# alu_cmd_issuer

==> alu_cmd_issuer/port_trees.png <==
Scale: 1.5 px per µm.
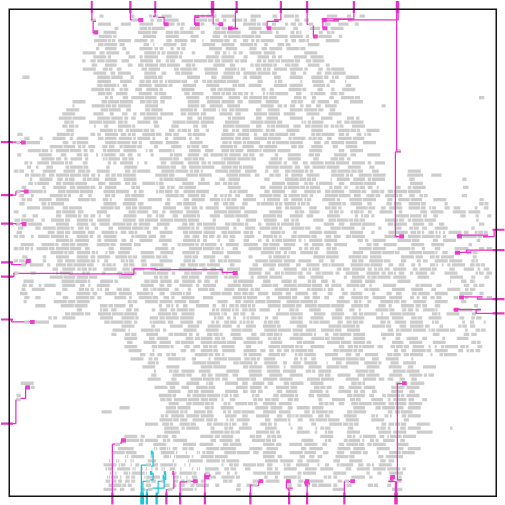

<file path="src/rtl/alu_pkg.sv">
// Shared definitions for the ALU command issuer: opcode encodings and FSM state type.
package alu_pkg;

    localparam logic [7:0] ALU_ID   = 8'd0;
    localparam logic [7:0] ALU_ADD  = 8'd1;
    localparam logic [7:0] ALU_SUB  = 8'd2;
    localparam logic [7:0] ALU_EQ   = 8'd3;
    localparam logic [7:0] ALU_LE   = 8'd4;
    localparam logic [7:0] ALU_GE   = 8'd5;
    localparam logic [7:0] ALU_NOPS = 8'd6;

    typedef enum logic [1:0] {
        ST_IDLE,
        ST_EXEC,
        ST_WB
    } state_t;

endpackage

</file>
<file path="src/rtl/alu_regfile.sv">
// Register file for the issuer: three combinational read ports, one synchronous
// write port, r0 reads as zero and ignores writes.
module alu_regfile
    import alu_pkg::*;
#(
    parameter int unsigned DATA_WIDTH = 32,
    parameter int unsigned NREG       = 16,
    parameter int unsigned REG_ADDR_W = 4
) (
    input  logic                  clk,
    input  logic                  rstn,
    input  logic                  we,
    input  logic [REG_ADDR_W-1:0] waddr,
    input  logic [DATA_WIDTH-1:0] wdata,
    input  logic [REG_ADDR_W-1:0] rs0_addr,
    output logic [DATA_WIDTH-1:0] rs0_data,
    input  logic [REG_ADDR_W-1:0] rs1_addr,
    output logic [DATA_WIDTH-1:0] rs1_data,
    input  logic [REG_ADDR_W-1:0] dbg_addr,
    output logic [DATA_WIDTH-1:0] dbg_data
);

    logic [DATA_WIDTH-1:0] regs [NREG];

    always_ff @(posedge clk or negedge rstn) begin
        if (!rstn) begin
            for (int unsigned i = 0; i < NREG; i++) begin
                regs[i] <= '0;
            end
        end else if (we && (waddr != '0)) begin
            regs[waddr] <= wdata;
        end
    end

    always_comb begin
        rs0_data = (rs0_addr == '0) ? '0 : regs[rs0_addr];
        rs1_data = (rs1_addr == '0) ? '0 : regs[rs1_addr];
        dbg_data = (dbg_addr == '0) ? '0 : regs[dbg_addr];
    end

endmodule

</file>
<file path="src/rtl/alu_cmd_issuer.sv">
// Initiator side of the ALU interface: reads operands, drives the combinational ALU,
// and writes the masked result back, one command every three cycles.
module alu_cmd_issuer
    import alu_pkg::*;
#(
    parameter int unsigned DATA_WIDTH = 32,
    parameter int unsigned NREG       = 16,
    parameter int unsigned REG_ADDR_W = 4
) (
    input  logic                  clk,
    input  logic                  rstn,
    input  logic                  cmd_valid,
    output logic                  cmd_ready,
    input  logic [7:0]            cmd_op,
    input  logic [REG_ADDR_W-1:0] cmd_rd,
    input  logic [REG_ADDR_W-1:0] cmd_rs0,
    input  logic [REG_ADDR_W-1:0] cmd_rs1,
    input  logic                  cmd_imm_en,
    input  logic [DATA_WIDTH-1:0] cmd_imm,
    output logic [7:0]            alu_ctrl,
    output logic [DATA_WIDTH-1:0] alu_in0,
    output logic [DATA_WIDTH-1:0] alu_in1,
    input  logic [DATA_WIDTH-1:0] alu_out,
    output logic                  res_valid,
    output logic [DATA_WIDTH-1:0] res_data,
    output logic [REG_ADDR_W-1:0] res_rd,
    output logic                  op_err,
    input  logic [REG_ADDR_W-1:0] dbg_addr,
    output logic [DATA_WIDTH-1:0] dbg_data
);

    state_t                state, state_nxt;
    logic                  issue, capture, wb;
    logic [7:0]            op_q;
    logic [REG_ADDR_W-1:0] rd_q;
    logic [DATA_WIDTH-1:0] rs0_data, rs1_data, alu_masked;

    alu_regfile #(
        .DATA_WIDTH (DATA_WIDTH),
        .NREG       (NREG),
        .REG_ADDR_W (REG_ADDR_W)
    ) u_regfile (
        .clk      (clk),
        .rstn     (rstn),
        .we       (wb),
        .waddr    (res_rd),
        .wdata    (res_data),
        .rs0_addr (cmd_rs0),
        .rs0_data (rs0_data),
        .rs1_addr (cmd_rs1),
        .rs1_data (rs1_data),
        .dbg_addr (dbg_addr),
        .dbg_data (dbg_data)
    );

    always_ff @(posedge clk or negedge rstn) begin
        if (!rstn) begin
            state <= ST_IDLE;
        end else begin
            state <= state_nxt;
        end
    end

    // cmd_ready is gated by rstn so nothing is accepted while reset is held.
    always_comb begin
        state_nxt = state;
        cmd_ready = 1'b0;
        issue     = 1'b0;
        capture   = 1'b0;
        wb        = 1'b0;
        res_valid = 1'b0;
        op_err    = 1'b0;
        case (state)
            ST_IDLE: begin
                cmd_ready = rstn;
                if (cmd_valid && rstn) begin
                    issue     = 1'b1;
                    state_nxt = ST_EXEC;
                end
            end
            ST_EXEC: begin
                capture   = 1'b1;
                state_nxt = ST_WB;
            end
            ST_WB: begin
                wb        = 1'b1;
                res_valid = 1'b1;
                op_err    = (op_q >= ALU_NOPS);
                state_nxt = ST_IDLE;
            end
            default: state_nxt = ST_IDLE;
        endcase
    end

    // Compare ops yield a single boolean bit; illegal ops retire a zero result.
    always_comb begin
        alu_masked = '0;
        if (op_q >= ALU_NOPS) begin
            alu_masked = '0;
        end else if (op_q >= ALU_EQ) begin
            alu_masked[0] = alu_out[0];
        end else begin
            alu_masked = alu_out;
        end
    end

    always_ff @(posedge clk or negedge rstn) begin
        if (!rstn) begin
            alu_ctrl <= '0;
            alu_in0  <= '0;
            alu_in1  <= '0;
            op_q     <= '0;
            rd_q     <= '0;
            res_data <= '0;
            res_rd   <= '0;
        end else begin
            if (issue) begin
                alu_ctrl <= cmd_op;
                alu_in0  <= rs0_data;
                alu_in1  <= cmd_imm_en ? cmd_imm : rs1_data;
                op_q     <= cmd_op;
                rd_q     <= cmd_rd;
            end
            if (capture) begin
                res_data <= alu_masked;
                res_rd   <= rd_q;
            end
        end
    end

endmodule

</file>
<file path="config.mk">
export PLATFORM = sky130hd
export DESIGN_NAME = alu_cmd_issuer
export DESIGN_NICKNAME = d
export VERILOG_FILES = /design/src/rtl/alu_pkg.sv /design/src/rtl/alu_regfile.sv /design/src/rtl/alu_cmd_issuer.sv
export SDC_FILE = /design/constraint.sdc
export NUM_CORES = 1
export LEC_CHECK = 0
export CELL_PAD_IN_SITES_DETAIL_PLACEMENT = 0
export CELL_PAD_IN_SITES_GLOBAL_PLACEMENT = 1
export CORE_MARGIN = 2
export CORE_UTILIZATION = 35
export DETAILED_ROUTE_END_ITERATION = 8
export MAX_ROUTING_LAYER = met4
export PLACE_DENSITY = 0.68
export SETUP_SLACK_MARGIN = 0.5
export SLEW_MARGIN = 20
export SYNTH_ARGS = -nofsm -noshare
export SYNTH_HDL_FRONTEND = slang
export SYNTH_SLANG_ARGS = --single-unit
</file>
<file path="constraint.sdc">
create_clock -name clk -period 2.54 [get_ports clk]
set_input_delay 0.508 -clock clk [delete_from_list [all_inputs] [get_ports clk]]
set_output_delay 0.508 -clock clk [all_outputs]
set_load 0.03 [all_outputs]
</file>
# hazard_ctrl_flat

--- src/rtl/rv32i_types.sv ---
// Shared rv32i core types: register index, opcodes, control word and the
// hazard controller's accounting state.
package rv32i_types;

  typedef logic [4:0] rv32i_reg;

  typedef enum logic [6:0] {
    op_lui   = 7'b0110111,
    op_auipc = 7'b0010111,
    op_jal   = 7'b1101111,
    op_jalr  = 7'b1100111,
    op_br    = 7'b1100011,
    op_load  = 7'b0000011,
    op_store = 7'b0100011,
    op_imm   = 7'b0010011,
    op_reg   = 7'b0110011,
    op_csr   = 7'b1110011
  } rv32i_opcode;

  typedef struct packed {
    rv32i_opcode opcode;
    logic        load_regfile;
  } rv32i_control_word;

  typedef enum logic [1:0] {
    RUN   = 2'd0,
    IWAIT = 2'd1,
    DWAIT = 2'd2
  } state_t;

endpackage

--- src/rtl/hazard_ctrl_if.sv ---
// Cache handshake bundle seen by the hazard controller.
// A request (icache_read / dcache_req) stays high until its single-cycle resp
// pulse; every cycle with request high and resp low is a miss cycle.
interface hazard_ctrl_if;
  logic icache_read;
  logic icache_resp;
  logic dcache_req;
  logic dcache_resp;

  modport ctrl  (input  icache_read, icache_resp, dcache_req, dcache_resp);
  modport cache (output icache_read, icache_resp, dcache_req, dcache_resp);
endinterface

--- src/rtl/hazard_perf_counters.sv ---
// Free-running 32-bit performance counters for pipeline stalls, load-use
// bubbles and branch flushes; all wrap modulo 2^32.
module hazard_perf_counters (
  input  logic        clk,
  input  logic        rst,
  input  logic        freeze,
  input  logic        lu,
  input  logic        br_taken,
  output logic [31:0] stall_cycles,
  output logic [31:0] lu_count,
  output logic [31:0] flush_count
);

  logic [31:0] stall_q, stall_d;
  logic [31:0] lu_q, lu_d;
  logic [31:0] flush_q, flush_d;
  logic        stall_en, lu_en, flush_en;

  // A load-use swallowed by a branch flush, or one hidden under a freeze,
  // never produces its own bubble.
  always_comb begin
    stall_en = freeze | (lu & ~br_taken);
    lu_en    = lu & ~freeze & ~br_taken;
    flush_en = br_taken & ~freeze;
    stall_d  = stall_q + {31'd0, stall_en};
    lu_d     = lu_q + {31'd0, lu_en};
    flush_d  = flush_q + {31'd0, flush_en};
  end

  always_ff @(posedge clk) begin
    if (rst) begin
      stall_q <= '0;
      lu_q    <= '0;
      flush_q <= '0;
    end else begin
      stall_q <= stall_d;
      lu_q    <= lu_d;
      flush_q <= flush_d;
    end
  end

  assign stall_cycles = stall_q;
  assign lu_count     = lu_q;
  assign flush_count  = flush_q;

endmodule

--- src/rtl/hazard_ctrl.sv ---
// Pipeline sequencing controller: combinational stall/flush decisions from
// cache misses, EX load-use hazards and EX redirects, plus a miss watchdog.
module hazard_ctrl
  import rv32i_types::*;
#(
  parameter int unsigned TIMEOUT = 1024
) (
  input  logic              clk,
  input  logic              rst,
  input  rv32i_reg          ID_rs1_num,
  input  rv32i_reg          ID_rs2_num,
  input  rv32i_control_word ID_ctrlword,
  input  rv32i_reg          EX_rd_num,
  input  rv32i_control_word EX_ctrlword,
  input  logic              EX_br_taken,
  hazard_ctrl_if.ctrl       cache_if,
  output logic              stall_pc,
  output logic              stall_IF_ID,
  output logic              stall_ID_EX,
  output logic              stall_EX_MEM,
  output logic              stall_MEM_WB,
  output logic              flush_IF_ID,
  output logic              flush_ID_EX,
  output logic              hang_err,
  output logic [31:0]       stall_cycles,
  output logic [31:0]       lu_count,
  output logic [31:0]       flush_count,
  output state_t            state
);

  localparam int unsigned CW = (TIMEOUT > 2) ? $clog2(TIMEOUT) : 1;
  localparam logic [CW-1:0] WAIT_MAX = CW'(TIMEOUT - 1);

  logic imiss, dmiss, freeze, lu;
  logic id_uses_rs1, id_uses_rs2;
  logic kind_change;
  state_t state_q, state_d;
  logic [CW-1:0] wait_q, wait_d;
  logic hang_q, hang_d;
  logic unused_id_load_regfile;

  assign unused_id_load_regfile = ID_ctrlword.load_regfile;

  always_comb begin
    imiss = cache_if.icache_read & ~cache_if.icache_resp;
    dmiss = cache_if.dcache_req & ~cache_if.dcache_resp;
    freeze = imiss | dmiss;

    id_uses_rs1 = !(ID_ctrlword.opcode inside {op_lui, op_auipc, op_jal});
    id_uses_rs2 = ID_ctrlword.opcode inside {op_reg, op_br, op_store};
    lu = (EX_ctrlword.opcode == op_load) && EX_ctrlword.load_regfile &&
         (EX_rd_num != 5'd0) &&
         ((id_uses_rs1 && (EX_rd_num == ID_rs1_num)) ||
          (id_uses_rs2 && (EX_rd_num == ID_rs2_num)));
  end

  // Priority: reset, freeze, redirect, load-use bubble.
  always_comb begin
    stall_pc     = 1'b0;
    stall_IF_ID  = 1'b0;
    stall_ID_EX  = 1'b0;
    stall_EX_MEM = 1'b0;
    stall_MEM_WB = 1'b0;
    flush_IF_ID  = 1'b0;
    flush_ID_EX  = 1'b0;
    if (rst) begin
      flush_IF_ID = 1'b1;
      flush_ID_EX = 1'b1;
    end else if (freeze) begin
      stall_pc     = 1'b1;
      stall_IF_ID  = 1'b1;
      stall_ID_EX  = 1'b1;
      stall_EX_MEM = 1'b1;
      stall_MEM_WB = 1'b1;
    end else if (EX_br_taken) begin
      flush_IF_ID = 1'b1;
      flush_ID_EX = 1'b1;
    end else if (lu) begin
      stall_pc    = 1'b1;
      stall_IF_ID = 1'b1;
      flush_ID_EX = 1'b1;
    end
  end

  always_comb begin
    state_d = RUN;
    if (dmiss)      state_d = DWAIT;
    else if (imiss) state_d = IWAIT;

    kind_change = ((state_q == IWAIT) && (state_d == DWAIT)) ||
                  ((state_q == DWAIT) && (state_d == IWAIT));

    wait_d = wait_q;
    if (!freeze || kind_change) wait_d = '0;
    else if (wait_q != WAIT_MAX) wait_d = wait_q + 1'b1;

    hang_d = hang_q;
    if (freeze && !kind_change && (wait_q == WAIT_MAX)) hang_d = 1'b1;
  end

  always_ff @(posedge clk) begin
    if (rst) begin
      state_q <= RUN;
      wait_q  <= '0;
      hang_q  <= 1'b0;
    end else begin
      state_q <= state_d;
      wait_q  <= wait_d;
      hang_q  <= hang_d;
    end
  end

  assign state    = state_q;
  assign hang_err = hang_q;

  hazard_perf_counters u_perf (
    .clk          (clk),
    .rst          (rst),
    .freeze       (freeze),
    .lu           (lu),
    .br_taken     (EX_br_taken),
    .stall_cycles (stall_cycles),
    .lu_count     (lu_count),
    .flush_count  (flush_count)
  );

endmodule

--- src/flat_wrapper.sv ---
// flat-port wrapper written by rule: the top's interface ports become plain ports
module hazard_ctrl_flat import rv32i_types::*;
#(
  parameter int unsigned TIMEOUT = 1024
)
  (clk, rst, ID_rs1_num, ID_rs2_num, ID_ctrlword, EX_rd_num, EX_ctrlword, EX_br_taken, stall_pc, stall_IF_ID, stall_ID_EX, stall_EX_MEM, stall_MEM_WB, flush_IF_ID, flush_ID_EX, hang_err, stall_cycles, lu_count, flush_count, state, cache_if_icache_read, cache_if_icache_resp, cache_if_dcache_req, cache_if_dcache_resp);
  hazard_ctrl_if cache_if_i ();
  input  logic clk;
  input  logic rst;
  input  rv32i_reg ID_rs1_num;
  input  rv32i_reg ID_rs2_num;
  input  rv32i_control_word ID_ctrlword;
  input  rv32i_reg EX_rd_num;
  input  rv32i_control_word EX_ctrlword;
  input  logic EX_br_taken;
  output logic stall_pc;
  output logic stall_IF_ID;
  output logic stall_ID_EX;
  output logic stall_EX_MEM;
  output logic stall_MEM_WB;
  output logic flush_IF_ID;
  output logic flush_ID_EX;
  output logic hang_err;
  output logic [31:0] stall_cycles;
  output logic [31:0] lu_count;
  output logic [31:0] flush_count;
  output state_t state;
  input wire logic [$bits(cache_if_i.icache_read)-1:0] cache_if_icache_read;
  input wire logic [$bits(cache_if_i.icache_resp)-1:0] cache_if_icache_resp;
  input wire logic [$bits(cache_if_i.dcache_req)-1:0] cache_if_dcache_req;
  input wire logic [$bits(cache_if_i.dcache_resp)-1:0] cache_if_dcache_resp;
  assign cache_if_i.icache_read = cache_if_icache_read;
  assign cache_if_i.icache_resp = cache_if_icache_resp;
  assign cache_if_i.dcache_req = cache_if_dcache_req;
  assign cache_if_i.dcache_resp = cache_if_dcache_resp;
  hazard_ctrl #(.TIMEOUT(TIMEOUT)) u_core (.clk(clk), .rst(rst), .ID_rs1_num(ID_rs1_num), .ID_rs2_num(ID_rs2_num), .ID_ctrlword(ID_ctrlword), .EX_rd_num(EX_rd_num), .EX_ctrlword(EX_ctrlword), .EX_br_taken(EX_br_taken), .cache_if(cache_if_i), .stall_pc(stall_pc), .stall_IF_ID(stall_IF_ID), .stall_ID_EX(stall_ID_EX), .stall_EX_MEM(stall_EX_MEM), .stall_MEM_WB(stall_MEM_WB), .flush_IF_ID(flush_IF_ID), .flush_ID_EX(flush_ID_EX), .hang_err(hang_err), .stall_cycles(stall_cycles), .lu_count(lu_count), .flush_count(flush_count), .state(state));
endmodule
--- config.mk ---
export PLATFORM = sky130hd
export DESIGN_NAME = hazard_ctrl_flat
export DESIGN_NICKNAME = d
export VERILOG_FILES = /design/src/rtl/rv32i_types.sv /design/src/rtl/hazard_ctrl_if.sv /design/src/rtl/hazard_perf_counters.sv /design/src/rtl/hazard_ctrl.sv /design/src/flat_wrapper.sv
export SDC_FILE = /design/constraint.sdc
export NUM_CORES = 1
export LEC_CHECK = 0
export ABC_AREA = 1
export CORE_UTILIZATION = 45
export CTS_BUF_LIST = sky130_fd_sc_hd__clkbuf_16
export CTS_CLUSTER_DIAMETER = 30
export DETAILED_ROUTE_END_ITERATION = 6
export DONT_BUFFER_PORTS = 1
export PLACE_DENSITY = 0.61
export SYNTH_ARGS = -nofsm -noshare
export SYNTH_HDL_FRONTEND = slang
export SYNTH_SLANG_ARGS = --single-unit
--- constraint.sdc ---
create_clock -name clk -period 7.1 [get_ports clk]
set_clock_uncertainty 0.1 [all_clocks]
set_input_delay 1.065 -clock clk [delete_from_list [all_inputs] [get_ports clk]]
set_output_delay 1.065 -clock clk [all_outputs]
set_load 0.1 [all_outputs]
# fp_to_fixed_flat

--- src/rtl/fp_to_fixed_if.sv ---
// fp_to_fixed_if: start/data/result bus for the float-to-Q2.30 converter
interface fp_to_fixed_if;
    logic        clk_en;
    logic        start;
    logic [31:0] dataa;
    logic [31:0] result;
    logic        done;
    logic        ovf;
    modport master (output clk_en, start, dataa, input result, done, ovf);
    modport slave (input clk_en, start, dataa, output result, done, ovf);
endinterface

--- src/rtl/fp_to_fixed.sv ---
// fp_to_fixed: 3-stage IEEE-754 single to signed Q2.30 converter with clock-enable stall.
// Define FP_TO_FIXED_SATURATE_EN to saturate on overflow instead of forcing zero.
module fp_to_fixed (
    input logic        clock,
    input logic        aclr,
    fp_to_fixed_if.slave bus
);
    logic        r_v1, r_s1, r_v2, r_s2, r_ovf2, r_done, r_ovf;
    logic [7:0]  r_e1;
    logic [23:0] r_m1;
    logic [31:0] r_mag2, r_res;
    logic [7:0]  w_rsh;
    logic [31:0] w_mag, w_sat, w_res;
`ifdef FP_TO_FIXED_SATURATE_EN
    logic        r_nan1, r_nan2;
    assign w_sat = (r_s2 && !r_nan2) ? 32'h8000_0000 : 32'h7FFF_FFFF;
`else
    assign w_sat = 32'h0;
`endif
    // e=120 is the unit shift point: Q2.30 value is M * 2^(e-120)
    assign w_rsh = 8'd120 - r_e1;
    assign w_mag = (r_e1 >= 8'd120) ? ({8'd0, r_m1} << (r_e1 - 8'd120))
                 : (w_rsh >= 8'd24) ? 32'd0 : ({8'd0, r_m1} >> w_rsh);
    assign w_res = r_ovf2 ? w_sat : (r_s2 ? -r_mag2 : r_mag2);
    always_ff @(posedge clock or posedge aclr) begin
        if (aclr) begin
            r_v1   <= 1'b0;
            r_s1   <= 1'b0;
            r_e1   <= 8'd0;
            r_m1   <= 24'd0;
            r_v2   <= 1'b0;
            r_s2   <= 1'b0;
            r_ovf2 <= 1'b0;
            r_mag2 <= 32'd0;
            r_done <= 1'b0;
            r_ovf  <= 1'b0;
            r_res  <= 32'd0;
`ifdef FP_TO_FIXED_SATURATE_EN
            r_nan1 <= 1'b0;
            r_nan2 <= 1'b0;
`endif
        end else if (bus.clk_en) begin
            r_v1   <= bus.start;
            r_s1   <= bus.dataa[31];
            r_e1   <= bus.dataa[30:23];
            r_m1   <= (bus.dataa[30:23] == 8'd0) ? 24'd0 : {1'b1, bus.dataa[22:0]};
            r_v2   <= r_v1;
            r_s2   <= r_s1;
            r_ovf2 <= r_e1[7];
            r_mag2 <= w_mag;
            r_done <= r_v2;
`ifdef FP_TO_FIXED_SATURATE_EN
            r_nan1 <= (&bus.dataa[30:23]) && (|bus.dataa[22:0]);
            r_nan2 <= r_nan1;
`endif
            if (r_v2) begin
                r_res <= w_res;
                r_ovf <= r_ovf2;
            end
        end
    end
    assign bus.result = r_res;
    assign bus.done   = r_done;
    assign bus.ovf    = r_ovf;
endmodule

--- src/flat_wrapper.sv ---
// flat-port wrapper written by rule: the top's interface ports become plain ports
module fp_to_fixed_flat 
  (clock, aclr, bus_clk_en, bus_start, bus_dataa, bus_result, bus_done, bus_ovf);
  fp_to_fixed_if bus_i ();
  input logic clock;
  input logic aclr;
  input wire logic [$bits(bus_i.clk_en)-1:0] bus_clk_en;
  input wire logic [$bits(bus_i.start)-1:0] bus_start;
  input wire logic [$bits(bus_i.dataa)-1:0] bus_dataa;
  output wire logic [$bits(bus_i.result)-1:0] bus_result;
  output wire logic [$bits(bus_i.done)-1:0] bus_done;
  output wire logic [$bits(bus_i.ovf)-1:0] bus_ovf;
  assign bus_i.clk_en = bus_clk_en;
  assign bus_i.start = bus_start;
  assign bus_i.dataa = bus_dataa;
  assign bus_result = bus_i.result;
  assign bus_done = bus_i.done;
  assign bus_ovf = bus_i.ovf;
  fp_to_fixed u_core (.clock(clock), .aclr(aclr), .bus(bus_i));
endmodule
--- config.mk ---
export PLATFORM = sky130hd
export DESIGN_NAME = fp_to_fixed_flat
export DESIGN_NICKNAME = d
export VERILOG_FILES = /design/src/rtl/fp_to_fixed_if.sv /design/src/rtl/fp_to_fixed.sv /design/src/flat_wrapper.sv
export SDC_FILE = /design/constraint.sdc
export NUM_CORES = 1
export LEC_CHECK = 0
export CAP_MARGIN = 10
export CORE_UTILIZATION = 53
export DETAILED_ROUTE_END_ITERATION = 12
export HOLD_SLACK_MARGIN = 0.12
export PLACE_DENSITY = 0.77
export SLEW_MARGIN = 20
export SYNTH_ARGS = -nofsm -noshare
export SYNTH_HDL_FRONTEND = slang
export SYNTH_SLANG_ARGS = --single-unit
--- constraint.sdc ---
create_clock -name clock -period 3.85 [get_ports clock]
set_clock_uncertainty 0.05 [all_clocks]
set_input_delay 0.5775 -clock clock [delete_from_list [all_inputs] [get_ports clock]]
set_output_delay 0.5775 -clock clock [all_outputs]
set_load 0.005 [all_outputs]
# nib_in_byte_assembler

===== src/rtl/nib_in_pkg.sv =====
// Shared widths, defaults and payload types for the nibble-to-byte input path.
package nib_in_pkg;

    localparam int unsigned NIB_W       = 4;
    localparam int unsigned BYTE_W      = 8;
    localparam int unsigned FIFO_AW_DEF = 2;

    typedef logic [NIB_W-1:0]  nibble_t;
    typedef logic [BYTE_W-1:0] byte_t;

endpackage


===== src/rtl/nib_sync2.sv =====
// Two-flop synchronizer, async reset to 0. Only built when NIB_IN_SYNC_EN is defined.
`ifdef NIB_IN_SYNC_EN
module nib_sync2 #(
    parameter int unsigned W = 1
) (
    input  logic         clk,
    input  logic         reset,
    input  logic [W-1:0] d,
    output logic [W-1:0] q
);

    logic [W-1:0] ff1_q, ff1_d;
    logic [W-1:0] ff2_q, ff2_d;

    always_comb begin
        ff1_d = d;
        ff2_d = ff1_q;
    end

    always_ff @(posedge clk or posedge reset) begin
        if (reset) begin
            ff1_q <= '0;
            ff2_q <= '0;
        end else begin
            ff1_q <= ff1_d;
            ff2_q <= ff2_d;
        end
    end

    assign q = ff2_q;

endmodule
`endif


===== src/rtl/nib_in_byte_assembler.sv =====
// Assembles MSB-first nibble pairs into bytes and queues them in a small FWFT FIFO.
// Define NIB_IN_SYNC_EN to put a two-flop synchronizer on select/nstrobe/nin.
module nib_in_byte_assembler
    import nib_in_pkg::*;
#(
    parameter int unsigned FIFO_AW = FIFO_AW_DEF
) (
    input  logic              clk,
    input  logic              reset,
    input  logic              select,
    input  logic              nstrobe,
    input  logic [NIB_W-1:0]  nin,
    input  logic              rd_en,
    input  logic              clr_ovr,
    output logic [BYTE_W-1:0] dout,
    output logic              empty,
    output logic              full,
    output logic              overrun,
    output logic              nib_phase
);

    localparam int unsigned DEPTH = 1 << FIFO_AW;
    localparam int unsigned CW    = FIFO_AW + 1;
    localparam int unsigned ARM_W = 3;
`ifdef NIB_IN_SYNC_EN
    localparam int unsigned ARM_CYC = 4;
`else
    localparam int unsigned ARM_CYC = 2;
`endif

    logic    s_sel, s_strb;
    nibble_t s_nin;

`ifdef NIB_IN_SYNC_EN
    nib_sync2 #(.W(NIB_W + 2)) u_sync (
        .clk   (clk),
        .reset (reset),
        .d     ({select, nstrobe, nin}),
        .q     ({s_sel, s_strb, s_nin})
    );
`else
    always_comb begin
        s_sel  = select;
        s_strb = nstrobe;
        s_nin  = nin;
    end
`endif

    logic             sel_q, sel_d;
    logic             strb_q, strb_d;
    logic             strb_prev_q, strb_prev_d;
    nibble_t          nin_q, nin_d;
    logic [ARM_W-1:0] arm_cnt_q, arm_cnt_d;
    logic             phase_q, phase_d;
    nibble_t          hold_q, hold_d;
    byte_t            mem_q [DEPTH];
    byte_t            mem_d [DEPTH];
    logic [FIFO_AW-1:0] wr_ptr_q, wr_ptr_d;
    logic [FIFO_AW-1:0] rd_ptr_q, rd_ptr_d;
    logic [CW-1:0]    count_q, count_d;
    logic             ovr_q, ovr_d;

    logic armed, strb_rise, capture, push, pop, wr;

    assign empty = (count_q == '0);
    assign full  = (count_q == CW'(DEPTH));

    // Edge detect is held off until the post-reset level has reached the previous-sample register.
    always_comb begin
        sel_d       = s_sel;
        strb_d      = s_strb;
        nin_d       = s_nin;
        strb_prev_d = strb_q;
        arm_cnt_d   = arm_cnt_q;
        phase_d     = phase_q;
        hold_d      = hold_q;
        mem_d       = mem_q;
        wr_ptr_d    = wr_ptr_q;
        rd_ptr_d    = rd_ptr_q;
        count_d     = count_q;
        ovr_d       = ovr_q;

        armed     = (arm_cnt_q == ARM_W'(ARM_CYC));
        strb_rise = armed & strb_q & ~strb_prev_q;
        capture   = strb_rise & sel_q;
        push      = capture & phase_q;
        pop       = rd_en & ~empty;
        wr        = push & (~full | pop);

        if (!armed) begin
            arm_cnt_d = arm_cnt_q + ARM_W'(1);
        end

        if (!sel_q) begin
            phase_d = 1'b0;
            hold_d  = '0;
        end else if (capture) begin
            phase_d = ~phase_q;
            hold_d  = phase_q ? nibble_t'(0) : nin_q;
        end

        if (wr) begin
            mem_d[wr_ptr_q] = {hold_q, nin_q};
            wr_ptr_d        = wr_ptr_q + FIFO_AW'(1);
        end
        if (pop) begin
            rd_ptr_d = rd_ptr_q + FIFO_AW'(1);
        end
        count_d = count_q + CW'(wr) - CW'(pop);

        // A fresh drop wins over a coincident clear.
        if (push && full && !pop) begin
            ovr_d = 1'b1;
        end else if (clr_ovr) begin
            ovr_d = 1'b0;
        end
    end

    always_ff @(posedge clk or posedge reset) begin
        if (reset) begin
            sel_q       <= 1'b0;
            strb_q      <= 1'b0;
            strb_prev_q <= 1'b0;
            nin_q       <= '0;
            arm_cnt_q   <= '0;
            phase_q     <= 1'b0;
            hold_q      <= '0;
            mem_q       <= '{default: '0};
            wr_ptr_q    <= '0;
            rd_ptr_q    <= '0;
            count_q     <= '0;
            ovr_q       <= 1'b0;
        end else begin
            sel_q       <= sel_d;
            strb_q      <= strb_d;
            strb_prev_q <= strb_prev_d;
            nin_q       <= nin_d;
            arm_cnt_q   <= arm_cnt_d;
            phase_q     <= phase_d;
            hold_q      <= hold_d;
            mem_q       <= mem_d;
            wr_ptr_q    <= wr_ptr_d;
            rd_ptr_q    <= rd_ptr_d;
            count_q     <= count_d;
            ovr_q       <= ovr_d;
        end
    end

    assign dout      = empty ? byte_t'(0) : mem_q[rd_ptr_q];
    assign overrun   = ovr_q;
    assign nib_phase = phase_q;

endmodule


===== config.mk =====
export PLATFORM = sky130hd
export DESIGN_NAME = nib_in_byte_assembler
export DESIGN_NICKNAME = d
export VERILOG_FILES = /design/src/rtl/nib_in_pkg.sv /design/src/rtl/nib_sync2.sv /design/src/rtl/nib_in_byte_assembler.sv
export SDC_FILE = /design/constraint.sdc
export NUM_CORES = 1
export LEC_CHECK = 0
export CAP_MARGIN = 30
export CORE_ASPECT_RATIO = 1.5
export CORE_MARGIN = 2
export CORE_UTILIZATION = 45
export DETAILED_ROUTE_END_ITERATION = 10
export DONT_BUFFER_PORTS = 1
export SLEW_MARGIN = 5
export SYNTH_ARGS = -nofsm -noshare
export SYNTH_HDL_FRONTEND = slang
export SYNTH_SLANG_ARGS = --single-unit

===== constraint.sdc =====
create_clock -name clk -period 6.3 [get_ports clk]
set_clock_uncertainty 0.15 [all_clocks]
set_input_delay 0.945 -clock clk [delete_from_list [all_inputs] [get_ports clk]]
set_output_delay 0.945 -clock clk [all_outputs]
set_load 0.02 [all_outputs]

==> fp_to_fixed_flat/route_heat.png <==
Scale: 3 px per µm. 25 x 25 tiles, from white (low) to dark blue (high), scaled to the fullest tile. Values are wire area over tile area, all layers added.
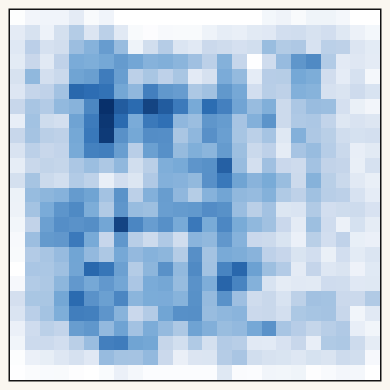
tiles over half the peak	22%
nearly empty tiles	4.5%
emptiest ninth of the die	south-east
mean over tiles	0.28
fullest tile	0.85

==> flow_summary_export.csv, fp_to_fixed_flat <==
group,metric,value,unit
global_routing,global_route_total_overflow,0,
die,chip_area,0.01521,mm²
pwr,power_leader,"combinational logic",
final_layout,seq_cell_count,103,
critical_path,reg2reg_to,"u_core.r_mag2[4]$_DFFE_PP0P_",
status,status,"finished, final reports clean",
worst_hold_path,hold_start,"u_core.bus.result[5]$_DFFE_PP0P_",
synthesis,synth.area.mux_share,0.2146,
synthesis,synth_cell_types,72,
placement,placedInstanceArea,0.008622,mm²
critical_path,maximum_single_stage_delay_on_the_critical_path,0.67,ns
detailed_routing,drt_pass1_iterations,5,
critical_path,crit_start,"u_core.r_e1[4]$_DFFE_PP0P_",
final_timing,timing.hold.ws,0.4328,ns
synthesis,synthesis.instances,843,
pwr,power.clock.fraction,0.259,
placement,dp_cells,1043,
synthesis,synth.yosys.seq_area_share,0.3303,
final_layout,antenna_cells_inserted,0,
die,io_pins,70,
pwr,switching_share,0.3661,
global_routing,via_count_of_the_first_global_routing_pass,6759,
detailed_routing,wl_met2,11.97,mm
final_layout,area_growth_syn_to_layout,14.85,%
fp_to_fixed_flat: flip-flops by register name (all words and copies together) (netlist names):
register / count
u_core.r_ovf2: 1
u_core.bus.result: 32
u_core.bus.done: 1
u_core.r_s2: 1
u_core.r_v2: 1
u_core.r_s1: 1
u_core.r_m1: 24
u_core.bus.ovf: 1
u_core.r_v1: 1
u_core.r_e1: 8
u_core.r_mag2: 32
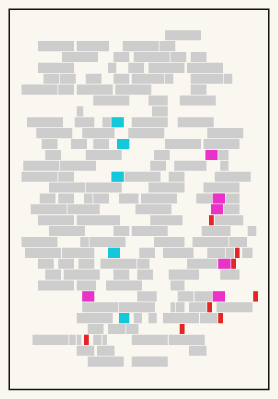
(nib_in_byte_assembler/gates.png)
Scale: 4 px per µm.
family	colour	cells
inv cells	red	8
non-inverting ao/oa cells	cyan	5
xor and xnor cells	magenta	6

==> nib_in_byte_assembler/port_trees.png <==
Scale: 4 px per µm.
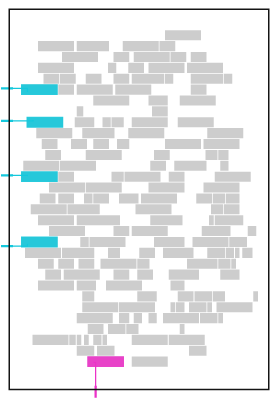
port	colour	bits	direction	end cells	buffers	wire
nin	cyan	4	input	4	0	18.7 µm
nstrobe	magenta	1	input	1	0	6.80 µm

==> flow_summary_export.csv, nib_in_byte_assembler <==
group,metric,value,unit
critical_path,cp-start-kind,"flop",
final_timing,max_clock_freq,0.3353,GHz
synthesis,yosysMostFrequentCell,"sky130_fd_sc_hd__dfrtp_1",
synthesis,synth.area.mux_share,0.2281,
pwr,seq_cell_power,0.475,mW
global_routing,number_of_antenna_violations_at_the_first_check_in_global_routing,0,
final_layout,antenna_cells_inserted,0,
placement,finalWeightedCongestion,0.6759,
synthesis,yosys.area_share.aoi,0.02179,
placement,place.detailed.hpwl,2.972,mm
final_timing,final_setup_tns,0,ns
status,status,"finished, final reports clean",
clocking,cts.clk_slew.worst_paths,0.10,ns
detailed_routing,drc_errors,0,
die,chip_area,0.006106,mm²
die,num_rows,33,
final_timing,timing.hold.ws,0.2285,ns
synthesis,simple_gate_area_frac,0.09579,
critical_path,data_required_time_of_the_worst_path,5.20,ns
## nib_in_byte_assembler: area by class of cell
class,instances,area [µm²],area share
flip-flops and latches,55,1376,0.5157
multi-input cells,90,1031,0.3863
well taps,70,87.58,0.03282
clock buffers,5,68.82,0.02579
clock inverters,3,43.79,0.01641
repair buffers,2,31.28,0.01172
inverters,8,30.03,0.01125
## nib_in_byte_assembler: per-layer routing
metal,vias up,global-route usage
li1,571,-
met1,644,0.1965
met2,24,0.2786
met3,6,0.03337
met4,0,0.06383
met5,-,0
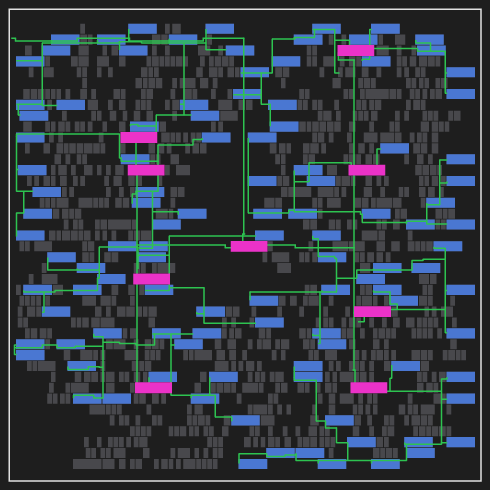
(hazard_ctrl_flat/clock_wires.png)
Scale: 4 px per µm.
[clock wires] green | length: 1450 µm
[clock-net drivers] magenta | count: 9
[flip-flops] blue | count: 109
flops lie	spread over the die

==> flow_summary_export.csv, hazard_ctrl_flat <==
group,metric,value,unit
clocking,cts.hold.buffers_added,0,
die,io_pins,144,
critical_path,crit_start,"EX_rd_num[1]",
final_layout,finish.instance_area,0.006447,mm²
clocking,clock-root-buffer,"sky130_fd_sc_hd__clkbuf_16",
clocking,postCtsResizedCells,0,
synthesis,netlist_top_cells_area,"sky130_fd_sc_hd__dfxtp_1, sky130_fd_sc_hd__nand2_1, sky130_fd_sc_hd__inv_1, sky130_fd_sc_hd__nor2_1, sky130_fd_sc_hd__a21oi_1",
critical_path,critical-path-top-cell-by-count,"sky130_fd_sc_hd__nand2_1",
critical_path,reg2reg_to,"u_core.u_perf.stall_cycles[16]$_SDFF_PP0_",
global_routing,global_route_total_overflow,0,
synthesis,ys_cells,925,
critical_path,rr_worst_depth,10,
final_timing,report.final.setup_viol,0,
pwr,pg_comb,0.0538,mW
synthesis,yosys.area_share.aoi,0.1085,
pwr,power_frac_seq,0.556,
clocking,cts_tree,"built",
global_routing,grt.met1_usage,0.2993,
critical_path,cp-endpoint,"stall_IF_ID",
status,status,"finished, final reports clean",
run,stage_log_warnings,27,
hazard_ctrl_flat: layout make-up:
cell class,count,area (µm²),share of cell area
Tap cell,172,215.2,0.03338
Clock buffer,9,225.2,0.03493
Sequential cell,109,2182,0.3384
Timing Repair Buffer,2,27.53,0.004269
Clock inverter,6,25.02,0.003881
Inverter,139,521.8,0.08092
Multi-Input combinational cell,662,3251,0.5042
hazard_ctrl_flat: flip-flops by register name, indices dropped and copies added, names as in the netlist:
name,cells
u_core.state,2
u_core.u_perf.lu_count,32
u_core.u_perf.stall_cycles,32
u_core.wait_q,10
u_core.hang_err,1
u_core.u_perf.flush_count,32
==> alu_cmd_issuer/clock_wires.png <==
Scale: 1.5 px per µm.
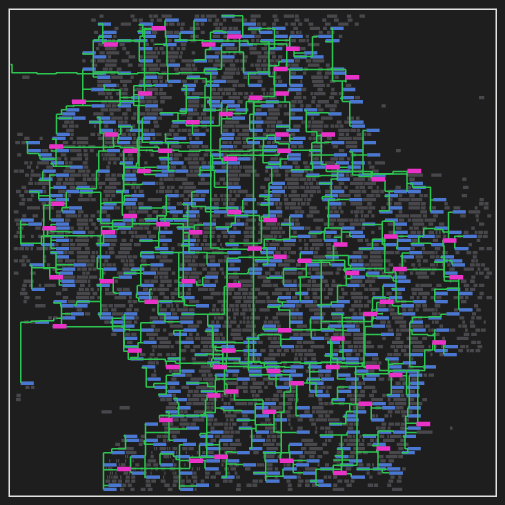
[flip-flops] blue | count: 626
[clock-net drivers] magenta | count: 74
[clock wires] green | length: 9270 µm
flops lie	spread over the die
routed clock nets	75
clock distribution power: 11.2 mW
clock latency reported for the late side of the worst-skew pair: 0.62 ns

About alu_cmd_issuer/port_trees.png:
port	colour	bits	direction	end cells	buffers	wire
alu_out	magenta	32	input	32	32	971 µm
cmd_rd	cyan	4	input	4	4	87.7 µm

==> flow_summary_export.csv, alu_cmd_issuer <==
group,metric,value,unit
worst_hold_path,worstHoldPathType,"input port to asynchronous set/reset pin",
clocking,cts.hold.buffers_added,1,
detailed_routing,post_drt_wl_per_cell,29.86,µm
clocking,postCtsResizedCells,359,
final_layout,buffers_excl_clock,672,
final_layout,finalNetCount,3071,
final_layout,area_share_nonclk_buffers,0.1506,
placement,port_buffers,234,
status,failed_checks,"setup timing",
final_timing,report.final.setup_viol,15,
final_timing,worst_slack,-0.09330,ns
detailed_routing,drt_iter0_drc,2704,
critical_path,timing.critical_path.cells,"mux4_2 -> mux2_4 -> nand2_4 -> o21ai_4 -> buf_6",
pwr,total_power,27.27,mW
synthesis,synth.cellmix.adderShare,0,
die,num_rows,117,
status,status,"finished, violations left",
global_routing,global_route_total_overflow,0,
[alu_cmd_issuer: worst max-delay path: cells and delay by family, from the launching register on]
family                 cells  cell delay, ns
multiplexers               2            0.79
flip-flops                 1            0.42
buffers and inverters      1            0.15
AND/OR/NAND/NOR            1            0.08
AND-OR/OR-AND              1            0.06
[alu_cmd_issuer: power by group]
group	total [mW]	internal, mW	switching (mW)
clock	11.2	6.82	4.40
combinational	5.06	2.31	2.75
sequential	11.0	10.5	0.525
total	27.3	19.6	7.67

# execute_cc_reg

==> execute_cc_reg/gates.png <==
Scale: 2 px per µm.
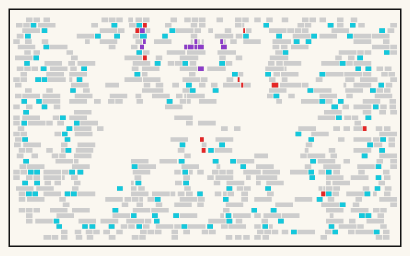

File: config.mk
export PLATFORM = sky130hd
export DESIGN_NAME = execute_cc_reg
export DESIGN_NICKNAME = d
export VERILOG_FILES = /design/src/rtl/y86_pkg.sv /design/src/rtl/cc_cond_eval.sv /design/src/rtl/execute_cc_reg.sv
export SDC_FILE = /design/constraint.sdc
export NUM_CORES = 1
export LEC_CHECK = 0
export CORE_ASPECT_RATIO = 0.6
export CORE_UTILIZATION = 24
export DETAILED_ROUTE_END_ITERATION = 8
export HOLD_SLACK_MARGIN = 0.03
export PLACE_DENSITY_LB_ADDON = 0.05
export SLEW_MARGIN = 10
export SYNTH_ARGS = -nofsm -noshare
export SYNTH_HDL_FRONTEND = slang
export SYNTH_SLANG_ARGS = --single-unit
export TNS_END_PERCENT = 1
File: constraint.sdc
create_clock -name clk -period 3.3 [get_ports clk]
set_clock_uncertainty 0.1 [all_clocks]
set_input_delay 0.66 -clock clk [delete_from_list [all_inputs] [get_ports clk]]
set_output_delay 0.66 -clock clk [all_outputs]
set_load 0.01 [all_outputs]
File: src/rtl/y86_pkg.sv
// Shared Y86 execute-stage definitions: instruction/condition codes, the
// "no register" ID, the data word type and the E->M pipeline payload.
package y86_pkg;

    localparam int unsigned WORD_W  = 64;
    localparam int unsigned REG_W   = 4;
    localparam int unsigned CODE_W  = 4;

    typedef logic [WORD_W-1:0] word_t;

    // Instruction codes used by the execute stage
    localparam logic [CODE_W-1:0] I_NOP    = 4'h1;
    localparam logic [CODE_W-1:0] I_CMOVXX = 4'h2;
    localparam logic [CODE_W-1:0] I_OPQ    = 4'h6;
    localparam logic [CODE_W-1:0] I_JXX    = 4'h7;

    // Condition function codes for jXX / cmovXX
    localparam logic [CODE_W-1:0] C_ALWAYS = 4'h0;
    localparam logic [CODE_W-1:0] C_LE     = 4'h1;
    localparam logic [CODE_W-1:0] C_L      = 4'h2;
    localparam logic [CODE_W-1:0] C_E      = 4'h3;
    localparam logic [CODE_W-1:0] C_NE     = 4'h4;
    localparam logic [CODE_W-1:0] C_GE     = 4'h5;
    localparam logic [CODE_W-1:0] C_G      = 4'h6;

    localparam logic [REG_W-1:0] RNONE = 4'hF;

    // E->M pipeline register payload
    typedef struct packed {
        logic              valid;
        logic [CODE_W-1:0] icode;
        logic              cnd;
        word_t             val_e;
        word_t             val_a;
        logic [REG_W-1:0]  dst_e;
        logic [REG_W-1:0]  dst_m;
    } em_reg_t;

    // Payload of an empty (bubble) memory-stage slot
    function automatic em_reg_t em_bubble();
        em_reg_t b;
        b.valid = 1'b0;
        b.icode = I_NOP;
        b.cnd   = 1'b0;
        b.val_e = '0;
        b.val_a = '0;
        b.dst_e = RNONE;
        b.dst_m = RNONE;
        return b;
    endfunction

endpackage

File: src/rtl/cc_cond_eval.sv
// Combinational jXX/cmovXX condition evaluator.
//   zf, sf, of : condition-code flags
//   ifun       : condition function code
//   cnd        : condition result (0 for undefined function codes)
module cc_cond_eval
    import y86_pkg::*;
(
    input  logic              zf,
    input  logic              sf,
    input  logic              of,
    input  logic [CODE_W-1:0] ifun,
    output logic              cnd
);

    logic lt;

    // Signed less-than as seen through the flags
    assign lt = sf ^ of;

    always_comb begin
        cnd = 1'b0;
        case (ifun)
            C_ALWAYS: cnd = 1'b1;
            C_LE:     cnd = lt | zf;
            C_L:      cnd = lt;
            C_E:      cnd = zf;
            C_NE:     cnd = ~zf;
            C_GE:     cnd = ~lt;
            C_G:      cnd = ~lt & ~zf;
            default:  cnd = 1'b0;
        endcase
    end

endmodule

File: src/rtl/execute_cc_reg.sv
// Execute-stage back end: condition-code register, condition evaluation and
// the E->M pipeline register with stall/bubble control.
//   clk, rst_n                 : clock, async active-low reset
//   e_valid/e_icode/e_ifun     : execute-stage instruction
//   alu_out, alu_ovf           : ALU result and signed overflow
//   e_valA, e_dstE, e_dstM     : values forwarded to the memory stage
//   m_exc                      : downstream exception, blocks CC update
//   stall, bubble              : hazard control for the E->M register
//   cc_zf/cc_sf/cc_of          : registered condition codes
//   e_cnd                      : combinational condition for this instruction
//   M_*                        : registered memory-stage slot
module execute_cc_reg
    import y86_pkg::*;
(
    input  logic              clk,
    input  logic              rst_n,
    input  logic              e_valid,
    input  logic [CODE_W-1:0] e_icode,
    input  logic [CODE_W-1:0] e_ifun,
    input  word_t             alu_out,
    input  logic              alu_ovf,
    input  word_t             e_valA,
    input  logic [REG_W-1:0]  e_dstE,
    input  logic [REG_W-1:0]  e_dstM,
    input  logic              m_exc,
    input  logic              stall,
    input  logic              bubble,
    output logic              cc_zf,
    output logic              cc_sf,
    output logic              cc_of,
    output logic              e_cnd,
    output logic              M_valid,
    output logic [CODE_W-1:0] M_icode,
    output logic              M_cnd,
    output word_t             M_valE,
    output word_t             M_valA,
    output logic [REG_W-1:0]  M_dstE,
    output logic [REG_W-1:0]  M_dstM
);

    logic    cc_we;
    logic    zf_d, sf_d, of_d;
    em_reg_t em_q, em_d;

    // Condition uses only the registered flags
    cc_cond_eval u_cond (
        .zf   (cc_zf),
        .sf   (cc_sf),
        .of   (cc_of),
        .ifun (e_ifun),
        .cnd  (e_cnd)
    );

    assign cc_we = e_valid & (e_icode == I_OPQ) & ~m_exc & ~stall & ~bubble;

    // Next CC value
    always_comb begin
        zf_d = cc_zf;
        sf_d = cc_sf;
        of_d = cc_of;
        if (cc_we) begin
            zf_d = (alu_out == '0);
            sf_d = alu_out[WORD_W-1];
            of_d = alu_ovf;
        end
    end

    // Next E->M payload: stall > bubble > load; an invalid slot loads a bubble
    always_comb begin
        em_d = em_q;
        if (!stall) begin
            if (bubble || !e_valid) begin
                em_d = em_bubble();
            end else begin
                em_d.valid = 1'b1;
                em_d.icode = e_icode;
                em_d.cnd   = e_cnd;
                em_d.val_e = alu_out;
                em_d.val_a = e_valA;
                em_d.dst_e = ((e_icode == I_CMOVXX) && !e_cnd) ? RNONE : e_dstE;
                em_d.dst_m = e_dstM;
            end
        end
    end

    // CC register
    always_ff @(posedge clk or negedge rst_n) begin
        if (!rst_n) begin
            cc_zf <= 1'b1;
            cc_sf <= 1'b0;
            cc_of <= 1'b0;
        end else begin
            cc_zf <= zf_d;
            cc_sf <= sf_d;
            cc_of <= of_d;
        end
    end

    // E->M register
    always_ff @(posedge clk or negedge rst_n) begin
        if (!rst_n) begin
            em_q <= em_bubble();
        end else begin
            em_q <= em_d;
        end
    end

    assign M_valid = em_q.valid;
    assign M_icode = em_q.icode;
    assign M_cnd   = em_q.cnd;
    assign M_valE  = em_q.val_e;
    assign M_valA  = em_q.val_a;
    assign M_dstE  = em_q.dst_e;
    assign M_dstM  = em_q.dst_m;

endmodule

# shared_bus_controller

## src/rtl/shared_bus_pkg.sv

```systemverilog
// -----------------------------------------------------------------------------
// shared_bus_pkg
// Shared types and default sizes for the shared bus controller.
//   snoop_t     : 2-bit snoop bus encoding seen on snoop_in_i / result_o
//   bus_state_t : transaction sequencer states
// -----------------------------------------------------------------------------
package shared_bus_pkg;

    localparam int unsigned DEF_NUM_REQ     = 4;
    localparam int unsigned DEF_ADDR_W      = 32;
    localparam int unsigned OP_W            = 8;
    localparam int unsigned DEF_SNOOP_LAT   = 2;
    localparam int unsigned DEF_STALL_LIMIT = 15;

    typedef enum logic [1:0] {
        SNOOP_MISS  = 2'b00,
        SNOOP_HIT   = 2'b01,
        SNOOP_HITM  = 2'b10,
        SNOOP_STALL = 2'b11
    } snoop_t;

    typedef enum logic [2:0] {
        ST_IDLE  = 3'd0,
        ST_ADDR  = 3'd1,
        ST_SNOOP = 3'd2,
        ST_WB    = 3'd3,
        ST_MEM   = 3'd4,
        ST_DONE  = 3'd5
    } bus_state_t;

endpackage

```

## src/rtl/shared_bus_controller_rr_arbiter.sv

```systemverilog
// -----------------------------------------------------------------------------
// rr_arbiter
// Combinational round-robin pick: the first active request found when
// scanning upward from ptr_i (wrapping) wins.
//   req_i  : request levels
//   ptr_i  : index holding highest priority this round
//   pick_o : one-hot winner, all zero when no request is active
// -----------------------------------------------------------------------------
module rr_arbiter #(
    parameter int unsigned NUM_REQ = 4
) (
    input  logic [NUM_REQ-1:0]         req_i,
    input  logic [$clog2(NUM_REQ)-1:0] ptr_i,
    output logic [NUM_REQ-1:0]         pick_o
);

    logic        found_s;
    logic [31:0] idx_s;

    // Scan from the pointer; found_s masks every request after the first hit.
    always_comb begin
        pick_o  = '0;
        found_s = 1'b0;
        idx_s   = 32'd0;
        for (int k = 0; k < int'(NUM_REQ); k++) begin
            idx_s   = (32'(ptr_i) + 32'(k)) % 32'(NUM_REQ);
            pick_o[idx_s[$clog2(NUM_REQ)-1:0]] = req_i[idx_s[$clog2(NUM_REQ)-1:0]] & ~found_s;
            found_s = found_s | req_i[idx_s[$clog2(NUM_REQ)-1:0]];
        end
    end

endmodule

```

## src/rtl/shared_bus_controller.sv

```systemverilog
// -----------------------------------------------------------------------------
// shared_bus_controller
// Arbitrates the shared L2 bus among NUM_REQ requesters and sequences each
// transaction through ADDR -> SNOOP -> (WB) -> MEM -> DONE.
//   clk, rst_n      : clock (rising edge), asynchronous active-low reset
//   req_i           : per-requester request level
//   req_op_i        : per-requester 8-bit op, slice i = [8i+7:8i]
//   req_addr_i      : per-requester address, slice i = [ADDR_W*i +: ADDR_W]
//   gnt_o           : one-hot grant held for the whole transaction
//   done_o          : one-cycle completion pulse to the winner
//   result_o        : sampled snoop result, valid with done_o
//   bus_valid_o     : one-cycle address phase strobe
//   bus_op_o/addr_o : latched op/address, held ADDR..DONE, zero in IDLE
//   snoop_in_i      : 00 MISS, 01 HIT, 10 HITM, 11 STALL
//   hitm_wb_o       : snooper writeback phase active
//   mem_rdy_i       : memory completes current WB/MEM phase
//   timeout_err_o   : sticky snoop timeout flag
// Build option: define SHARED_BUS_SNOOP_TIMEOUT_EN to abort a transaction
// after STALL_LIMIT consecutive stall samples; otherwise stalls wait forever
// and timeout_err_o is tied low.
// -----------------------------------------------------------------------------
import shared_bus_pkg::*;

module shared_bus_controller #(
    parameter int unsigned NUM_REQ     = DEF_NUM_REQ,
    parameter int unsigned ADDR_W      = DEF_ADDR_W,
    parameter int unsigned SNOOP_LAT   = DEF_SNOOP_LAT,
    parameter int unsigned STALL_LIMIT = DEF_STALL_LIMIT
) (
    input  logic                      clk,
    input  logic                      rst_n,
    input  logic [NUM_REQ-1:0]        req_i,
    input  logic [NUM_REQ*OP_W-1:0]   req_op_i,
    input  logic [NUM_REQ*ADDR_W-1:0] req_addr_i,
    output logic [NUM_REQ-1:0]        gnt_o,
    output logic [NUM_REQ-1:0]        done_o,
    output logic [1:0]                result_o,
    output logic                      bus_valid_o,
    output logic [OP_W-1:0]           bus_op_o,
    output logic [ADDR_W-1:0]         bus_addr_o,
    input  logic [1:0]                snoop_in_i,
    output logic                      hitm_wb_o,
    input  logic                      mem_rdy_i,
    output logic                      timeout_err_o
);

    localparam int unsigned PTR_W   = $clog2(NUM_REQ);
    // One width serves both the snoop-latency and the stall counter.
    localparam int unsigned CNT_MAX = (SNOOP_LAT > STALL_LIMIT) ? SNOOP_LAT : STALL_LIMIT;
    localparam int unsigned CNT_W   = $clog2(CNT_MAX + 1);

    bus_state_t          state_q, state_d;
    logic [PTR_W-1:0]    ptr_q, ptr_d;
    logic [CNT_W-1:0]    cnt_q, cnt_d;
    snoop_t              snoop_q, snoop_d;
    logic [NUM_REQ-1:0]  gnt_q, gnt_d;
    logic [NUM_REQ-1:0]  done_q, done_d;
    snoop_t              result_q, result_d;
    logic                bus_valid_q, bus_valid_d;
    logic                hitm_wb_q, hitm_wb_d;
    logic [OP_W-1:0]     op_q, op_d;
    logic [ADDR_W-1:0]   addr_q, addr_d;

    logic [NUM_REQ-1:0]  pick_s;
    logic [PTR_W-1:0]    win_idx_s;
    logic [PTR_W-1:0]    next_ptr_s;
    logic [OP_W-1:0]     op_sel_s;
    logic [ADDR_W-1:0]   addr_sel_s;
    snoop_t              snoop_s;

`ifdef SHARED_BUS_SNOOP_TIMEOUT_EN
    logic [CNT_W-1:0]    stall_q, stall_d;
    logic                timeout_q, timeout_d;
`endif

    assign snoop_s = snoop_t'(snoop_in_i);

    rr_arbiter #(
        .NUM_REQ (NUM_REQ)
    ) u_arb (
        .req_i  (req_i),
        .ptr_i  (ptr_q),
        .pick_o (pick_s)
    );

    // Mux the winner's op/address and find its index (pick_s is one-hot).
    always_comb begin
        op_sel_s   = '0;
        addr_sel_s = '0;
        win_idx_s  = '0;
        for (int i = 0; i < int'(NUM_REQ); i++) begin
            op_sel_s   = op_sel_s   | (req_op_i[OP_W*i +: OP_W]       & {OP_W{pick_s[i]}});
            addr_sel_s = addr_sel_s | (req_addr_i[ADDR_W*i +: ADDR_W] & {ADDR_W{pick_s[i]}});
            win_idx_s  = win_idx_s  | (PTR_W'(i) & {PTR_W{pick_s[i]}});
        end
        next_ptr_s = (win_idx_s == PTR_W'(NUM_REQ - 1)) ? '0 : win_idx_s + PTR_W'(1);
    end

    // Next-state logic; output registers are decoded from the next state so
    // every output is a flop.
    always_comb begin
        state_d  = state_q;
        ptr_d    = ptr_q;
        cnt_d    = cnt_q;
        snoop_d  = snoop_q;
        gnt_d    = gnt_q;
        op_d     = op_q;
        addr_d   = addr_q;
`ifdef SHARED_BUS_SNOOP_TIMEOUT_EN
        stall_d   = stall_q;
        timeout_d = timeout_q;
`endif
        case (state_q)
            ST_IDLE: begin
                if (|req_i) begin
                    state_d = ST_ADDR;
                    gnt_d   = pick_s;
                    op_d    = op_sel_s;
                    addr_d  = addr_sel_s;
                    ptr_d   = next_ptr_s;
                    snoop_d = SNOOP_MISS;
                end else begin
                    gnt_d  = '0;
                    op_d   = '0;
                    addr_d = '0;
                end
            end
            ST_ADDR: begin
                cnt_d   = CNT_W'(SNOOP_LAT);
                state_d = ST_SNOOP;
`ifdef SHARED_BUS_SNOOP_TIMEOUT_EN
                stall_d = '0;
`endif
            end
            ST_SNOOP: begin
                // The counter parks at 1 so every later stall cycle resamples.
                if (cnt_q > CNT_W'(1)) begin
                    cnt_d = cnt_q - CNT_W'(1);
                end else begin
                    case (snoop_s)
                        SNOOP_STALL: begin
`ifdef SHARED_BUS_SNOOP_TIMEOUT_EN
                            if (stall_q == CNT_W'(STALL_LIMIT - 1)) begin
                                state_d   = ST_DONE;
                                snoop_d   = SNOOP_MISS;
                                timeout_d = 1'b1;
                            end else begin
                                stall_d = stall_q + CNT_W'(1);
                            end
`else
                            state_d = ST_SNOOP;
`endif
                        end
                        SNOOP_HITM: begin
                            snoop_d = SNOOP_HITM;
                            state_d = ST_WB;
                        end
                        default: begin
                            snoop_d = snoop_s;
                            state_d = ST_MEM;
                        end
                    endcase
                end
            end
            ST_WB: begin
                if (mem_rdy_i) begin
                    state_d = ST_MEM;
                end else begin
                    state_d = ST_WB;
                end
            end
            ST_MEM: begin
                if (mem_rdy_i) begin
                    state_d = ST_DONE;
                end else begin
                    state_d = ST_MEM;
                end
            end
            ST_DONE: begin
                state_d = ST_IDLE;
                gnt_d   = '0;
                op_d    = '0;
                addr_d  = '0;
            end
            default: begin
                state_d = ST_IDLE;
                gnt_d   = '0;
                op_d    = '0;
                addr_d  = '0;
            end
        endcase

        bus_valid_d = (state_d == ST_ADDR);
        hitm_wb_d   = (state_d == ST_WB);
        done_d      = (state_d == ST_DONE) ? gnt_d : '0;
        result_d    = (state_d == ST_DONE) ? snoop_d : SNOOP_MISS;
    end

    // State, pointer and output registers.
    always_ff @(posedge clk or negedge rst_n) begin
        if (!rst_n) begin
            state_q     <= ST_IDLE;
            ptr_q       <= '0;
            cnt_q       <= '0;
            snoop_q     <= SNOOP_MISS;
            gnt_q       <= '0;
            done_q      <= '0;
            result_q    <= SNOOP_MISS;
            bus_valid_q <= 1'b0;
            hitm_wb_q   <= 1'b0;
            op_q        <= '0;
            addr_q      <= '0;
        end else begin
            state_q     <= state_d;
            ptr_q       <= ptr_d;
            cnt_q       <= cnt_d;
            snoop_q     <= snoop_d;
            gnt_q       <= gnt_d;
            done_q      <= done_d;
            result_q    <= result_d;
            bus_valid_q <= bus_valid_d;
            hitm_wb_q   <= hitm_wb_d;
            op_q        <= op_d;
            addr_q      <= addr_d;
        end
    end

`ifdef SHARED_BUS_SNOOP_TIMEOUT_EN
    // Stall counter and sticky timeout flag.
    always_ff @(posedge clk or negedge rst_n) begin
        if (!rst_n) begin
            stall_q   <= '0;
            timeout_q <= 1'b0;
        end else begin
            stall_q   <= stall_d;
            timeout_q <= timeout_d;
        end
    end
    assign timeout_err_o = timeout_q;
`else
    assign timeout_err_o = 1'b0;
`endif

    assign gnt_o       = gnt_q;
    assign done_o      = done_q;
    assign result_o    = result_q;
    assign bus_valid_o = bus_valid_q;
    assign bus_op_o    = op_q;
    assign bus_addr_o  = addr_q;
    assign hitm_wb_o   = hitm_wb_q;

endmodule

```

## config.mk

```make
export PLATFORM = sky130hd
export DESIGN_NAME = shared_bus_controller
export DESIGN_NICKNAME = d
export VERILOG_FILES = /design/src/rtl/shared_bus_pkg.sv /design/src/rtl/shared_bus_controller_rr_arbiter.sv /design/src/rtl/shared_bus_controller.sv
export SDC_FILE = /design/constraint.sdc
export NUM_CORES = 1
export LEC_CHECK = 0
export ABC_AREA = 1
export CORE_AREA = 8 8 109 111
export CTS_CLUSTER_SIZE = 30
export DETAILED_ROUTE_END_ITERATION = 12
export DIE_AREA = 0 0 117 119
export PLACE_DENSITY = 0.86
export SLEW_MARGIN = 15
export SYNTH_ARGS = -nofsm -noshare
export SYNTH_HDL_FRONTEND = slang
export SYNTH_SLANG_ARGS = --single-unit
```

## constraint.sdc

```tcl
create_clock -name clk -period 4.6 [get_ports clk]
set_clock_uncertainty 0.1 [all_clocks]
set_input_delay 0.92 -clock clk [delete_from_list [all_inputs] [get_ports clk]]
set_output_delay 0.92 -clock clk [all_outputs]
set_load 0.02 [all_outputs]
```

==> execute_cc_reg/route_heat.png <==
Scale: 2 px per µm. 39 x 24 tiles, from white (low) to dark blue (high), scaled to the fullest tile. Values are wire area over tile area, all layers added.
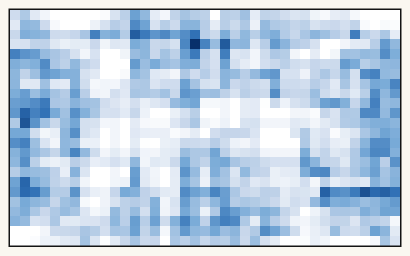
emptiest ninth of the die	centre
fullest tile	0.47
tiles over half the peak	14%
nearly empty tiles	7.9%
mean over tiles	0.13
routed vias: 4491
GR Util All Layers: 0.1675
Routed Wire Length: 18.98 mm

==> execute_cc_reg/clock_wires.png <==
Scale: 3 px per µm.
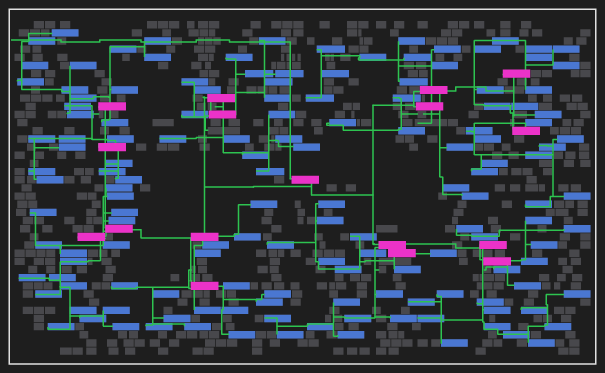
[clock wires] green | length: 2110 µm
[flip-flops] blue | count: 145
[clock-net drivers] magenta | count: 17
flops lie	spread over the die
clock latency reported for the late side of the worst-skew pair: 0.42 ns
clock network fraction of total power: 0.429

About execute_cc_reg/gates.png:
family	colour	cells
non-inverting ao/oa cells	cyan	139
aoi and oai cells	purple	11
nand cells	red	11
most numerous logic cell after layout: sky130_fd_sc_hd__clkdlybuf4s50_1
fraction of area in multi-input gates: 0.1711
number of cells in the finished layout apart from fillers: 952

==> flow_summary_export.csv, execute_cc_reg <==
group,metric,value,unit
pwr,pg_comb,0.695,mW
final_timing,timing.hold.ws,0.1275,ns
final_layout,buffers_excl_clock,304,
synthesis,yosysWarnings,0,
placement,placedInstanceArea,0.008622,mm²
final_layout,multi_input_combinational_cell_count,190,
pwr,power_leader,"clock",
clocking,cts.hold.buffers_added,0,
final_layout,layout.cells.most_common_list,"sky130_fd_sc_hd__clkdlybuf4s50_1, sky130_fd_sc_hd__dfrtp_1, sky130_fd_sc_hd__a22o_1",
synthesis,synth.yosys.seq_area_share,0.6790,
pwr,fraction_of_power_consumed_by_combinational_cells,0.150,
detailed_routing,route.antenna.remaining_nets,0,
detailed_routing,drt_iter0_drc,197,
critical_path,cp-start-kind,"input port",
placement,pre_cts_ws,0.2713,ns
status,status,"finished, final reports clean",
die,num_rows,41,
clocking,clock-root-buffer,"sky130_fd_sc_hd__clkbuf_16",
global_routing,via_count_of_the_first_global_routing_pass,4837,
clocking,cts_tree,"built",
synthesis,ys_cells,368,
==> execute_cc_reg: per-layer routing <==
| layer | wire (µm) | global-route usage | vias up |
|---|---|---|---|
| li1 | - | - | 2037 |
| met2 | 8565 | 0.2513 | 178 |
| met4 | 270 | 0.05315 | 0 |
| met3 | 1543 | 0.06705 | 20 |
| met1 | 8600 | 0.2193 | 2256 |
| met5 | 0 | 0 | - |
==> execute_cc_reg: state kept, by name, summed over array words and instances (netlist names) <==
name and cells:
M_valE 64, M_cnd 1, M_valA 64, M_dstE 4, cc_sf 1, M_valid 1
M_dstM 4, M_icode 4, cc_zf 1, cc_of 1
==> shared_bus_controller/route_heat.png <==
Scale: 3 px per µm. 23 x 24 tiles, from white (low) to dark blue (high), scaled to the fullest tile. Values are wire area over tile area, all layers added.
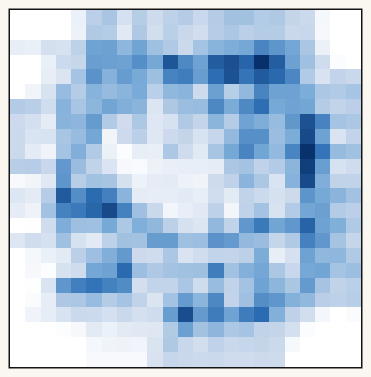
nearly empty tiles	11%
emptiest ninth of the die	south-west
mean over tiles	0.21
tiles over half the peak	21%

==> flow_summary_export.csv, shared_bus_controller <==
group,metric,value,unit
global_routing,globalRouteMet3Util,0.06518,
placement,pre_cts_ws,1.111,ns
synthesis,synthesis.instances,636,
synthesis,synth.cellmix.adderShare,0.02588,
global_routing,global_route_wire_length_before_repair,27.28,mm
critical_path,crit_start,"ptr_q[0]$_DFFE_PN0P_",
final_layout,multi_input_combinational_cell_count,498,
critical_path,cp-start-kind,"flop",
die,chip_area,0.01392,mm²
detailed_routing,dr_top_layer,"met4",
final_layout,fillCellCount,897,
final_layout,layout.area.top_class,"logic gates",
critical_path,critPathCaptureType,"flop",
critical_path,worst_ep_arrival_time,3.37,ns
placement,place.detailed.hpwl,13.04,mm
synthesis,synth_top_flop_cell,"sky130_fd_sc_hd__dfrtp_1",
status,status,"finished, final reports clean",
synthesis,synth_cell_types,31,
critical_path,crit_fanout,41,
final_layout,seq-cell-share,0.2343,
synthesis,ys_cells,636,
clocking,h_tree_level_count,3,
critical_path,critical-path-top-cell-by-count,"sky130_fd_sc_hd__nand2_1",
detailed_routing,detailroute.wirelength.met3,1.604,mm
## shared_bus_controller: cells in the mapped netlist, drive strengths merged (3+ instances only)
library cell,instances,area [µm²]
nand3,178,905.9
ha,9,112.6
inv,33,123.9
buf,33,249.0
nand2,220,863.3
clkbuf,8,30.03
nor2,15,63.81
nand4,3,18.77
a21oi,9,45.04
o21ai,50,257.8
nor3,3,15.01
dfrtp,63,1577
## shared_bus_controller: state kept, by name (all words and copies together) (netlist names)
signal,cells
done_o,4
hitm_wb_o,1
snoop_q,2
cnt_q,4
bus_op_o,8
bus_addr_o,32
bus_valid_o,1
gnt_o,4
state_q,3
result_o,2
ptr_q,2

# cacheline_burst_tx

==> cacheline_burst_tx/route_heat.png <==
Scale: 1.5 px per µm. 22 x 22 tiles, from white (low) to dark blue (high), scaled to the fullest tile. Values are wire area over tile area, all layers added.
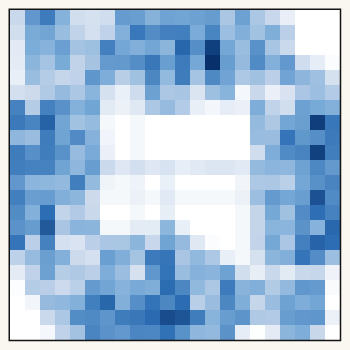

### src/rtl/cacheline_burst_tx.sv
// ============================================================================
// Module   : cacheline_burst_tx
// Purpose  : Latches one cache line and writes it to memory as 64-bit beats.
//            Optional per-beat response timeout: CACHELINE_TX_TIMEOUT_EN.
// Revision : 1.0 - initial release
// ============================================================================
`default_nettype none
`timescale 1ns/1ps

module cacheline_burst_tx #(
  parameter int width   = 256,
  parameter int BEATS   = width / 64,
  parameter int TIMEOUT = 255
) (
  input  logic             clk,
  input  logic             rst_n,
  input  logic             req,
  input  logic [31:0]      addr_in,
  input  logic [width-1:0] line_in,
  output logic             busy,
  output logic             done,
  output logic             err,
  output logic             mem_write,
  output logic [31:0]      mem_address,
  output logic [63:0]      mem_wdata,
  input  logic             mem_resp
);

  localparam int BW = (BEATS > 1) ? $clog2(BEATS) : 1;
  localparam logic [BW-1:0] LAST_BEAT = BW'(BEATS - 1);

  localparam logic [1:0] S_IDLE = 2'd0;
  localparam logic [1:0] S_SEND = 2'd1;
  localparam logic [1:0] S_DONE = 2'd2;

  logic [1:0]       state_q, state_d;
  logic [BW-1:0]    beat_q, beat_d;
  logic [31:5]      addr_q, addr_d;
  logic [width-1:0] line_q, line_d;

  // Line offset bits never reach memory; the burst always starts line-aligned.
  logic unused_addr_bits;
  assign unused_addr_bits = ^addr_in[4:0];

`ifdef CACHELINE_TX_TIMEOUT_EN
  localparam int TW = ($clog2(TIMEOUT + 1) > 8) ? $clog2(TIMEOUT + 1) : 8;
  localparam logic [TW-1:0] TMO_LAST = TW'(TIMEOUT - 1);

  logic [TW-1:0] tmo_q, tmo_d;
  logic          err_q, err_d;
`else
  localparam int unused_timeout = TIMEOUT;
`endif

  always_comb begin
    state_d = state_q;
    beat_d  = beat_q;
    addr_d  = addr_q;
    line_d  = line_q;
`ifdef CACHELINE_TX_TIMEOUT_EN
    tmo_d   = tmo_q;
    err_d   = 1'b0;
`endif
    case (state_q)
      S_IDLE: begin
        if (req) begin
          addr_d  = addr_in[31:5];
          line_d  = line_in;
          beat_d  = '0;
          state_d = S_SEND;
`ifdef CACHELINE_TX_TIMEOUT_EN
          tmo_d   = '0;
`endif
        end
      end
      S_SEND: begin
        if (mem_resp) begin
`ifdef CACHELINE_TX_TIMEOUT_EN
          tmo_d = '0;
`endif
          if (beat_q == LAST_BEAT) begin
            state_d = S_DONE;
          end else begin
            beat_d = beat_q + 1'b1;
          end
        end
`ifdef CACHELINE_TX_TIMEOUT_EN
        // Abort on the TIMEOUT-th consecutive stalled cycle of one beat.
        else if (tmo_q == TMO_LAST) begin
          state_d = S_IDLE;
          err_d   = 1'b1;
          tmo_d   = '0;
        end else begin
          tmo_d = tmo_q + 1'b1;
        end
`endif
      end
      S_DONE: begin
        state_d = S_IDLE;
      end
      default: begin
        state_d = S_IDLE;
      end
    endcase
  end

  always_ff @(posedge clk or negedge rst_n) begin
    if (!rst_n) begin
      state_q <= S_IDLE;
      beat_q  <= '0;
      addr_q  <= '0;
      line_q  <= '0;
    end else begin
      state_q <= state_d;
      beat_q  <= beat_d;
      addr_q  <= addr_d;
      line_q  <= line_d;
    end
  end

`ifdef CACHELINE_TX_TIMEOUT_EN
  always_ff @(posedge clk or negedge rst_n) begin
    if (!rst_n) begin
      tmo_q <= '0;
      err_q <= 1'b0;
    end else begin
      tmo_q <= tmo_d;
      err_q <= err_d;
    end
  end

  assign err = err_q;
`else
  assign err = 1'b0;
`endif

  assign busy        = (state_q != S_IDLE);
  assign done        = (state_q == S_DONE);
  assign mem_write   = (state_q == S_SEND);
  assign mem_address = {addr_q, 5'b0};
  assign mem_wdata   = line_q[64*int'(beat_q) +: 64];

endmodule

`default_nettype wire

### config.mk
export PLATFORM = sky130hd
export DESIGN_NAME = cacheline_burst_tx
export DESIGN_NICKNAME = d
export VERILOG_FILES = /design/src/rtl/cacheline_burst_tx.sv
export SDC_FILE = /design/constraint.sdc
export NUM_CORES = 1
export LEC_CHECK = 0
export CAP_MARGIN = 40
export CORE_MARGIN = 4
export CORE_UTILIZATION = 30
export CTS_CLUSTER_DIAMETER = 80
export DETAILED_ROUTE_END_ITERATION = 7
export PLACE_DENSITY = 0.58
export SLEW_MARGIN = 20
export SYNTH_ARGS = -nofsm -noshare
export SYNTH_HDL_FRONTEND = slang
export SYNTH_SLANG_ARGS = --single-unit
### constraint.sdc
create_clock -name clk -period 3 [get_ports clk]
set_clock_uncertainty 0.15 [all_clocks]
set_input_delay 0.45 -clock clk [delete_from_list [all_inputs] [get_ports clk]]
set_output_delay 0.45 -clock clk [all_outputs]
set_load 0.005 [all_outputs]
# car_motion

<file path="src/rtl/car_motion.sv">
// Elevator car motion controller: latches floor requests, steps a one-hot car position
// up or down on a travel timer, and dwells in ARRIVE. Optional macro: CAR_ARRIVE_HOLD_EN.
module car_motion #(
    parameter int TRAVEL_CYCLES = 8,
    parameter int HOLD_CYCLES   = 4
) (
    input  logic       Clock,
    input  logic       Reset,
    input  logic [5:0] inputfloors,
    input  logic       doorOpen,
    output logic [5:0] currentFloor,
    output logic [5:0] pending,
    output logic       up,
    output logic       down,
    output logic       arrive
);

    typedef enum logic [1:0] {
        IDLE      = 2'd0,
        MOVE_UP   = 2'd1,
        MOVE_DOWN = 2'd2,
        ARRIVE    = 2'd3
    } state_t;

    typedef enum logic [1:0] {
        DIR_NONE = 2'd0,
        DIR_UP   = 2'd1,
        DIR_DOWN = 2'd2
    } dir_t;

    localparam logic [7:0] STEP_LAST = 8'(TRAVEL_CYCLES - 1);

    if (TRAVEL_CYCLES < 2 || TRAVEL_CYCLES > 255 ||
        HOLD_CYCLES < 1 || HOLD_CYCLES > 255) begin : g_param_check
        $error("car_motion: TRAVEL_CYCLES or HOLD_CYCLES out of range");
    end

    state_t     state;
    state_t     state_nxt;
    dir_t       dir;
    dir_t       dir_nxt;
    logic [7:0] step_cnt;
    logic [7:0] step_cnt_nxt;
    logic [5:0] floor_nxt;
    logic [5:0] ahead;
    logic [5:0] clear;
    logic       arrive_done;

    // Floors strictly below / above a one-hot position.
    function automatic logic [5:0] mask_below(input logic [5:0] f);
        return f - 6'd1;
    endfunction

    function automatic logic [5:0] mask_above(input logic [5:0] f);
        return ~(f | (f - 6'd1));
    endfunction

`ifdef CAR_ARRIVE_HOLD_EN
    localparam logic [7:0] HOLD_LAST = 8'(HOLD_CYCLES - 1);
    logic [7:0] hold_cnt;

    // Dwell is over only once the count is done and the door has been seen closed.
    assign arrive_done = (hold_cnt >= HOLD_LAST) && !doorOpen;
`else
    assign arrive_done = 1'b1;
`endif

    always_comb begin
        state_nxt    = state;
        dir_nxt      = dir;
        step_cnt_nxt = step_cnt;
        floor_nxt    = currentFloor;
        ahead        = '0;
        case (state)
            IDLE: begin
                step_cnt_nxt = '0;
                if (!doorOpen) begin
                    if (|(pending & currentFloor)) begin
                        state_nxt = ARRIVE;
                        dir_nxt   = DIR_NONE;
                    end else if (|(pending & mask_above(currentFloor))) begin
                        state_nxt = MOVE_UP;
                        dir_nxt   = DIR_UP;
                    end else if (|(pending & mask_below(currentFloor))) begin
                        state_nxt = MOVE_DOWN;
                        dir_nxt   = DIR_DOWN;
                    end
                end
            end
            MOVE_UP, MOVE_DOWN: begin
                if ((state == MOVE_UP && currentFloor[5]) ||
                    (state == MOVE_DOWN && currentFloor[0])) begin
                    state_nxt    = IDLE;
                    dir_nxt      = DIR_NONE;
                    step_cnt_nxt = '0;
                end else if (!doorOpen) begin
                    if (step_cnt == STEP_LAST) begin
                        step_cnt_nxt = '0;
                        if (state == MOVE_UP) begin
                            floor_nxt = currentFloor << 1;
                            ahead     = mask_above(floor_nxt);
                        end else begin
                            floor_nxt = currentFloor >> 1;
                            ahead     = mask_below(floor_nxt);
                        end
                        if (|(pending & floor_nxt)) begin
                            state_nxt = ARRIVE;
                        end else if (!(|(pending & ahead))) begin
                            state_nxt = IDLE;
                            dir_nxt   = DIR_NONE;
                        end
                    end else begin
                        step_cnt_nxt = step_cnt + 8'd1;
                    end
                end
            end
            ARRIVE: begin
                step_cnt_nxt = '0;
                if (arrive_done) begin
                    if (dir == DIR_UP && |(pending & mask_above(currentFloor))) begin
                        state_nxt = MOVE_UP;
                    end else if (dir == DIR_DOWN && |(pending & mask_below(currentFloor))) begin
                        state_nxt = MOVE_DOWN;
                    end else begin
                        state_nxt = IDLE;
                        dir_nxt   = DIR_NONE;
                    end
                end
            end
            default: begin
                state_nxt    = IDLE;
                dir_nxt      = DIR_NONE;
                step_cnt_nxt = '0;
            end
        endcase
    end

    // The arrival floor's request is served on the entry edge itself.
    assign clear = (state_nxt == ARRIVE && state != ARRIVE) ? floor_nxt : 6'b000000;

    always_ff @(posedge Clock or negedge Reset) begin
        if (!Reset) begin
            state        <= IDLE;
            dir          <= DIR_NONE;
            step_cnt     <= '0;
            currentFloor <= 6'b000001;
            pending      <= '0;
            up           <= 1'b0;
            down         <= 1'b0;
            arrive       <= 1'b0;
`ifdef CAR_ARRIVE_HOLD_EN
            hold_cnt     <= '0;
`endif
        end else begin
            state        <= state_nxt;
            dir          <= dir_nxt;
            step_cnt     <= step_cnt_nxt;
            currentFloor <= floor_nxt;
            pending      <= (pending | inputfloors) & ~clear;
            up           <= (state_nxt == MOVE_UP);
            down         <= (state_nxt == MOVE_DOWN);
            arrive       <= (state_nxt == ARRIVE);
`ifdef CAR_ARRIVE_HOLD_EN
            if (state == ARRIVE && state_nxt == ARRIVE) begin
                if (hold_cnt < HOLD_LAST) begin
                    hold_cnt <= hold_cnt + 8'd1;
                end
            end else begin
                hold_cnt <= '0;
            end
`endif
        end
    end

endmodule

</file>
<file path="config.mk">
export PLATFORM = sky130hd
export DESIGN_NAME = car_motion
export DESIGN_NICKNAME = d
export VERILOG_FILES = /design/src/rtl/car_motion.sv
export SDC_FILE = /design/constraint.sdc
export NUM_CORES = 1
export LEC_CHECK = 0
export CORE_ASPECT_RATIO = 1.25
export CORE_MARGIN = 3
export CORE_UTILIZATION = 50
export DETAILED_ROUTE_END_ITERATION = 16
export PLACE_DENSITY = 0.76
export SYNTH_ARGS = -nofsm -noshare
export SYNTH_HDL_FRONTEND = slang
export SYNTH_SLANG_ARGS = --single-unit
</file>
<file path="constraint.sdc">
create_clock -name Clock -period 2.75 [get_ports Clock]
set_clock_uncertainty 0.15 [all_clocks]
set_input_delay 0.55 -clock Clock [delete_from_list [all_inputs] [get_ports Clock]]
set_output_delay 0.55 -clock Clock [all_outputs]
set_load 0.01 [all_outputs]
</file>
# branch_verify

==> src/rtl/branch_verify.sv <==
// branch_verify: resolves the conditional branch sitting in EX against the
// direction fetch predicted for it. On a misprediction it requests a pipeline
// flush with the corrected fetch PC, registers a one-cycle repair bundle for
// the branch predictor, and keeps running counts of resolved branches and
// mispredictions.
module branch_verify (
  input  logic        clk,
  input  logic        rst_n,

  // Instruction in ID: branch class, one-hot branch type, PC, immediate, prediction
  input  logic        B_type_id,
  input  logic        beq_id,
  input  logic        bne_id,
  input  logic        blt_id,
  input  logic        bge_id,
  input  logic        bltu_id,
  input  logic        bgeu_id,
  input  logic [31:0] pc_id,
  input  logic [31:0] imme_id,
  input  logic        B_type_result_id,

  // Fully forwarded operands of the instruction in EX
  input  logic [31:0] rs1_data_ex,
  input  logic [31:0] rs2_data_ex,
  input  logic        PL_stall_ex,

  // Misprediction flush request and corrected fetch PC
  output logic        PL_flush,
  output logic [31:0] pc_rollback,

  // Registered predictor-repair bundle
  output logic        B_type_branch_failed,
  output logic        beq_branch_failed,
  output logic        bne_branch_failed,
  output logic        blt_branch_failed,
  output logic        bge_branch_failed,
  output logic        bltu_branch_failed,
  output logic        bgeu_branch_failed,
  output logic [31:0] pc_branch_filled,
  output logic        B_type_result_branch_failed,

  // Statistics
  output logic [31:0] branch_cnt,
  output logic [31:0] mispredict_cnt
);

  // Branch type vector layout, shared by ID capture, EX evaluation and repair:
  // [0]=beq [1]=bne [2]=blt [3]=bge [4]=bltu [5]=bgeu
  localparam int NTYPE = 6;

  logic [NTYPE-1:0] type_id;

  // ID->EX register set
  logic             valid_ex_reg;
  logic             class_ex_reg;
  logic [NTYPE-1:0] type_ex_reg;
  logic [31:0]      pc_ex_reg;
  logic [31:0]      imme_ex_reg;
  logic             pred_ex_reg;

  // Outcome evaluation
  logic             op_eq;
  logic             op_lt_s;
  logic             op_lt_u;
  logic [NTYPE-1:0] cond_true;
  logic [NTYPE-1:0] type_hit;
  logic             taken;
  logic             branch_live;
  logic             mispredict;
  logic [31:0]      target_pc;
  logic [31:0]      fallthru_pc;

  // Repair bundle state
  logic             repair_class_reg;
  logic             repair_result_reg;
  logic [31:0]      repair_pc_reg;
  logic [NTYPE-1:0] repair_type;

  // Counters
  logic [31:0]      branch_cnt_reg;
  logic [31:0]      mispredict_cnt_reg;

  assign type_id = {bgeu_id, bltu_id, bge_id, blt_id, bne_id, beq_id};

  // ---------------------------------------------------------------------------
  // ID->EX register set. A stalled EX holds its branch so it resolves exactly
  // once, on its first unstalled cycle. A flushing edge loads a bubble so the
  // wrong-path instruction currently in ID can never resolve or flush again.
  // pc/imme still follow ID on a bubble: they only matter for a live branch.
  // ---------------------------------------------------------------------------
  always_ff @(posedge clk or negedge rst_n) begin
    if (!rst_n) begin
      valid_ex_reg <= 1'b0;
      class_ex_reg <= 1'b0;
      type_ex_reg  <= '0;
      pc_ex_reg    <= '0;
      imme_ex_reg  <= '0;
      pred_ex_reg  <= 1'b0;
    end else if (!PL_stall_ex) begin
      pc_ex_reg   <= pc_id;
      imme_ex_reg <= imme_id;
      if (mispredict) begin
        valid_ex_reg <= 1'b0;
        class_ex_reg <= 1'b0;
        type_ex_reg  <= '0;
        pred_ex_reg  <= 1'b0;
      end else begin
        valid_ex_reg <= 1'b1;
        class_ex_reg <= B_type_id;
        type_ex_reg  <= type_id;
        pred_ex_reg  <= B_type_result_id;
      end
    end
  end

  // ---------------------------------------------------------------------------
  // Actual outcome. Operands are re-evaluated every cycle, so while EX is
  // stalled the latest forwarded values decide. Each type pairs with one
  // comparison; a B-class instruction with no type bit set matches nothing
  // and therefore resolves as not taken.
  // ---------------------------------------------------------------------------
  assign op_eq   = (rs1_data_ex == rs2_data_ex);
  assign op_lt_s = ($signed(rs1_data_ex) < $signed(rs2_data_ex));
  assign op_lt_u = (rs1_data_ex < rs2_data_ex);

  assign cond_true = {~op_lt_u, op_lt_u, ~op_lt_s, op_lt_s, ~op_eq, op_eq};

  generate
    for (genvar gi = 0; gi < NTYPE; gi++) begin : g_hit
      assign type_hit[gi] = type_ex_reg[gi] & cond_true[gi];
    end
  endgenerate

  assign taken = |type_hit;

  // A branch only resolves (and is counted) on a cycle where EX advances.
  assign branch_live = valid_ex_reg & class_ex_reg & ~PL_stall_ex;
  assign mispredict  = branch_live & (taken != pred_ex_reg);

  // Corrected fetch PC: both candidates wrap modulo 2^32. Always driven from
  // registered state, so it is 4 straight out of reset.
  assign target_pc   = pc_ex_reg + imme_ex_reg;
  assign fallthru_pc = pc_ex_reg + 32'd4;

  assign PL_flush    = mispredict;
  assign pc_rollback = taken ? target_pc : fallthru_pc;

  // ---------------------------------------------------------------------------
  // Repair bundle: class/result flags pulse for one cycle after a
  // misprediction; the PC of the failed branch is kept until the next one.
  // ---------------------------------------------------------------------------
  always_ff @(posedge clk or negedge rst_n) begin
    if (!rst_n) begin
      repair_class_reg  <= 1'b0;
      repair_result_reg <= 1'b0;
      repair_pc_reg     <= '0;
    end else begin
      repair_class_reg  <= mispredict;
      repair_result_reg <= mispredict & taken;
      if (mispredict) begin
        repair_pc_reg <= pc_ex_reg;
      end
    end
  end

  // One pulse flag per branch type, marking which kind of branch failed.
  generate
    for (genvar gi = 0; gi < NTYPE; gi++) begin : g_repair_type
      logic flag_reg;

      // Registers the type bit of the mispredicting branch for one cycle
      always_ff @(posedge clk or negedge rst_n) begin
        if (!rst_n) begin
          flag_reg <= 1'b0;
        end else begin
          flag_reg <= mispredict & type_ex_reg[gi];
        end
      end

      assign repair_type[gi] = flag_reg;
    end
  endgenerate

  assign B_type_branch_failed        = repair_class_reg;
  assign beq_branch_failed           = repair_type[0];
  assign bne_branch_failed           = repair_type[1];
  assign blt_branch_failed           = repair_type[2];
  assign bge_branch_failed           = repair_type[3];
  assign bltu_branch_failed          = repair_type[4];
  assign bgeu_branch_failed          = repair_type[5];
  assign pc_branch_filled            = repair_pc_reg;
  assign B_type_result_branch_failed = repair_result_reg;

  // ---------------------------------------------------------------------------
  // Statistics counters; both wrap naturally at 2^32.
  // ---------------------------------------------------------------------------
  always_ff @(posedge clk or negedge rst_n) begin
    if (!rst_n) begin
      branch_cnt_reg     <= '0;
      mispredict_cnt_reg <= '0;
    end else begin
      if (branch_live) begin
        branch_cnt_reg <= branch_cnt_reg + 32'd1;
      end
      if (mispredict) begin
        mispredict_cnt_reg <= mispredict_cnt_reg + 32'd1;
      end
    end
  end

  assign branch_cnt     = branch_cnt_reg;
  assign mispredict_cnt = mispredict_cnt_reg;

endmodule
==> config.mk <==
export PLATFORM = sky130hd
export DESIGN_NAME = branch_verify
export DESIGN_NICKNAME = d
export VERILOG_FILES = /design/src/rtl/branch_verify.sv
export SDC_FILE = /design/constraint.sdc
export NUM_CORES = 1
export LEC_CHECK = 0
export ABC_AREA = 1
export CAP_MARGIN = 20
export CORE_MARGIN = 4
export CORE_UTILIZATION = 50
export DETAILED_ROUTE_END_ITERATION = 10
export GPL_ROUTABILITY_DRIVEN = 1
export PLACE_DENSITY = 0.81
export SLEW_MARGIN = 20
export SYNTH_ARGS = -nofsm -noshare
export SYNTH_HDL_FRONTEND = slang
export SYNTH_SLANG_ARGS = --single-unit
==> constraint.sdc <==
create_clock -name clk -period 3.5 [get_ports clk]
set_input_delay 0.7 -clock clk [delete_from_list [all_inputs] [get_ports clk]]
set_output_delay 0.7 -clock clk [all_outputs]
set_load 0.05 [all_outputs]
# narrow_to_wide_fifo

### src/rtl/narrow_to_wide_fifo_pkg.sv
// Shared defaults and width helpers for the narrow-to-wide FIFO.
package narrow_to_wide_fifo_pkg;

  localparam int unsigned DEFAULT_ADDR_WIDTH = 3;
  localparam int unsigned DEFAULT_DATA_WIDTH = 8;

  // Count must represent 0 .. 2^(addr_width+1) inclusive.
  function automatic int unsigned count_width(input int unsigned addr_width);
    return addr_width + 2;
  endfunction

endpackage

### src/rtl/n2w_fifo_ctrl.sv
// Pointer, occupancy count and flag logic for narrow_to_wide_fifo.
// Optional level output enabled by macro NARROW_TO_WIDE_FIFO_LEVEL_EN.
module n2w_fifo_ctrl
  import narrow_to_wide_fifo_pkg::*;
#(
  parameter int unsigned ADDR_WIDTH = DEFAULT_ADDR_WIDTH
) (
  input  logic                  clk,
  input  logic                  reset,
  input  logic                  wr,
  input  logic                  rd,
  output logic                  wr_en,
  output logic [ADDR_WIDTH:0]   waddr,
  output logic [ADDR_WIDTH-1:0] raddr,
  output logic                  full,
  output logic                  empty
`ifdef NARROW_TO_WIDE_FIFO_LEVEL_EN
  ,
  output logic [count_width(ADDR_WIDTH)-1:0] level
`endif
);

  localparam int unsigned CW = count_width(ADDR_WIDTH);
  localparam logic [CW-1:0]         CAPACITY = CW'(2 ** (ADDR_WIDTH + 1));
  localparam logic [CW-1:0]         CNT_ONE  = CW'(1);
  localparam logic [CW-1:0]         CNT_TWO  = CW'(2);
  localparam logic [ADDR_WIDTH:0]   WSTEP    = (ADDR_WIDTH + 1)'(1);
  localparam logic [ADDR_WIDTH-1:0] RSTEP    = ADDR_WIDTH'(1);

  logic [ADDR_WIDTH:0]   wptr_q, wptr_d;
  logic [ADDR_WIDTH-1:0] rptr_q, rptr_d;
  logic [CW-1:0]         count_q, count_d;
  logic                  full_q, full_d;
  logic                  empty_q, empty_d;
  logic                  rd_en;

  always_comb begin
    // Both acceptances use the registered flags, so wr and rd never interact.
    wr_en   = wr & ~full_q;
    rd_en   = rd & ~empty_q;
    wptr_d  = wptr_q;
    rptr_d  = rptr_q;
    if (wr_en) wptr_d = wptr_q + WSTEP;
    if (rd_en) rptr_d = rptr_q + RSTEP;
    count_d = count_q + (wr_en ? CNT_ONE : '0) - (rd_en ? CNT_TWO : '0);
    full_d  = (count_d == CAPACITY);
    empty_d = (count_d < CNT_TWO);
  end

  always_ff @(posedge clk or negedge reset) begin
    if (!reset) begin
      wptr_q  <= '0;
      rptr_q  <= '0;
      count_q <= '0;
      full_q  <= 1'b0;
      empty_q <= 1'b1;
    end else begin
      wptr_q  <= wptr_d;
      rptr_q  <= rptr_d;
      count_q <= count_d;
      full_q  <= full_d;
      empty_q <= empty_d;
    end
  end

  assign waddr = wptr_q;
  assign raddr = rptr_q;
  assign full  = full_q;
  assign empty = empty_q;
`ifdef NARROW_TO_WIDE_FIFO_LEVEL_EN
  assign level = count_q;
`endif

endmodule

### src/rtl/narrow_to_wide_fifo.sv
// FIFO written one narrow word at a time and read as first-word fall-through
// wide pairs. Macro NARROW_TO_WIDE_FIFO_LEVEL_EN adds the level output.
module narrow_to_wide_fifo
  import narrow_to_wide_fifo_pkg::*;
#(
  parameter int unsigned ADDR_WIDTH = DEFAULT_ADDR_WIDTH,
  parameter int unsigned DATA_WIDTH = DEFAULT_DATA_WIDTH
) (
  input  logic                    clk,
  input  logic                    reset,
  input  logic                    wr,
  input  logic [DATA_WIDTH-1:0]   w_data,
  input  logic                    rd,
  output logic [2*DATA_WIDTH-1:0] r_data,
  output logic                    full,
  output logic                    empty
`ifdef NARROW_TO_WIDE_FIFO_LEVEL_EN
  ,
  output logic [count_width(ADDR_WIDTH)-1:0] level
`endif
);

  localparam int unsigned DEPTH = 2 ** (ADDR_WIDTH + 1);

  logic [DATA_WIDTH-1:0] mem_q [DEPTH];
  logic                  wr_en;
  logic [ADDR_WIDTH:0]   waddr;
  logic [ADDR_WIDTH-1:0] raddr;

  n2w_fifo_ctrl #(
    .ADDR_WIDTH(ADDR_WIDTH)
  ) u_ctrl (
    .clk   (clk),
    .reset (reset),
    .wr    (wr),
    .rd    (rd),
    .wr_en (wr_en),
    .waddr (waddr),
    .raddr (raddr),
    .full  (full),
    .empty (empty)
`ifdef NARROW_TO_WIDE_FIFO_LEVEL_EN
    ,
    .level (level)
`endif
  );

  // Storage is left unreset; the cleared pointers and count make old data unreachable.
  always_ff @(posedge clk) begin
    if (wr_en) mem_q[waddr] <= w_data;
  end

  always_comb begin
    r_data = '0;
    if (!empty) r_data = {mem_q[{raddr, 1'b1}], mem_q[{raddr, 1'b0}]};
  end

endmodule

### config.mk
export PLATFORM = sky130hd
export DESIGN_NAME = narrow_to_wide_fifo
export DESIGN_NICKNAME = d
export VERILOG_FILES = /design/src/rtl/narrow_to_wide_fifo_pkg.sv /design/src/rtl/n2w_fifo_ctrl.sv /design/src/rtl/narrow_to_wide_fifo.sv
export SDC_FILE = /design/constraint.sdc
export NUM_CORES = 1
export LEC_CHECK = 0
export CELL_PAD_IN_SITES_DETAIL_PLACEMENT = 1
export CELL_PAD_IN_SITES_GLOBAL_PLACEMENT = 1
export CORE_ASPECT_RATIO = 0.7
export CORE_UTILIZATION = 52
export CTS_CLUSTER_SIZE = 24
export DETAILED_ROUTE_END_ITERATION = 7
export GPL_TIMING_DRIVEN = 0
export HOLD_SLACK_MARGIN = 0.08
export PLACE_DENSITY_LB_ADDON = 0.2
export SETUP_SLACK_MARGIN = 0.3
export SYNTH_ARGS = -nofsm -noshare
export SYNTH_HDL_FRONTEND = slang
export SYNTH_HIERARCHICAL = 1
export SYNTH_SLANG_ARGS = --single-unit
### constraint.sdc
create_clock -name clk -period 2.7 [get_ports clk]
set_input_delay 0.405 -clock clk [delete_from_list [all_inputs] [get_ports clk]]
set_output_delay 0.405 -clock clk [all_outputs]
set_load 0.02 [all_outputs]
# instruction_fetch

<file path="src/rtl/instruction_fetch.sv">
// Fetch stage: owns the PC, addresses a combinational instruction memory and fills the IF/ID register.
// Optional FETCH_MISALIGN_TRAP_EN: a misaligned redirect traps into a FAULT state until reset.
module instruction_fetch #(
    parameter logic [15:0] RESET_PC = 16'h0000,
    parameter logic [31:0] NOP_WORD = 32'h00000013
) (
    input  logic        clk,
    input  logic        reset,
    output logic [15:0] instructionAddress,
    input  logic [31:0] instruction,
    input  logic        stall,
    input  logic        branchTaken,
    input  logic [15:0] branchTarget,
    output logic [31:0] ifidInstruction,
    output logic [15:0] ifidPC,
    output logic        ifidValid,
    output logic [31:0] fetchCount,
    output logic        fetchFault
);

    typedef enum logic [0:0] {
        ST_RUN   = 1'b0,
        ST_FAULT = 1'b1
    } state_e;

    state_e      state_q;
    logic [15:0] pc_q;
    logic [31:0] ifid_instr_q;
    logic [15:0] ifid_pc_q;
    logic        ifid_valid_q;
    logic [31:0] fetch_count_q;
    logic [15:0] pc_seq_d;
    logic [15:0] redirect_pc_d;
    logic        misaligned_d;

    // Sequential PC wraps modulo 2^16; redirect targets are word-aligned before use.
    always_comb begin
        pc_seq_d      = pc_q + 16'd4;
        redirect_pc_d = branchTarget & 16'hFFFC;
`ifdef FETCH_MISALIGN_TRAP_EN
        misaligned_d  = (branchTarget[1:0] != 2'b00);
`else
        misaligned_d  = 1'b0;
`endif
    end

    // Fetch FSM: reset, then redirect over stall over sequential fetch; FAULT holds until reset.
    always_ff @(posedge clk) begin
        if (reset) begin
            state_q       <= ST_RUN;
            pc_q          <= RESET_PC;
            ifid_instr_q  <= NOP_WORD;
            ifid_pc_q     <= RESET_PC;
            ifid_valid_q  <= 1'b0;
            fetch_count_q <= 32'd0;
        end else begin
            case (state_q)
                ST_RUN: begin
                    if (branchTaken) begin
                        ifid_valid_q <= 1'b0;
                        ifid_instr_q <= NOP_WORD;
                        if (misaligned_d) begin
                            state_q <= ST_FAULT;
                        end else begin
                            pc_q      <= redirect_pc_d;
                            ifid_pc_q <= redirect_pc_d;
                        end
                    end else if (!stall) begin
                        ifid_instr_q  <= instruction;
                        ifid_pc_q     <= pc_q;
                        ifid_valid_q  <= 1'b1;
                        pc_q          <= pc_seq_d;
                        fetch_count_q <= fetch_count_q + 32'd1;
                    end else begin
                        pc_q <= pc_q;
                    end
                end
                ST_FAULT: begin
                    ifid_valid_q <= 1'b0;
                    ifid_instr_q <= NOP_WORD;
                end
                default: begin
                    state_q      <= ST_FAULT;
                    ifid_valid_q <= 1'b0;
                    ifid_instr_q <= NOP_WORD;
                end
            endcase
        end
    end

    assign instructionAddress = pc_q;
    assign ifidInstruction    = ifid_instr_q;
    assign ifidPC             = ifid_pc_q;
    assign ifidValid          = ifid_valid_q;
    assign fetchCount         = fetch_count_q;
`ifdef FETCH_MISALIGN_TRAP_EN
    assign fetchFault         = (state_q == ST_FAULT);
`else
    assign fetchFault         = 1'b0;
`endif

endmodule

</file>
<file path="config.mk">
export PLATFORM = sky130hd
export DESIGN_NAME = instruction_fetch
export DESIGN_NICKNAME = d
export VERILOG_FILES = /design/src/rtl/instruction_fetch.sv
export SDC_FILE = /design/constraint.sdc
export NUM_CORES = 1
export LEC_CHECK = 0
export ABC_CLOCK_PERIOD_IN_PS = 2200
export CAP_MARGIN = 20
export CORE_ASPECT_RATIO = 0.7
export CORE_MARGIN = 4
export CORE_UTILIZATION = 45
export DETAILED_ROUTE_END_ITERATION = 12
export GPL_TIMING_DRIVEN = 0
export PLACE_DENSITY_LB_ADDON = 0.2
export SLEW_MARGIN = 20
export SYNTH_ARGS = -nofsm -noshare
export SYNTH_HDL_FRONTEND = slang
export SYNTH_SLANG_ARGS = --single-unit
export TNS_END_PERCENT = 50
</file>
<file path="constraint.sdc">
create_clock -name clk -period 2.2 [get_ports clk]
set_input_delay 0.44 -clock clk [delete_from_list [all_inputs] [get_ports clk]]
set_output_delay 0.44 -clock clk [all_outputs]
set_load 0.05 [all_outputs]
</file>
==> car_motion/congestion_map.png <==
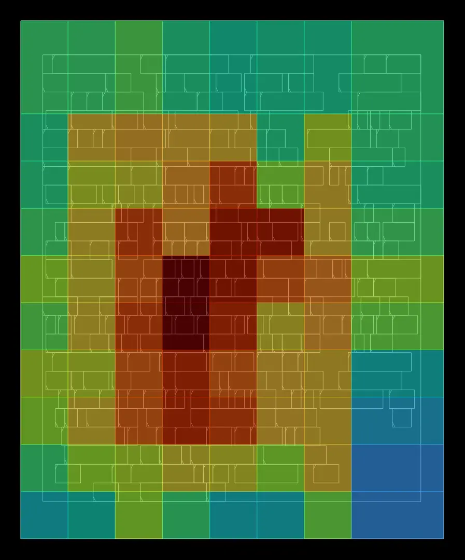
met1 capacity usage during global routing: 0.2726
met2 demand-to-capacity share in global routing: 0.4319
average wire per standard cell: 20.02 µm

==> flow_summary_export.csv, car_motion <==
group,metric,value,unit
status,status,"finished, violations left",
status,failed_checks,"setup timing",
critical_path,cp-start-kind,"flop",
final_layout,nClkBuffers,3,
die,die-height,75.70,µm
critical_path,cp-endpoint,"pending[0]$_DFF_PN0_",
pwr,pwr_density_cell,738.6,mW/mm²
placement,finalWeightedCongestion,0.8884,
synthesis,synth.cellmix.adderShare,0.09015,
final_layout,finish.utilization,0.7257,
synthesis,synth_top_flop_cell,"sky130_fd_sc_hd__dfrtp_1",
final_layout,comb_area_share,0.5254,
worst_hold_path,hold_start,"step_cnt[7]$_DFFE_PN0N_",
final_timing,worst_slack,-0.03039,ns
run,stage_log_warnings,33,
synthesis,synthesis.instances,207,
pwr,seq_cell_power,0.509,mW
synthesis,yosys.area_share.aoi,0.2363,
final_layout,seq-cell-share,0.2589,
pwr,pg_comb,1.17,mW
placement,port_buffers,23,
final_timing,report.final.setup_viol,3,
pwr,pg_clk,0.248,mW
run,maxCapViolCount,0,
clocking,tritoncts_num_sinks,27,
pwr,p_sw,0.8709,mW
placement,placedInstanceArea,0.002327,mm²
clocking,clock_latency_reported_for_the_late_side_of_the_worst_skew_pair,0.28,ns
global_routing,grtUsageTotal,0.2394,
clocking,tritoncts.num_buffers,3,
car_motion: per-layer routing:
metal	vias up	GRT usage	wire, µm	share of wire
li1	847	-	-	-
met1	900	0.2726	2275	0.40
met2	85	0.4319	2861	0.50
met3	23	0.03220	346	0.061
met4	0	0.1108	222	0.039
met5	-	0	0	0
car_motion: timing repair:
action                                  4_1_cts  5_1_grt
buffers inserted                              0        3
gates cloned                                  1        1
endpoints found under the setup margin        3       12
pin swaps                                     0       21
hold buffers                                  0        0
gates resized                                 2       31
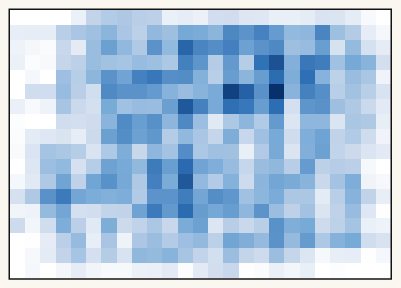
(narrow_to_wide_fifo/route_heat.png)
Scale: 3 px per µm. 25 x 18 tiles, from white (low) to dark blue (high), scaled to the fullest tile. Values are wire area over tile area, all layers added.
tiles over half the peak	23%
fullest tile	0.54
nearly empty tiles	6.2%
mean over tiles	0.18

==> flow_summary_export.csv, narrow_to_wide_fifo <==
group,metric,value,unit
final_layout,final-seq-area,0.004195,mm²
final_layout,area_growth_syn_to_layout,23.67,%
pwr,seq_cell_power,2.93,mW
status,status,"finished, final reports clean",
global_routing,globalRouteMet3Util,0.06523,
synthesis,top_cell_area_share,0.6775,
critical_path,regToRegStartpoint,"u_ctrl/full$_DFF_PN0_",
final_layout,seq-cell-share,0.5980,
pwr,pg_comb,3.21,mW
final_layout,finish.utilization,0.6699,
run,maxCapViolCount,0,
pwr,power_frac_seq,0.339,
placement,port_buffers,29,
clocking,tritoncts_num_sinks,142,
worst_hold_path,worstHoldPathType,"input port to asynchronous set/reset pin",
pwr,p_sw,2.808,mW
final_layout,nClkBuffers,17,
pwr,pwr_density_cell,1231,mW/mm²
die,io_pins,30,
synthesis,asyncSetResetFlopFracSynth,0.09859,
final_timing,max_clock_freq,0.3889,GHz
pwr,switching_share,0.3250,
final_layout,largest_register_ffs,128,
narrow_to_wide_fifo: critical path: stages (launching register included):
cell and delay [ns]:
sky130_fd_sc_hd__dfrtp_1 0.40, sky130_fd_sc_hd__buf_12 0.17, sky130_fd_sc_hd__buf_12 0.14, sky130_fd_sc_hd__buf_6 0.11
sky130_fd_sc_hd__mux4_2 0.51, sky130_fd_sc_hd__mux2i_2 0.18, sky130_fd_sc_hd__nor2_1 0.07, sky130_fd_sc_hd__buf_4 0.16
==> instruction_fetch/congestion_map.png <==
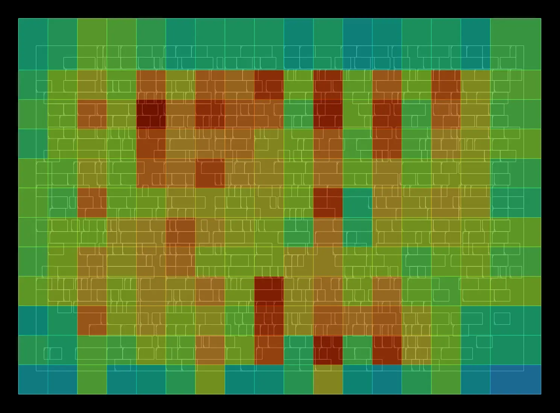
global-route layer with the greatest usage: met2
met2 demand-to-capacity share in global routing: 0.3445

==> flow_summary_export.csv, instruction_fetch <==
group,metric,value,unit
status,status,"finished, final reports clean",
critical_path,crit_fanout,8,
pwr,ir_worst_vdd,0.5958,mV
final_timing,final_setup_tns,0,ns
clocking,cts.clk_slew.worst_paths,0.07,ns
synthesis,synth.yosys.seq_area_share,0.4576,
final_timing,worst_slack,0.05642,ns
die,die-width,122.3,µm
critical_path,critPathCaptureType,"flop",
synthesis,yosysMostFrequentCell,"sky130_fd_sc_hd__dfxtp_1",
placement,placedInstanceArea,0.005714,mm²
critical_path,reg2reg_to,"fetchCount[23]$_SDFFE_PP0P_",
critical_path,worst-path-buf-inv,2,
final_layout,area_share_nonclk_buffers,0.2627,
final_layout,finalNetCount,653,
critical_path,timing.critical_path.depth,6,
clocking,cts_tree,"built",
placement,finalWeightedCongestion,0.7728,
instruction_fetch: sequential cells by signal, summed over array words and instances (netlist names):
signal              flops
fetchCount             32
ifidInstruction        32
ifidPC                 15
ifidValid               1
instructionAddress     14
instruction_fetch: cell families (layout without fill, tap and decap cells):
kind of cell    after synthesis  count (layout)  synth area share
simple gates                145             145            0.1947
flops                        94              94            0.4576
compound gates               80              80            0.1202
mux                          46              46            0.1159
buf+inv                      46             208           0.04928
xor+xnor                     26              26           0.05537
fa+ha+maj                     2               2          0.006084
other cells                   1               3         0.0009118
==> cacheline_burst_tx/congestion_map.png <==
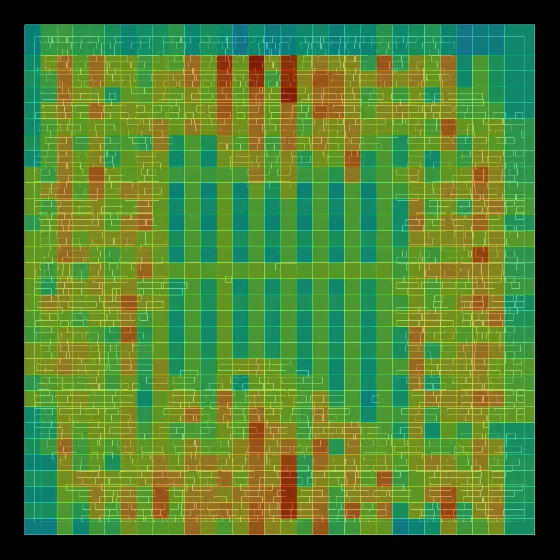
average wire per standard cell: 20.55 µm
met1 capacity usage during global routing: 0.1892

## Picture notes: cacheline_burst_tx/route_heat.png
emptiest ninth of the die	centre
tiles over half the peak	32%
nearly empty tiles	12%
mean over tiles	0.12
Routed Wire Length: 35.49 mm
GR Util All Layers: 0.1437
routed vias: 7601

==> flow_summary_export.csv, cacheline_burst_tx <==
group,metric,value,unit
critical_path,crit_type,"flop to output port",
global_routing,global_route_total_overflow,0,
synthesis,yosys-stat-area,0.01347,mm²
critical_path,data_required_time_of_the_worst_path,2.40,ns
global_routing,global_route_wire_length_before_repair,53.29,mm
pwr,fraction_of_power_consumed_by_combinational_cells,0.446,
detailed_routing,routed_via_count_divided_by_cell_count,4.401,
global_routing,number_of_antenna_violations_at_the_first_check_in_global_routing,2,
die,io_pins,392,
status,status,"finished, final reports clean",
synthesis,netlist_top_cells_area,"sky130_fd_sc_hd__dfrtp_1, sky130_fd_sc_hd__mux2_4, sky130_fd_sc_hd__mux4_2, sky130_fd_sc_hd__buf_12, sky130_fd_sc_hd__mux2_2",
final_timing,timing_worst_slew_pin_value,0.6158,ns
final_layout,fillCellCount,4021,
pwr,pg_comb,8.83,mW
die,floorplan_utilization,0.3039,
synthesis,post_synth.cell_area_avg,19.21,µm²
final_layout,layout.cells.most_common_list,"sky130_fd_sc_hd__clkdlybuf4s50_1, sky130_fd_sc_hd__dfrtp_1, sky130_fd_sc_hd__mux2_4",
detailed_routing,drt_iter0_drc,309,
detailed_routing,detailroute.wirelength.met3,2.203,mm
critical_path,cp-start-kind,"flop",
final_timing,max_clock_freq,0.3438,GHz
pwr,seq_cell_power,6.96,mW
final_timing,report.final.setup_viol,0,
synthesis,ys_cells,701,
pwr,power_leakage,8.699,nW
synthesis,xor_share,0,
critical_path,critical_path.slowest_cell,"sky130_fd_sc_hd__mux4_2",
critical_path,worst_ep_arrival_time,2.31,ns
die,num_rows,77,
cacheline_burst_tx: final cells by class:
| type | instances | area [µm²] | share of cell area |
|---|---|---|---|
| antenna | 1 | 2.502 | 0.0001315 |
| clock buffer | 52 | 1012 | 0.05319 |
| clock inverter | 5 | 52.55 | 0.002761 |
| inverter | 1 | 3.754 | 0.0001972 |
| multi-input combinational | 366 | 5674 | 0.2982 |
| sequential | 287 | 7189 | 0.3778 |
| tap | 592 | 740.7 | 0.03892 |
| timing repair buffer | 423 | 4355 | 0.2289 |
==> branch_verify/route_heat.png <==
Scale: 2 px per µm. 32 x 32 tiles, from white (low) to dark blue (high), scaled to the fullest tile. Values are wire area over tile area, all layers added.
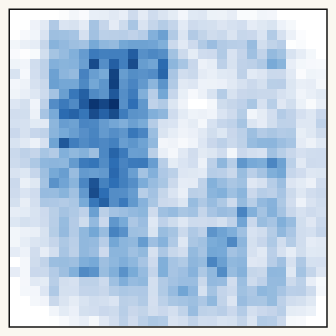
mean over tiles	0.30
emptiest ninth of the die	north-east
tiles over half the peak	16%
GR Util All Layers: 0.3227
Routed Wire Length: 43.97 mm

==> flow_summary_export.csv, branch_verify <==
group,metric,value,unit
synthesis,post_synth.cell_area_avg,7.462,µm²
clocking,clock_path_buffers,2,
status,failed_checks,"setup timing",
placement,place.detailed.hpwl,27.28,mm
synthesis,yosys-stat-area,0.01126,mm²
global_routing,global_route_total_overflow,0,
global_routing,grt.met1_usage,0.4248,
critical_path,critPathCaptureType,"output port",
final_layout,fillCellCount,1322,
final_timing,unrepaired_setup_endpoints_after_global_routing,"true",
placement,dp_cells,2068,
final_timing,worst_slack,-0.2771,ns
final_timing,report.final.setup_viol,33,
status,status,"finished, violations left",
final_timing,final_setup_tns,-5.826,ns
synthesis,netlist.top_cell.by_area,"sky130_fd_sc_hd__dfrtp_1",
run,stage_log_warnings,29,
final_layout,final-seq-area,0.004438,mm²
## branch_verify: area by class of cell
cell class	instances	area share
clock buffer	17	0.02425
clock inverter	15	0.01170
inverter	163	0.03516
multi-input combinational	1134	0.4446
sequential	177	0.2530
tap	280	0.01997
timing repair buffer	363	0.2113
## branch_verify: through the flow
step                      utilization  instance area, µm²  setup WS [ns]
after floorplan                     -               11360        -0.1966
after global placement         0.6794               14920        -0.4982
after detailed placement       0.6794               14920        -0.5606
after CTS                      0.7710               16930       -0.09423
after global routing           0.7989               17540        -0.3323
final                          0.7989               17540        -0.2771

==> gallery <==
Clock network drawn from the DEF.
(a)
Scale: 4 px per µm.
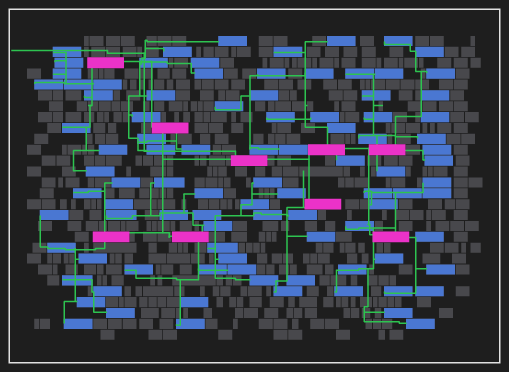
(b)
Scale: 6 px per µm.
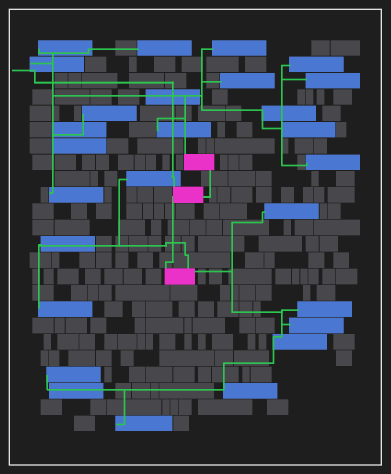
(c)
Scale: 3 px per µm.
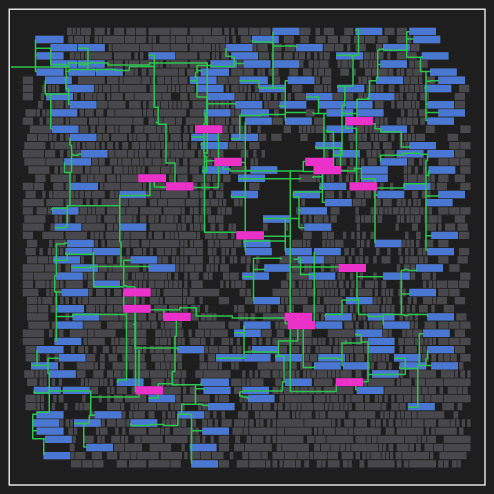
(d)
Scale: 4 px per µm.
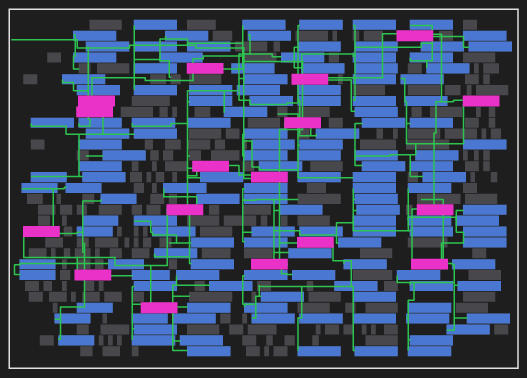
(e)
Scale: 2 px per µm.
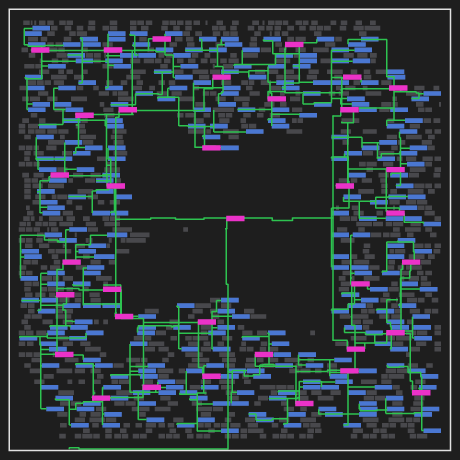
- smallest die: (b)
(b) comes from car_motion.
(e) comes from cacheline_burst_tx.
(c) comes from branch_verify.
(a) comes from instruction_fetch.
(d) comes from narrow_to_wide_fifo.

Key to (c):
[clock-net drivers] magenta | count: 17
[flip-flops] blue | count: 177
[clock wires] green | length: 2380 µm
flops lie	spread over the die


# keypad_scan_entry_flat

==> keypad_scan_entry_flat/port_trees.png <==
Scale: 6 px per µm.
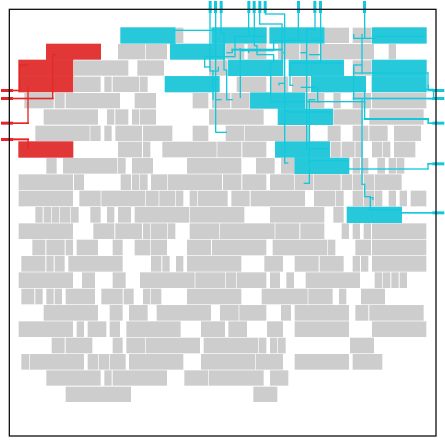
==> keypad_scan_entry_flat/gates.png <==
Scale: 6 px per µm.
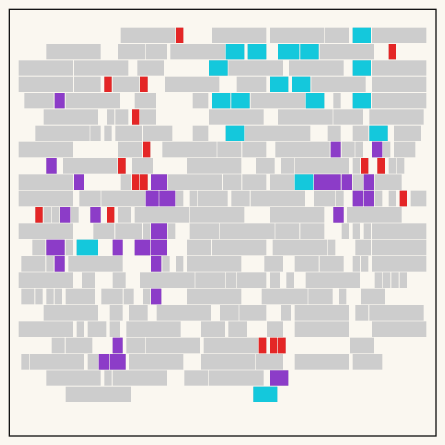
==> keypad_scan_entry_flat/route_heat.png <==
Scale: 6 px per µm. 14 x 14 tiles, from white (low) to dark blue (high), scaled to the fullest tile. Values are wire area over tile area, all layers added.
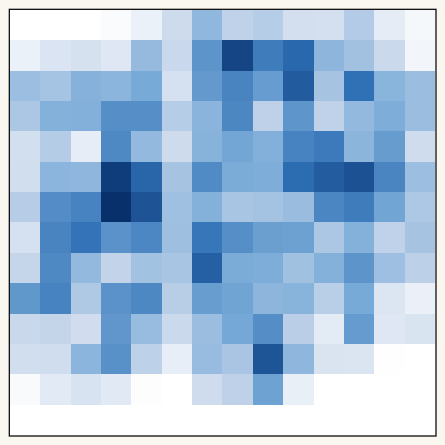
`config.mk`:
```
export PLATFORM = sky130hd
export DESIGN_NAME = keypad_scan_entry_flat
export DESIGN_NICKNAME = d
export VERILOG_FILES = /design/src/rtl/keypad_pkg.sv /design/src/rtl/keypad_scan_entry_if.sv /design/src/rtl/keypad_debounce.sv /design/src/rtl/keypad_scan_entry.sv /design/src/flat_wrapper.sv
export SDC_FILE = /design/constraint.sdc
export NUM_CORES = 1
export LEC_CHECK = 0
export ABC_CLOCK_PERIOD_IN_PS = 3100
export CAP_MARGIN = 30
export CORE_MARGIN = 1
export CORE_UTILIZATION = 62
export CTS_CLUSTER_SIZE = 8
export DETAILED_ROUTE_END_ITERATION = 6
export DONT_BUFFER_PORTS = 1
export GPL_ROUTABILITY_DRIVEN = 0
export PLACE_DENSITY = 0.9
export SYNTH_ARGS = -nofsm -noshare
export SYNTH_HDL_FRONTEND = slang
export SYNTH_SLANG_ARGS = --single-unit
```
`constraint.sdc`:
```
create_clock -name ck -period 3.1 [get_ports ck]
set_clock_uncertainty 0.05 [all_clocks]
set_input_delay 0.62 -clock ck [delete_from_list [all_inputs] [get_ports ck]]
set_output_delay 0.62 -clock ck [all_outputs]
set_load 0.03 [all_outputs]
```
`src/rtl/keypad_pkg.sv`:
```
// Shared definitions for the keypad scan / entry slice: digit width, special
// key indices, frame classification and accept-FSM encodings.
package keypad_pkg;

  localparam int DIGIT_W = 4;

  localparam logic [3:0] KEY_CLEAR = 4'd10;
  localparam logic [3:0] KEY_ENTER = 4'd11;

  typedef enum logic [1:0] {
    RES_NONE,
    RES_SINGLE,
    RES_MULTI
  } frame_res_t;

  typedef enum logic {
    ST_IDLE,
    ST_HELD
  } accept_state_t;

endpackage

```
`src/rtl/keypad_scan_entry_if.sv`:
```
// Keypad-facing and lock-facing signals of keypad_scan_entry. The master
// modport is the scanner itself; the slave side is the keypad/lock consumer.
interface keypad_scan_entry_if
#(
  parameter int ROWS   = 3,
  parameter int COLS   = 4,
  parameter int DIGITS = 4
);
  import keypad_pkg::*;

  logic [COLS-1:0]              colin;
  logic [ROWS-1:0]              rowout;
  logic [3:0]                   keycode;
  logic                         keyenbl;
  logic                         key_pulse;
  logic                         enter_pulse;
  logic [DIGIT_W*DIGITS-1:0]    sftreg;
  logic [$clog2(DIGITS+1)-1:0]  count;
  logic                         full;

  modport master (
    input  colin,
    output rowout, keycode, keyenbl, key_pulse, enter_pulse, sftreg, count, full
  );

  modport slave (
    output colin,
    input  rowout, keycode, keyenbl, key_pulse, enter_pulse, sftreg, count, full
  );

endinterface

```
`src/rtl/keypad_debounce.sv`:
```
// Frame-level debounce: a frame result must repeat DEBOUNCE times in a row
// before it is reported, with a strobe on every frame it remains stable.
module keypad_debounce
  import keypad_pkg::*;
#(
  parameter int DEBOUNCE = 2
) (
  input  logic       ck,
  input  logic       reset,
  input  logic       frame_done,
  input  frame_res_t frame_res,
  input  logic [3:0] frame_idx,
  output frame_res_t stable_res,
  output logic [3:0] stable_idx,
  output logic       stable_strobe
);
  localparam int RUN_W = $clog2(DEBOUNCE + 1);

  frame_res_t       last_res;
  logic [3:0]       last_idx;
  logic [RUN_W-1:0] run_cnt;
  logic [RUN_W-1:0] run_next;
  logic             same;

  // The run counter saturates at DEBOUNCE so a long hold keeps strobing.
  assign same     = (frame_res == last_res) && (frame_idx == last_idx);
  assign run_next = !same ? RUN_W'(1)
                  : (run_cnt == RUN_W'(DEBOUNCE)) ? run_cnt
                  : run_cnt + RUN_W'(1);

  always_ff @(posedge ck or posedge reset) begin
    if (reset) begin
      last_res      <= RES_NONE;
      last_idx      <= 4'd0;
      run_cnt       <= '0;
      stable_res    <= RES_NONE;
      stable_idx    <= 4'd0;
      stable_strobe <= 1'b0;
    end else begin
      stable_strobe <= 1'b0;
      if (frame_done) begin
        last_res <= frame_res;
        last_idx <= frame_idx;
        run_cnt  <= run_next;
        if (run_next == RUN_W'(DEBOUNCE)) begin
          stable_strobe <= 1'b1;
          stable_res    <= frame_res;
          stable_idx    <= frame_idx;
        end
      end
    end
  end

endmodule

```
`src/rtl/keypad_scan_entry.sv`:
```
// Keypad front end: one-hot row scan, per-frame key classification, debounced
// accept FSM and a BCD entry buffer feeding the lock comparator.
module keypad_scan_entry
  import keypad_pkg::*;
#(
  parameter int ROWS     = 3,
  parameter int COLS     = 4,
  parameter int SCAN_DIV = 64,
  parameter int DEBOUNCE = 2,
  parameter int DIGITS   = 4
) (
  input logic                 ck,
  input logic                 reset,
  keypad_scan_entry_if.master bus
);
  localparam int DIV_W = $clog2(SCAN_DIV);
  localparam int ROW_W = (ROWS > 1) ? $clog2(ROWS) : 1;
  localparam int COL_W = (COLS > 1) ? $clog2(COLS) : 1;
  localparam int CNT_W = $clog2(DIGITS + 1);
  localparam int BUF_W = DIGIT_W * DIGITS;

  logic [COLS-1:0]  col_meta, col_sync;
  logic [DIV_W-1:0] div_cnt;
  logic [ROW_W-1:0] row_idx;
  logic             dwell_end, frame_end;

  logic [1:0]       row_hits, acc_hits, tot_hits;
  logic [2:0]       hit_sum;
  logic [COL_W-1:0] row_col;
  logic [3:0]       row_key, acc_idx, next_idx;
  frame_res_t       res_now, frame_res;
  logic [3:0]       frame_idx;
  logic             frame_done;

  frame_res_t       stable_res;
  logic [3:0]       stable_idx;
  logic             stable_strobe;

  accept_state_t    state, state_next;
  logic             key_pulse, enter_pulse;
  logic [3:0]       keycode;
  logic [BUF_W-1:0] sftreg;
  logic [CNT_W-1:0] count;
  logic             full;

  always_ff @(posedge ck or posedge reset) begin
    if (reset) begin
      col_meta <= '0;
      col_sync <= '0;
    end else begin
      col_meta <= bus.colin;
      col_sync <= col_meta;
    end
  end

  assign dwell_end = (div_cnt == DIV_W'(SCAN_DIV - 1));
  assign frame_end = dwell_end && (row_idx == ROW_W'(ROWS - 1));

  always_ff @(posedge ck or posedge reset) begin
    if (reset) begin
      div_cnt <= '0;
      row_idx <= '0;
    end else if (dwell_end) begin
      div_cnt <= '0;
      row_idx <= frame_end ? '0 : row_idx + ROW_W'(1);
    end else begin
      div_cnt <= div_cnt + DIV_W'(1);
    end
  end

  assign bus.rowout = ROWS'(1) << row_idx;

  // Hit count saturates at 2: all the frame result needs is none/one/many.
  always_comb begin
    row_hits = 2'd0;
    row_col  = '0;
    for (int c = COLS - 1; c >= 0; c--) begin
      if (col_sync[c]) begin
        row_col = COL_W'(c);
        if (row_hits != 2'd2) row_hits = row_hits + 2'd1;
      end
    end
  end

  assign row_key  = 4'(row_idx * COLS) + 4'(row_col);
  assign hit_sum  = {1'b0, acc_hits} + {1'b0, row_hits};
  assign tot_hits = (hit_sum >= 3'd2) ? 2'd2 : hit_sum[1:0];
  assign next_idx = (acc_hits == 2'd0) ? row_key : acc_idx;

  always_comb begin
    res_now = RES_MULTI;
    if (tot_hits == 2'd0)      res_now = RES_NONE;
    else if (tot_hits == 2'd1) res_now = RES_SINGLE;
  end

  always_ff @(posedge ck or posedge reset) begin
    if (reset) begin
      acc_hits   <= 2'd0;
      acc_idx    <= 4'd0;
      frame_res  <= RES_NONE;
      frame_idx  <= 4'd0;
      frame_done <= 1'b0;
    end else begin
      frame_done <= 1'b0;
      if (frame_end) begin
        acc_hits   <= 2'd0;
        acc_idx    <= 4'd0;
        frame_res  <= res_now;
        frame_idx  <= (tot_hits == 2'd1) ? next_idx : 4'd0;
        frame_done <= 1'b1;
      end else if (dwell_end) begin
        acc_hits <= tot_hits;
        acc_idx  <= next_idx;
      end
    end
  end

  keypad_debounce #(.DEBOUNCE(DEBOUNCE)) u_debounce (
    .ck            (ck),
    .reset         (reset),
    .frame_done    (frame_done),
    .frame_res     (frame_res),
    .frame_idx     (frame_idx),
    .stable_res    (stable_res),
    .stable_idx    (stable_idx),
    .stable_strobe (stable_strobe)
  );

  always_ff @(posedge ck or posedge reset) begin
    if (reset) state <= ST_IDLE;
    else       state <= state_next;
  end

  // A different key while held is ignored; MULTI never moves the FSM.
  always_comb begin
    state_next = state;
    if (stable_strobe) begin
      case (state)
        ST_IDLE: if (stable_res == RES_SINGLE) state_next = ST_HELD;
        ST_HELD: if (stable_res == RES_NONE)   state_next = ST_IDLE;
        default: state_next = ST_IDLE;
      endcase
    end
  end

  always_comb begin
    key_pulse   = stable_strobe && (state == ST_IDLE) && (stable_res == RES_SINGLE);
    enter_pulse = key_pulse && (stable_idx == KEY_ENTER);
  end

  always_ff @(posedge ck or posedge reset) begin
    if (reset)          keycode <= 4'd0;
    else if (key_pulse) keycode <= stable_idx;
  end

  // ENTER clears on the edge closing its pulse, so the lock sees the digits first.
  always_ff @(posedge ck or posedge reset) begin
    if (reset) begin
      sftreg <= '0;
      count  <= '0;
    end else if (key_pulse) begin
      if (stable_idx < 4'd10) begin
        if (!full) begin
          sftreg <= (sftreg << DIGIT_W) | BUF_W'(stable_idx);
          count  <= count + CNT_W'(1);
        end
      end else if (stable_idx == KEY_CLEAR || stable_idx == KEY_ENTER) begin
        sftreg <= '0;
        count  <= '0;
      end
    end
  end

  assign full = (count == CNT_W'(DIGITS));

  assign bus.keycode     = keycode;
  assign bus.keyenbl     = (state == ST_HELD);
  assign bus.key_pulse   = key_pulse;
  assign bus.enter_pulse = enter_pulse;
  assign bus.sftreg      = sftreg;
  assign bus.count       = count;
  assign bus.full        = full;

endmodule

```
`src/flat_wrapper.sv`:
```
// flat-port wrapper written by rule: the top's interface ports become plain ports
module keypad_scan_entry_flat import keypad_pkg::*;
#(
  parameter int ROWS     = 3,
  parameter int COLS     = 4,
  parameter int SCAN_DIV = 64,
  parameter int DEBOUNCE = 2,
  parameter int DIGITS   = 4
)
  (ck, reset, bus_colin, bus_rowout, bus_keycode, bus_keyenbl, bus_key_pulse, bus_enter_pulse, bus_sftreg, bus_count, bus_full);
  keypad_scan_entry_if #(.ROWS(ROWS), .COLS(COLS), .DIGITS(DIGITS)) bus_i ();
  input logic ck;
  input logic reset;
  input wire logic [$bits(bus_i.colin)-1:0] bus_colin;
  output wire logic [$bits(bus_i.rowout)-1:0] bus_rowout;
  output wire logic [$bits(bus_i.keycode)-1:0] bus_keycode;
  output wire logic [$bits(bus_i.keyenbl)-1:0] bus_keyenbl;
  output wire logic [$bits(bus_i.key_pulse)-1:0] bus_key_pulse;
  output wire logic [$bits(bus_i.enter_pulse)-1:0] bus_enter_pulse;
  output wire logic [$bits(bus_i.sftreg)-1:0] bus_sftreg;
  output wire logic [$bits(bus_i.count)-1:0] bus_count;
  output wire logic [$bits(bus_i.full)-1:0] bus_full;
  assign bus_i.colin = bus_colin;
  assign bus_rowout = bus_i.rowout;
  assign bus_keycode = bus_i.keycode;
  assign bus_keyenbl = bus_i.keyenbl;
  assign bus_key_pulse = bus_i.key_pulse;
  assign bus_enter_pulse = bus_i.enter_pulse;
  assign bus_sftreg = bus_i.sftreg;
  assign bus_count = bus_i.count;
  assign bus_full = bus_i.full;
  keypad_scan_entry #(.ROWS(ROWS), .COLS(COLS), .SCAN_DIV(SCAN_DIV), .DEBOUNCE(DEBOUNCE), .DIGITS(DIGITS)) u_core (.ck(ck), .reset(reset), .bus(bus_i));
endmodule
```
==> flow_summary_export.csv <==
group,metric,value,unit
final_layout,largest_register_ffs,16,
pwr,seq_cell_power,0.896,mW
final_layout,finalNetCount,271,
final_layout,max_flop_register,"u_core.bus.sftreg",
status,failed_checks,"DRC",
pwr,pg_comb,0.0445,mW
synthesis,yosys-stat-area,0.002940,mm²
synthesis,synth-edff-count,0,
global_routing,grt.met1_usage,0.2724,
pwr,switching_share,0.1985,
synthesis,synth.cellmix.adderShare,0.04936,
critical_path,reg2reg_setup_slack,0.43,ns
pwr,power_leakage,1.563,nW
detailed_routing,detailroute.wirelength.met3,287,µm
global_routing,globalRouteMet3Util,0.1054,
final_layout,seq_cell_count,68,
clocking,tritoncts.num_buffers,9,
critical_path,crit_start,"u_core.col_sync[2]$_DFF_PP0_",
final_layout,finish.instance_area,0.003218,mm²
global_routing,number_of_antenna_violations_at_the_first_check_in_global_routing,0,
clocking,h_tree_level_count,3,
die,die-height,70.87,µm
final_layout,layout.cells.most_common_list,"sky130_fd_sc_hd__dfrtp_1, sky130_fd_sc_hd__nand2_1, sky130_fd_sc_hd__mux2_2",
status,status,"finished, violations left",
final_timing,worst_slack,0.4288,ns
final_layout,final.signal_inverter_count,17,
detailed_routing,drc_errors,8,
synthesis,yosysMostFrequentCell,"sky130_fd_sc_hd__dfrtp_1",
## Picture notes: keypad_scan_entry_flat/port_trees.png
port	colour	bits	direction	end cells	buffers	wire
bus_sftreg	cyan	16	output	16	0	414 µm
bus_colin	red	4	input	4	0	33.8 µm
I/O Pins: 36
IO Port Bufs: 0

## Picture notes: keypad_scan_entry_flat/gates.png
family	colour	cells
inv cells	red	17
aoi and oai cells	purple	28
non-inverting ao/oa cells	cyan	18
fraction of area in multi-input gates: 0.3519
most numerous logic cell after layout: sky130_fd_sc_hd__dfrtp_1
number of cells in the finished layout apart from fillers: 311

## Picture notes: keypad_scan_entry_flat/route_heat.png
tiles over half the peak	29%
mean over tiles	0.16
nearly empty tiles	13%
fullest tile	0.43
emptiest ninth of the die	south-east
average wire per standard cell: 16.20 µm
routed vias: 1864
Routed Wire Length: 5.038 mm
GR Util All Layers: 0.2341

logic make-up (layout without fill, tap and decap cells):
| group | after synthesis | count (layout) |
|---|---|---|
| buffers and inverters | 26 | 38 |
| adder cells (fa/ha/maj) | 11 | 11 |
| flip-flops | 68 | 68 |
| AND-OR/OR-AND | 46 | 46 |
| multiplexers | 22 | 22 |
| AND/OR/NAND/NOR | 65 | 65 |
| XOR/XNOR | 9 | 9 |


==> screenshots <==
Track usage over the die.
shot_01.png
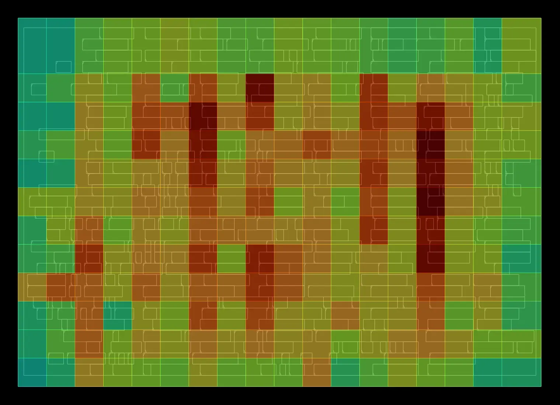
shot_02.png
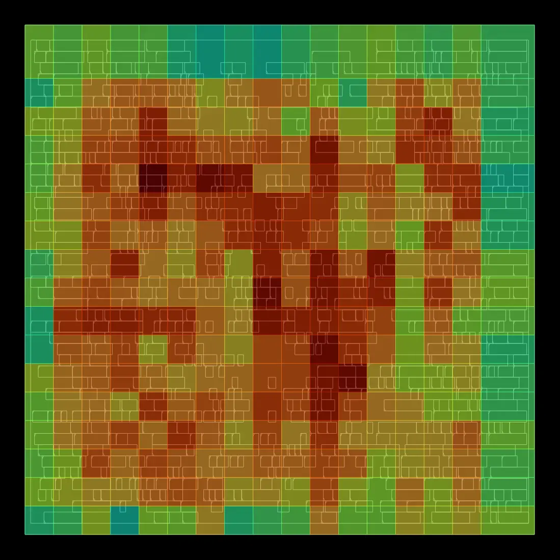
shot_03.png
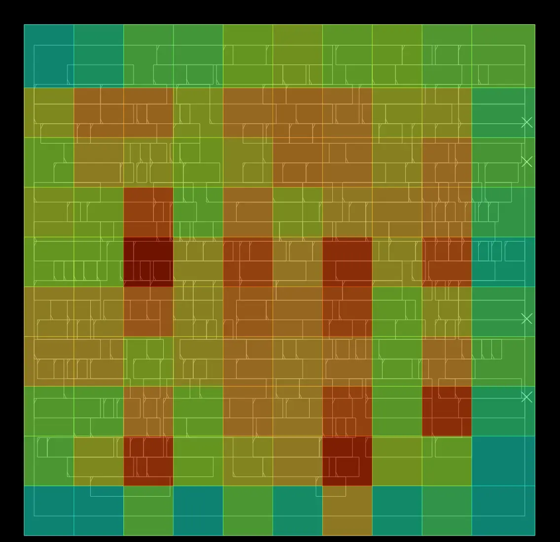
shot_04.png
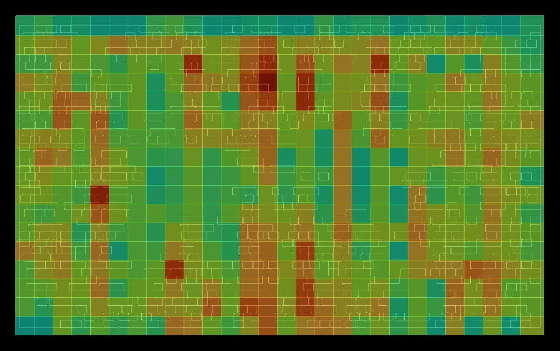
shot_05.png
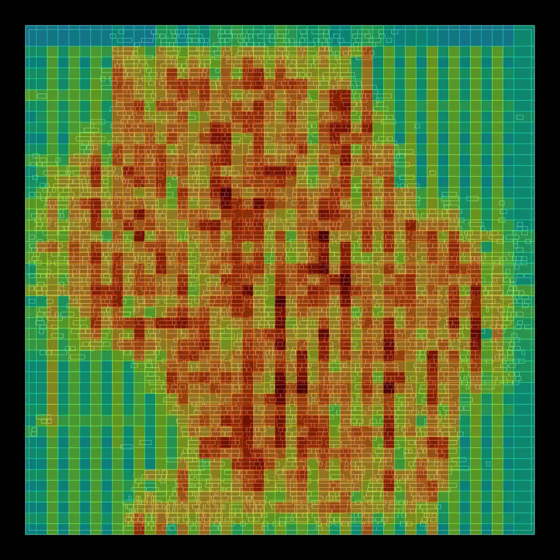
shot_06.png
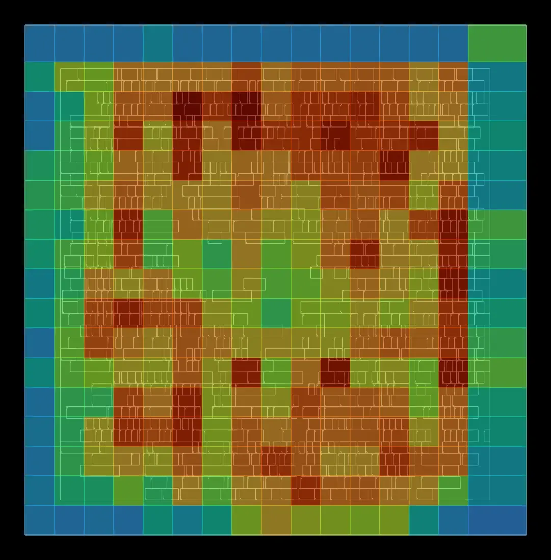
| picture | from |
|---|---|
| shot_04.png | execute_cc_reg |
| shot_02.png | fp_to_fixed_flat |
| shot_01.png | narrow_to_wide_fifo |
| shot_05.png | alu_cmd_issuer |
| shot_03.png | keypad_scan_entry_flat |
| shot_06.png | shared_bus_controller |


## Gallery

Clock network drawn from the DEF.
Plate I
Scale: 4 px per µm.
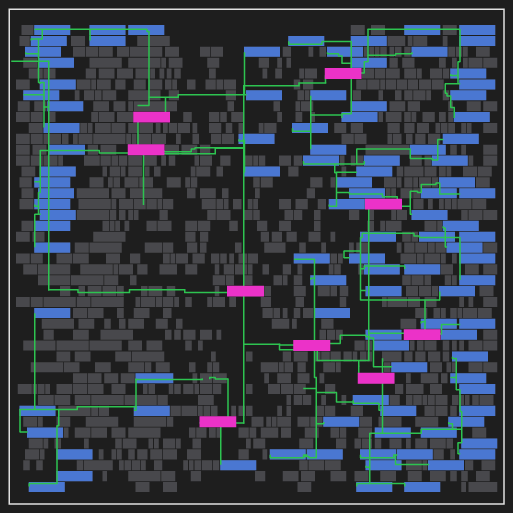
Plate II
Scale: 4 px per µm.
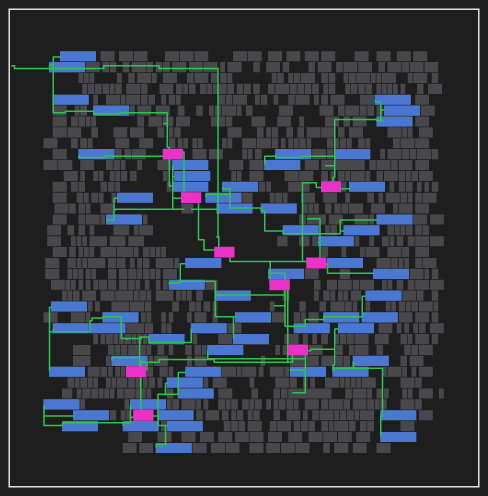
Plate III
Scale: 4 px per µm.
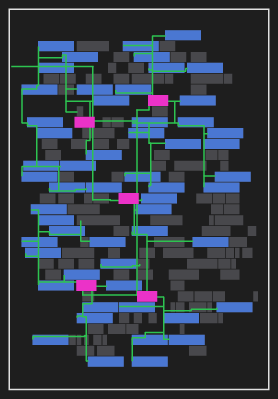
Plate IV
Scale: 6 px per µm.
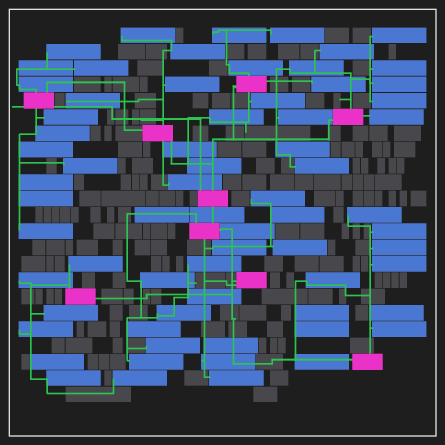
Of these, smallest die: Plate IV
Of these, most sequential cells: Plate I
Plate III: nib_in_byte_assembler
Plate II: shared_bus_controller
Plate IV: keypad_scan_entry_flat
Plate I: fp_to_fixed_flat

Key to Plate II:
[clock-net drivers] magenta | count: 9
[clock wires] green | length: 949 µm
[flip-flops] blue | count: 63
flops lie	spread over the die

Power and IR drop assume default switching activity.
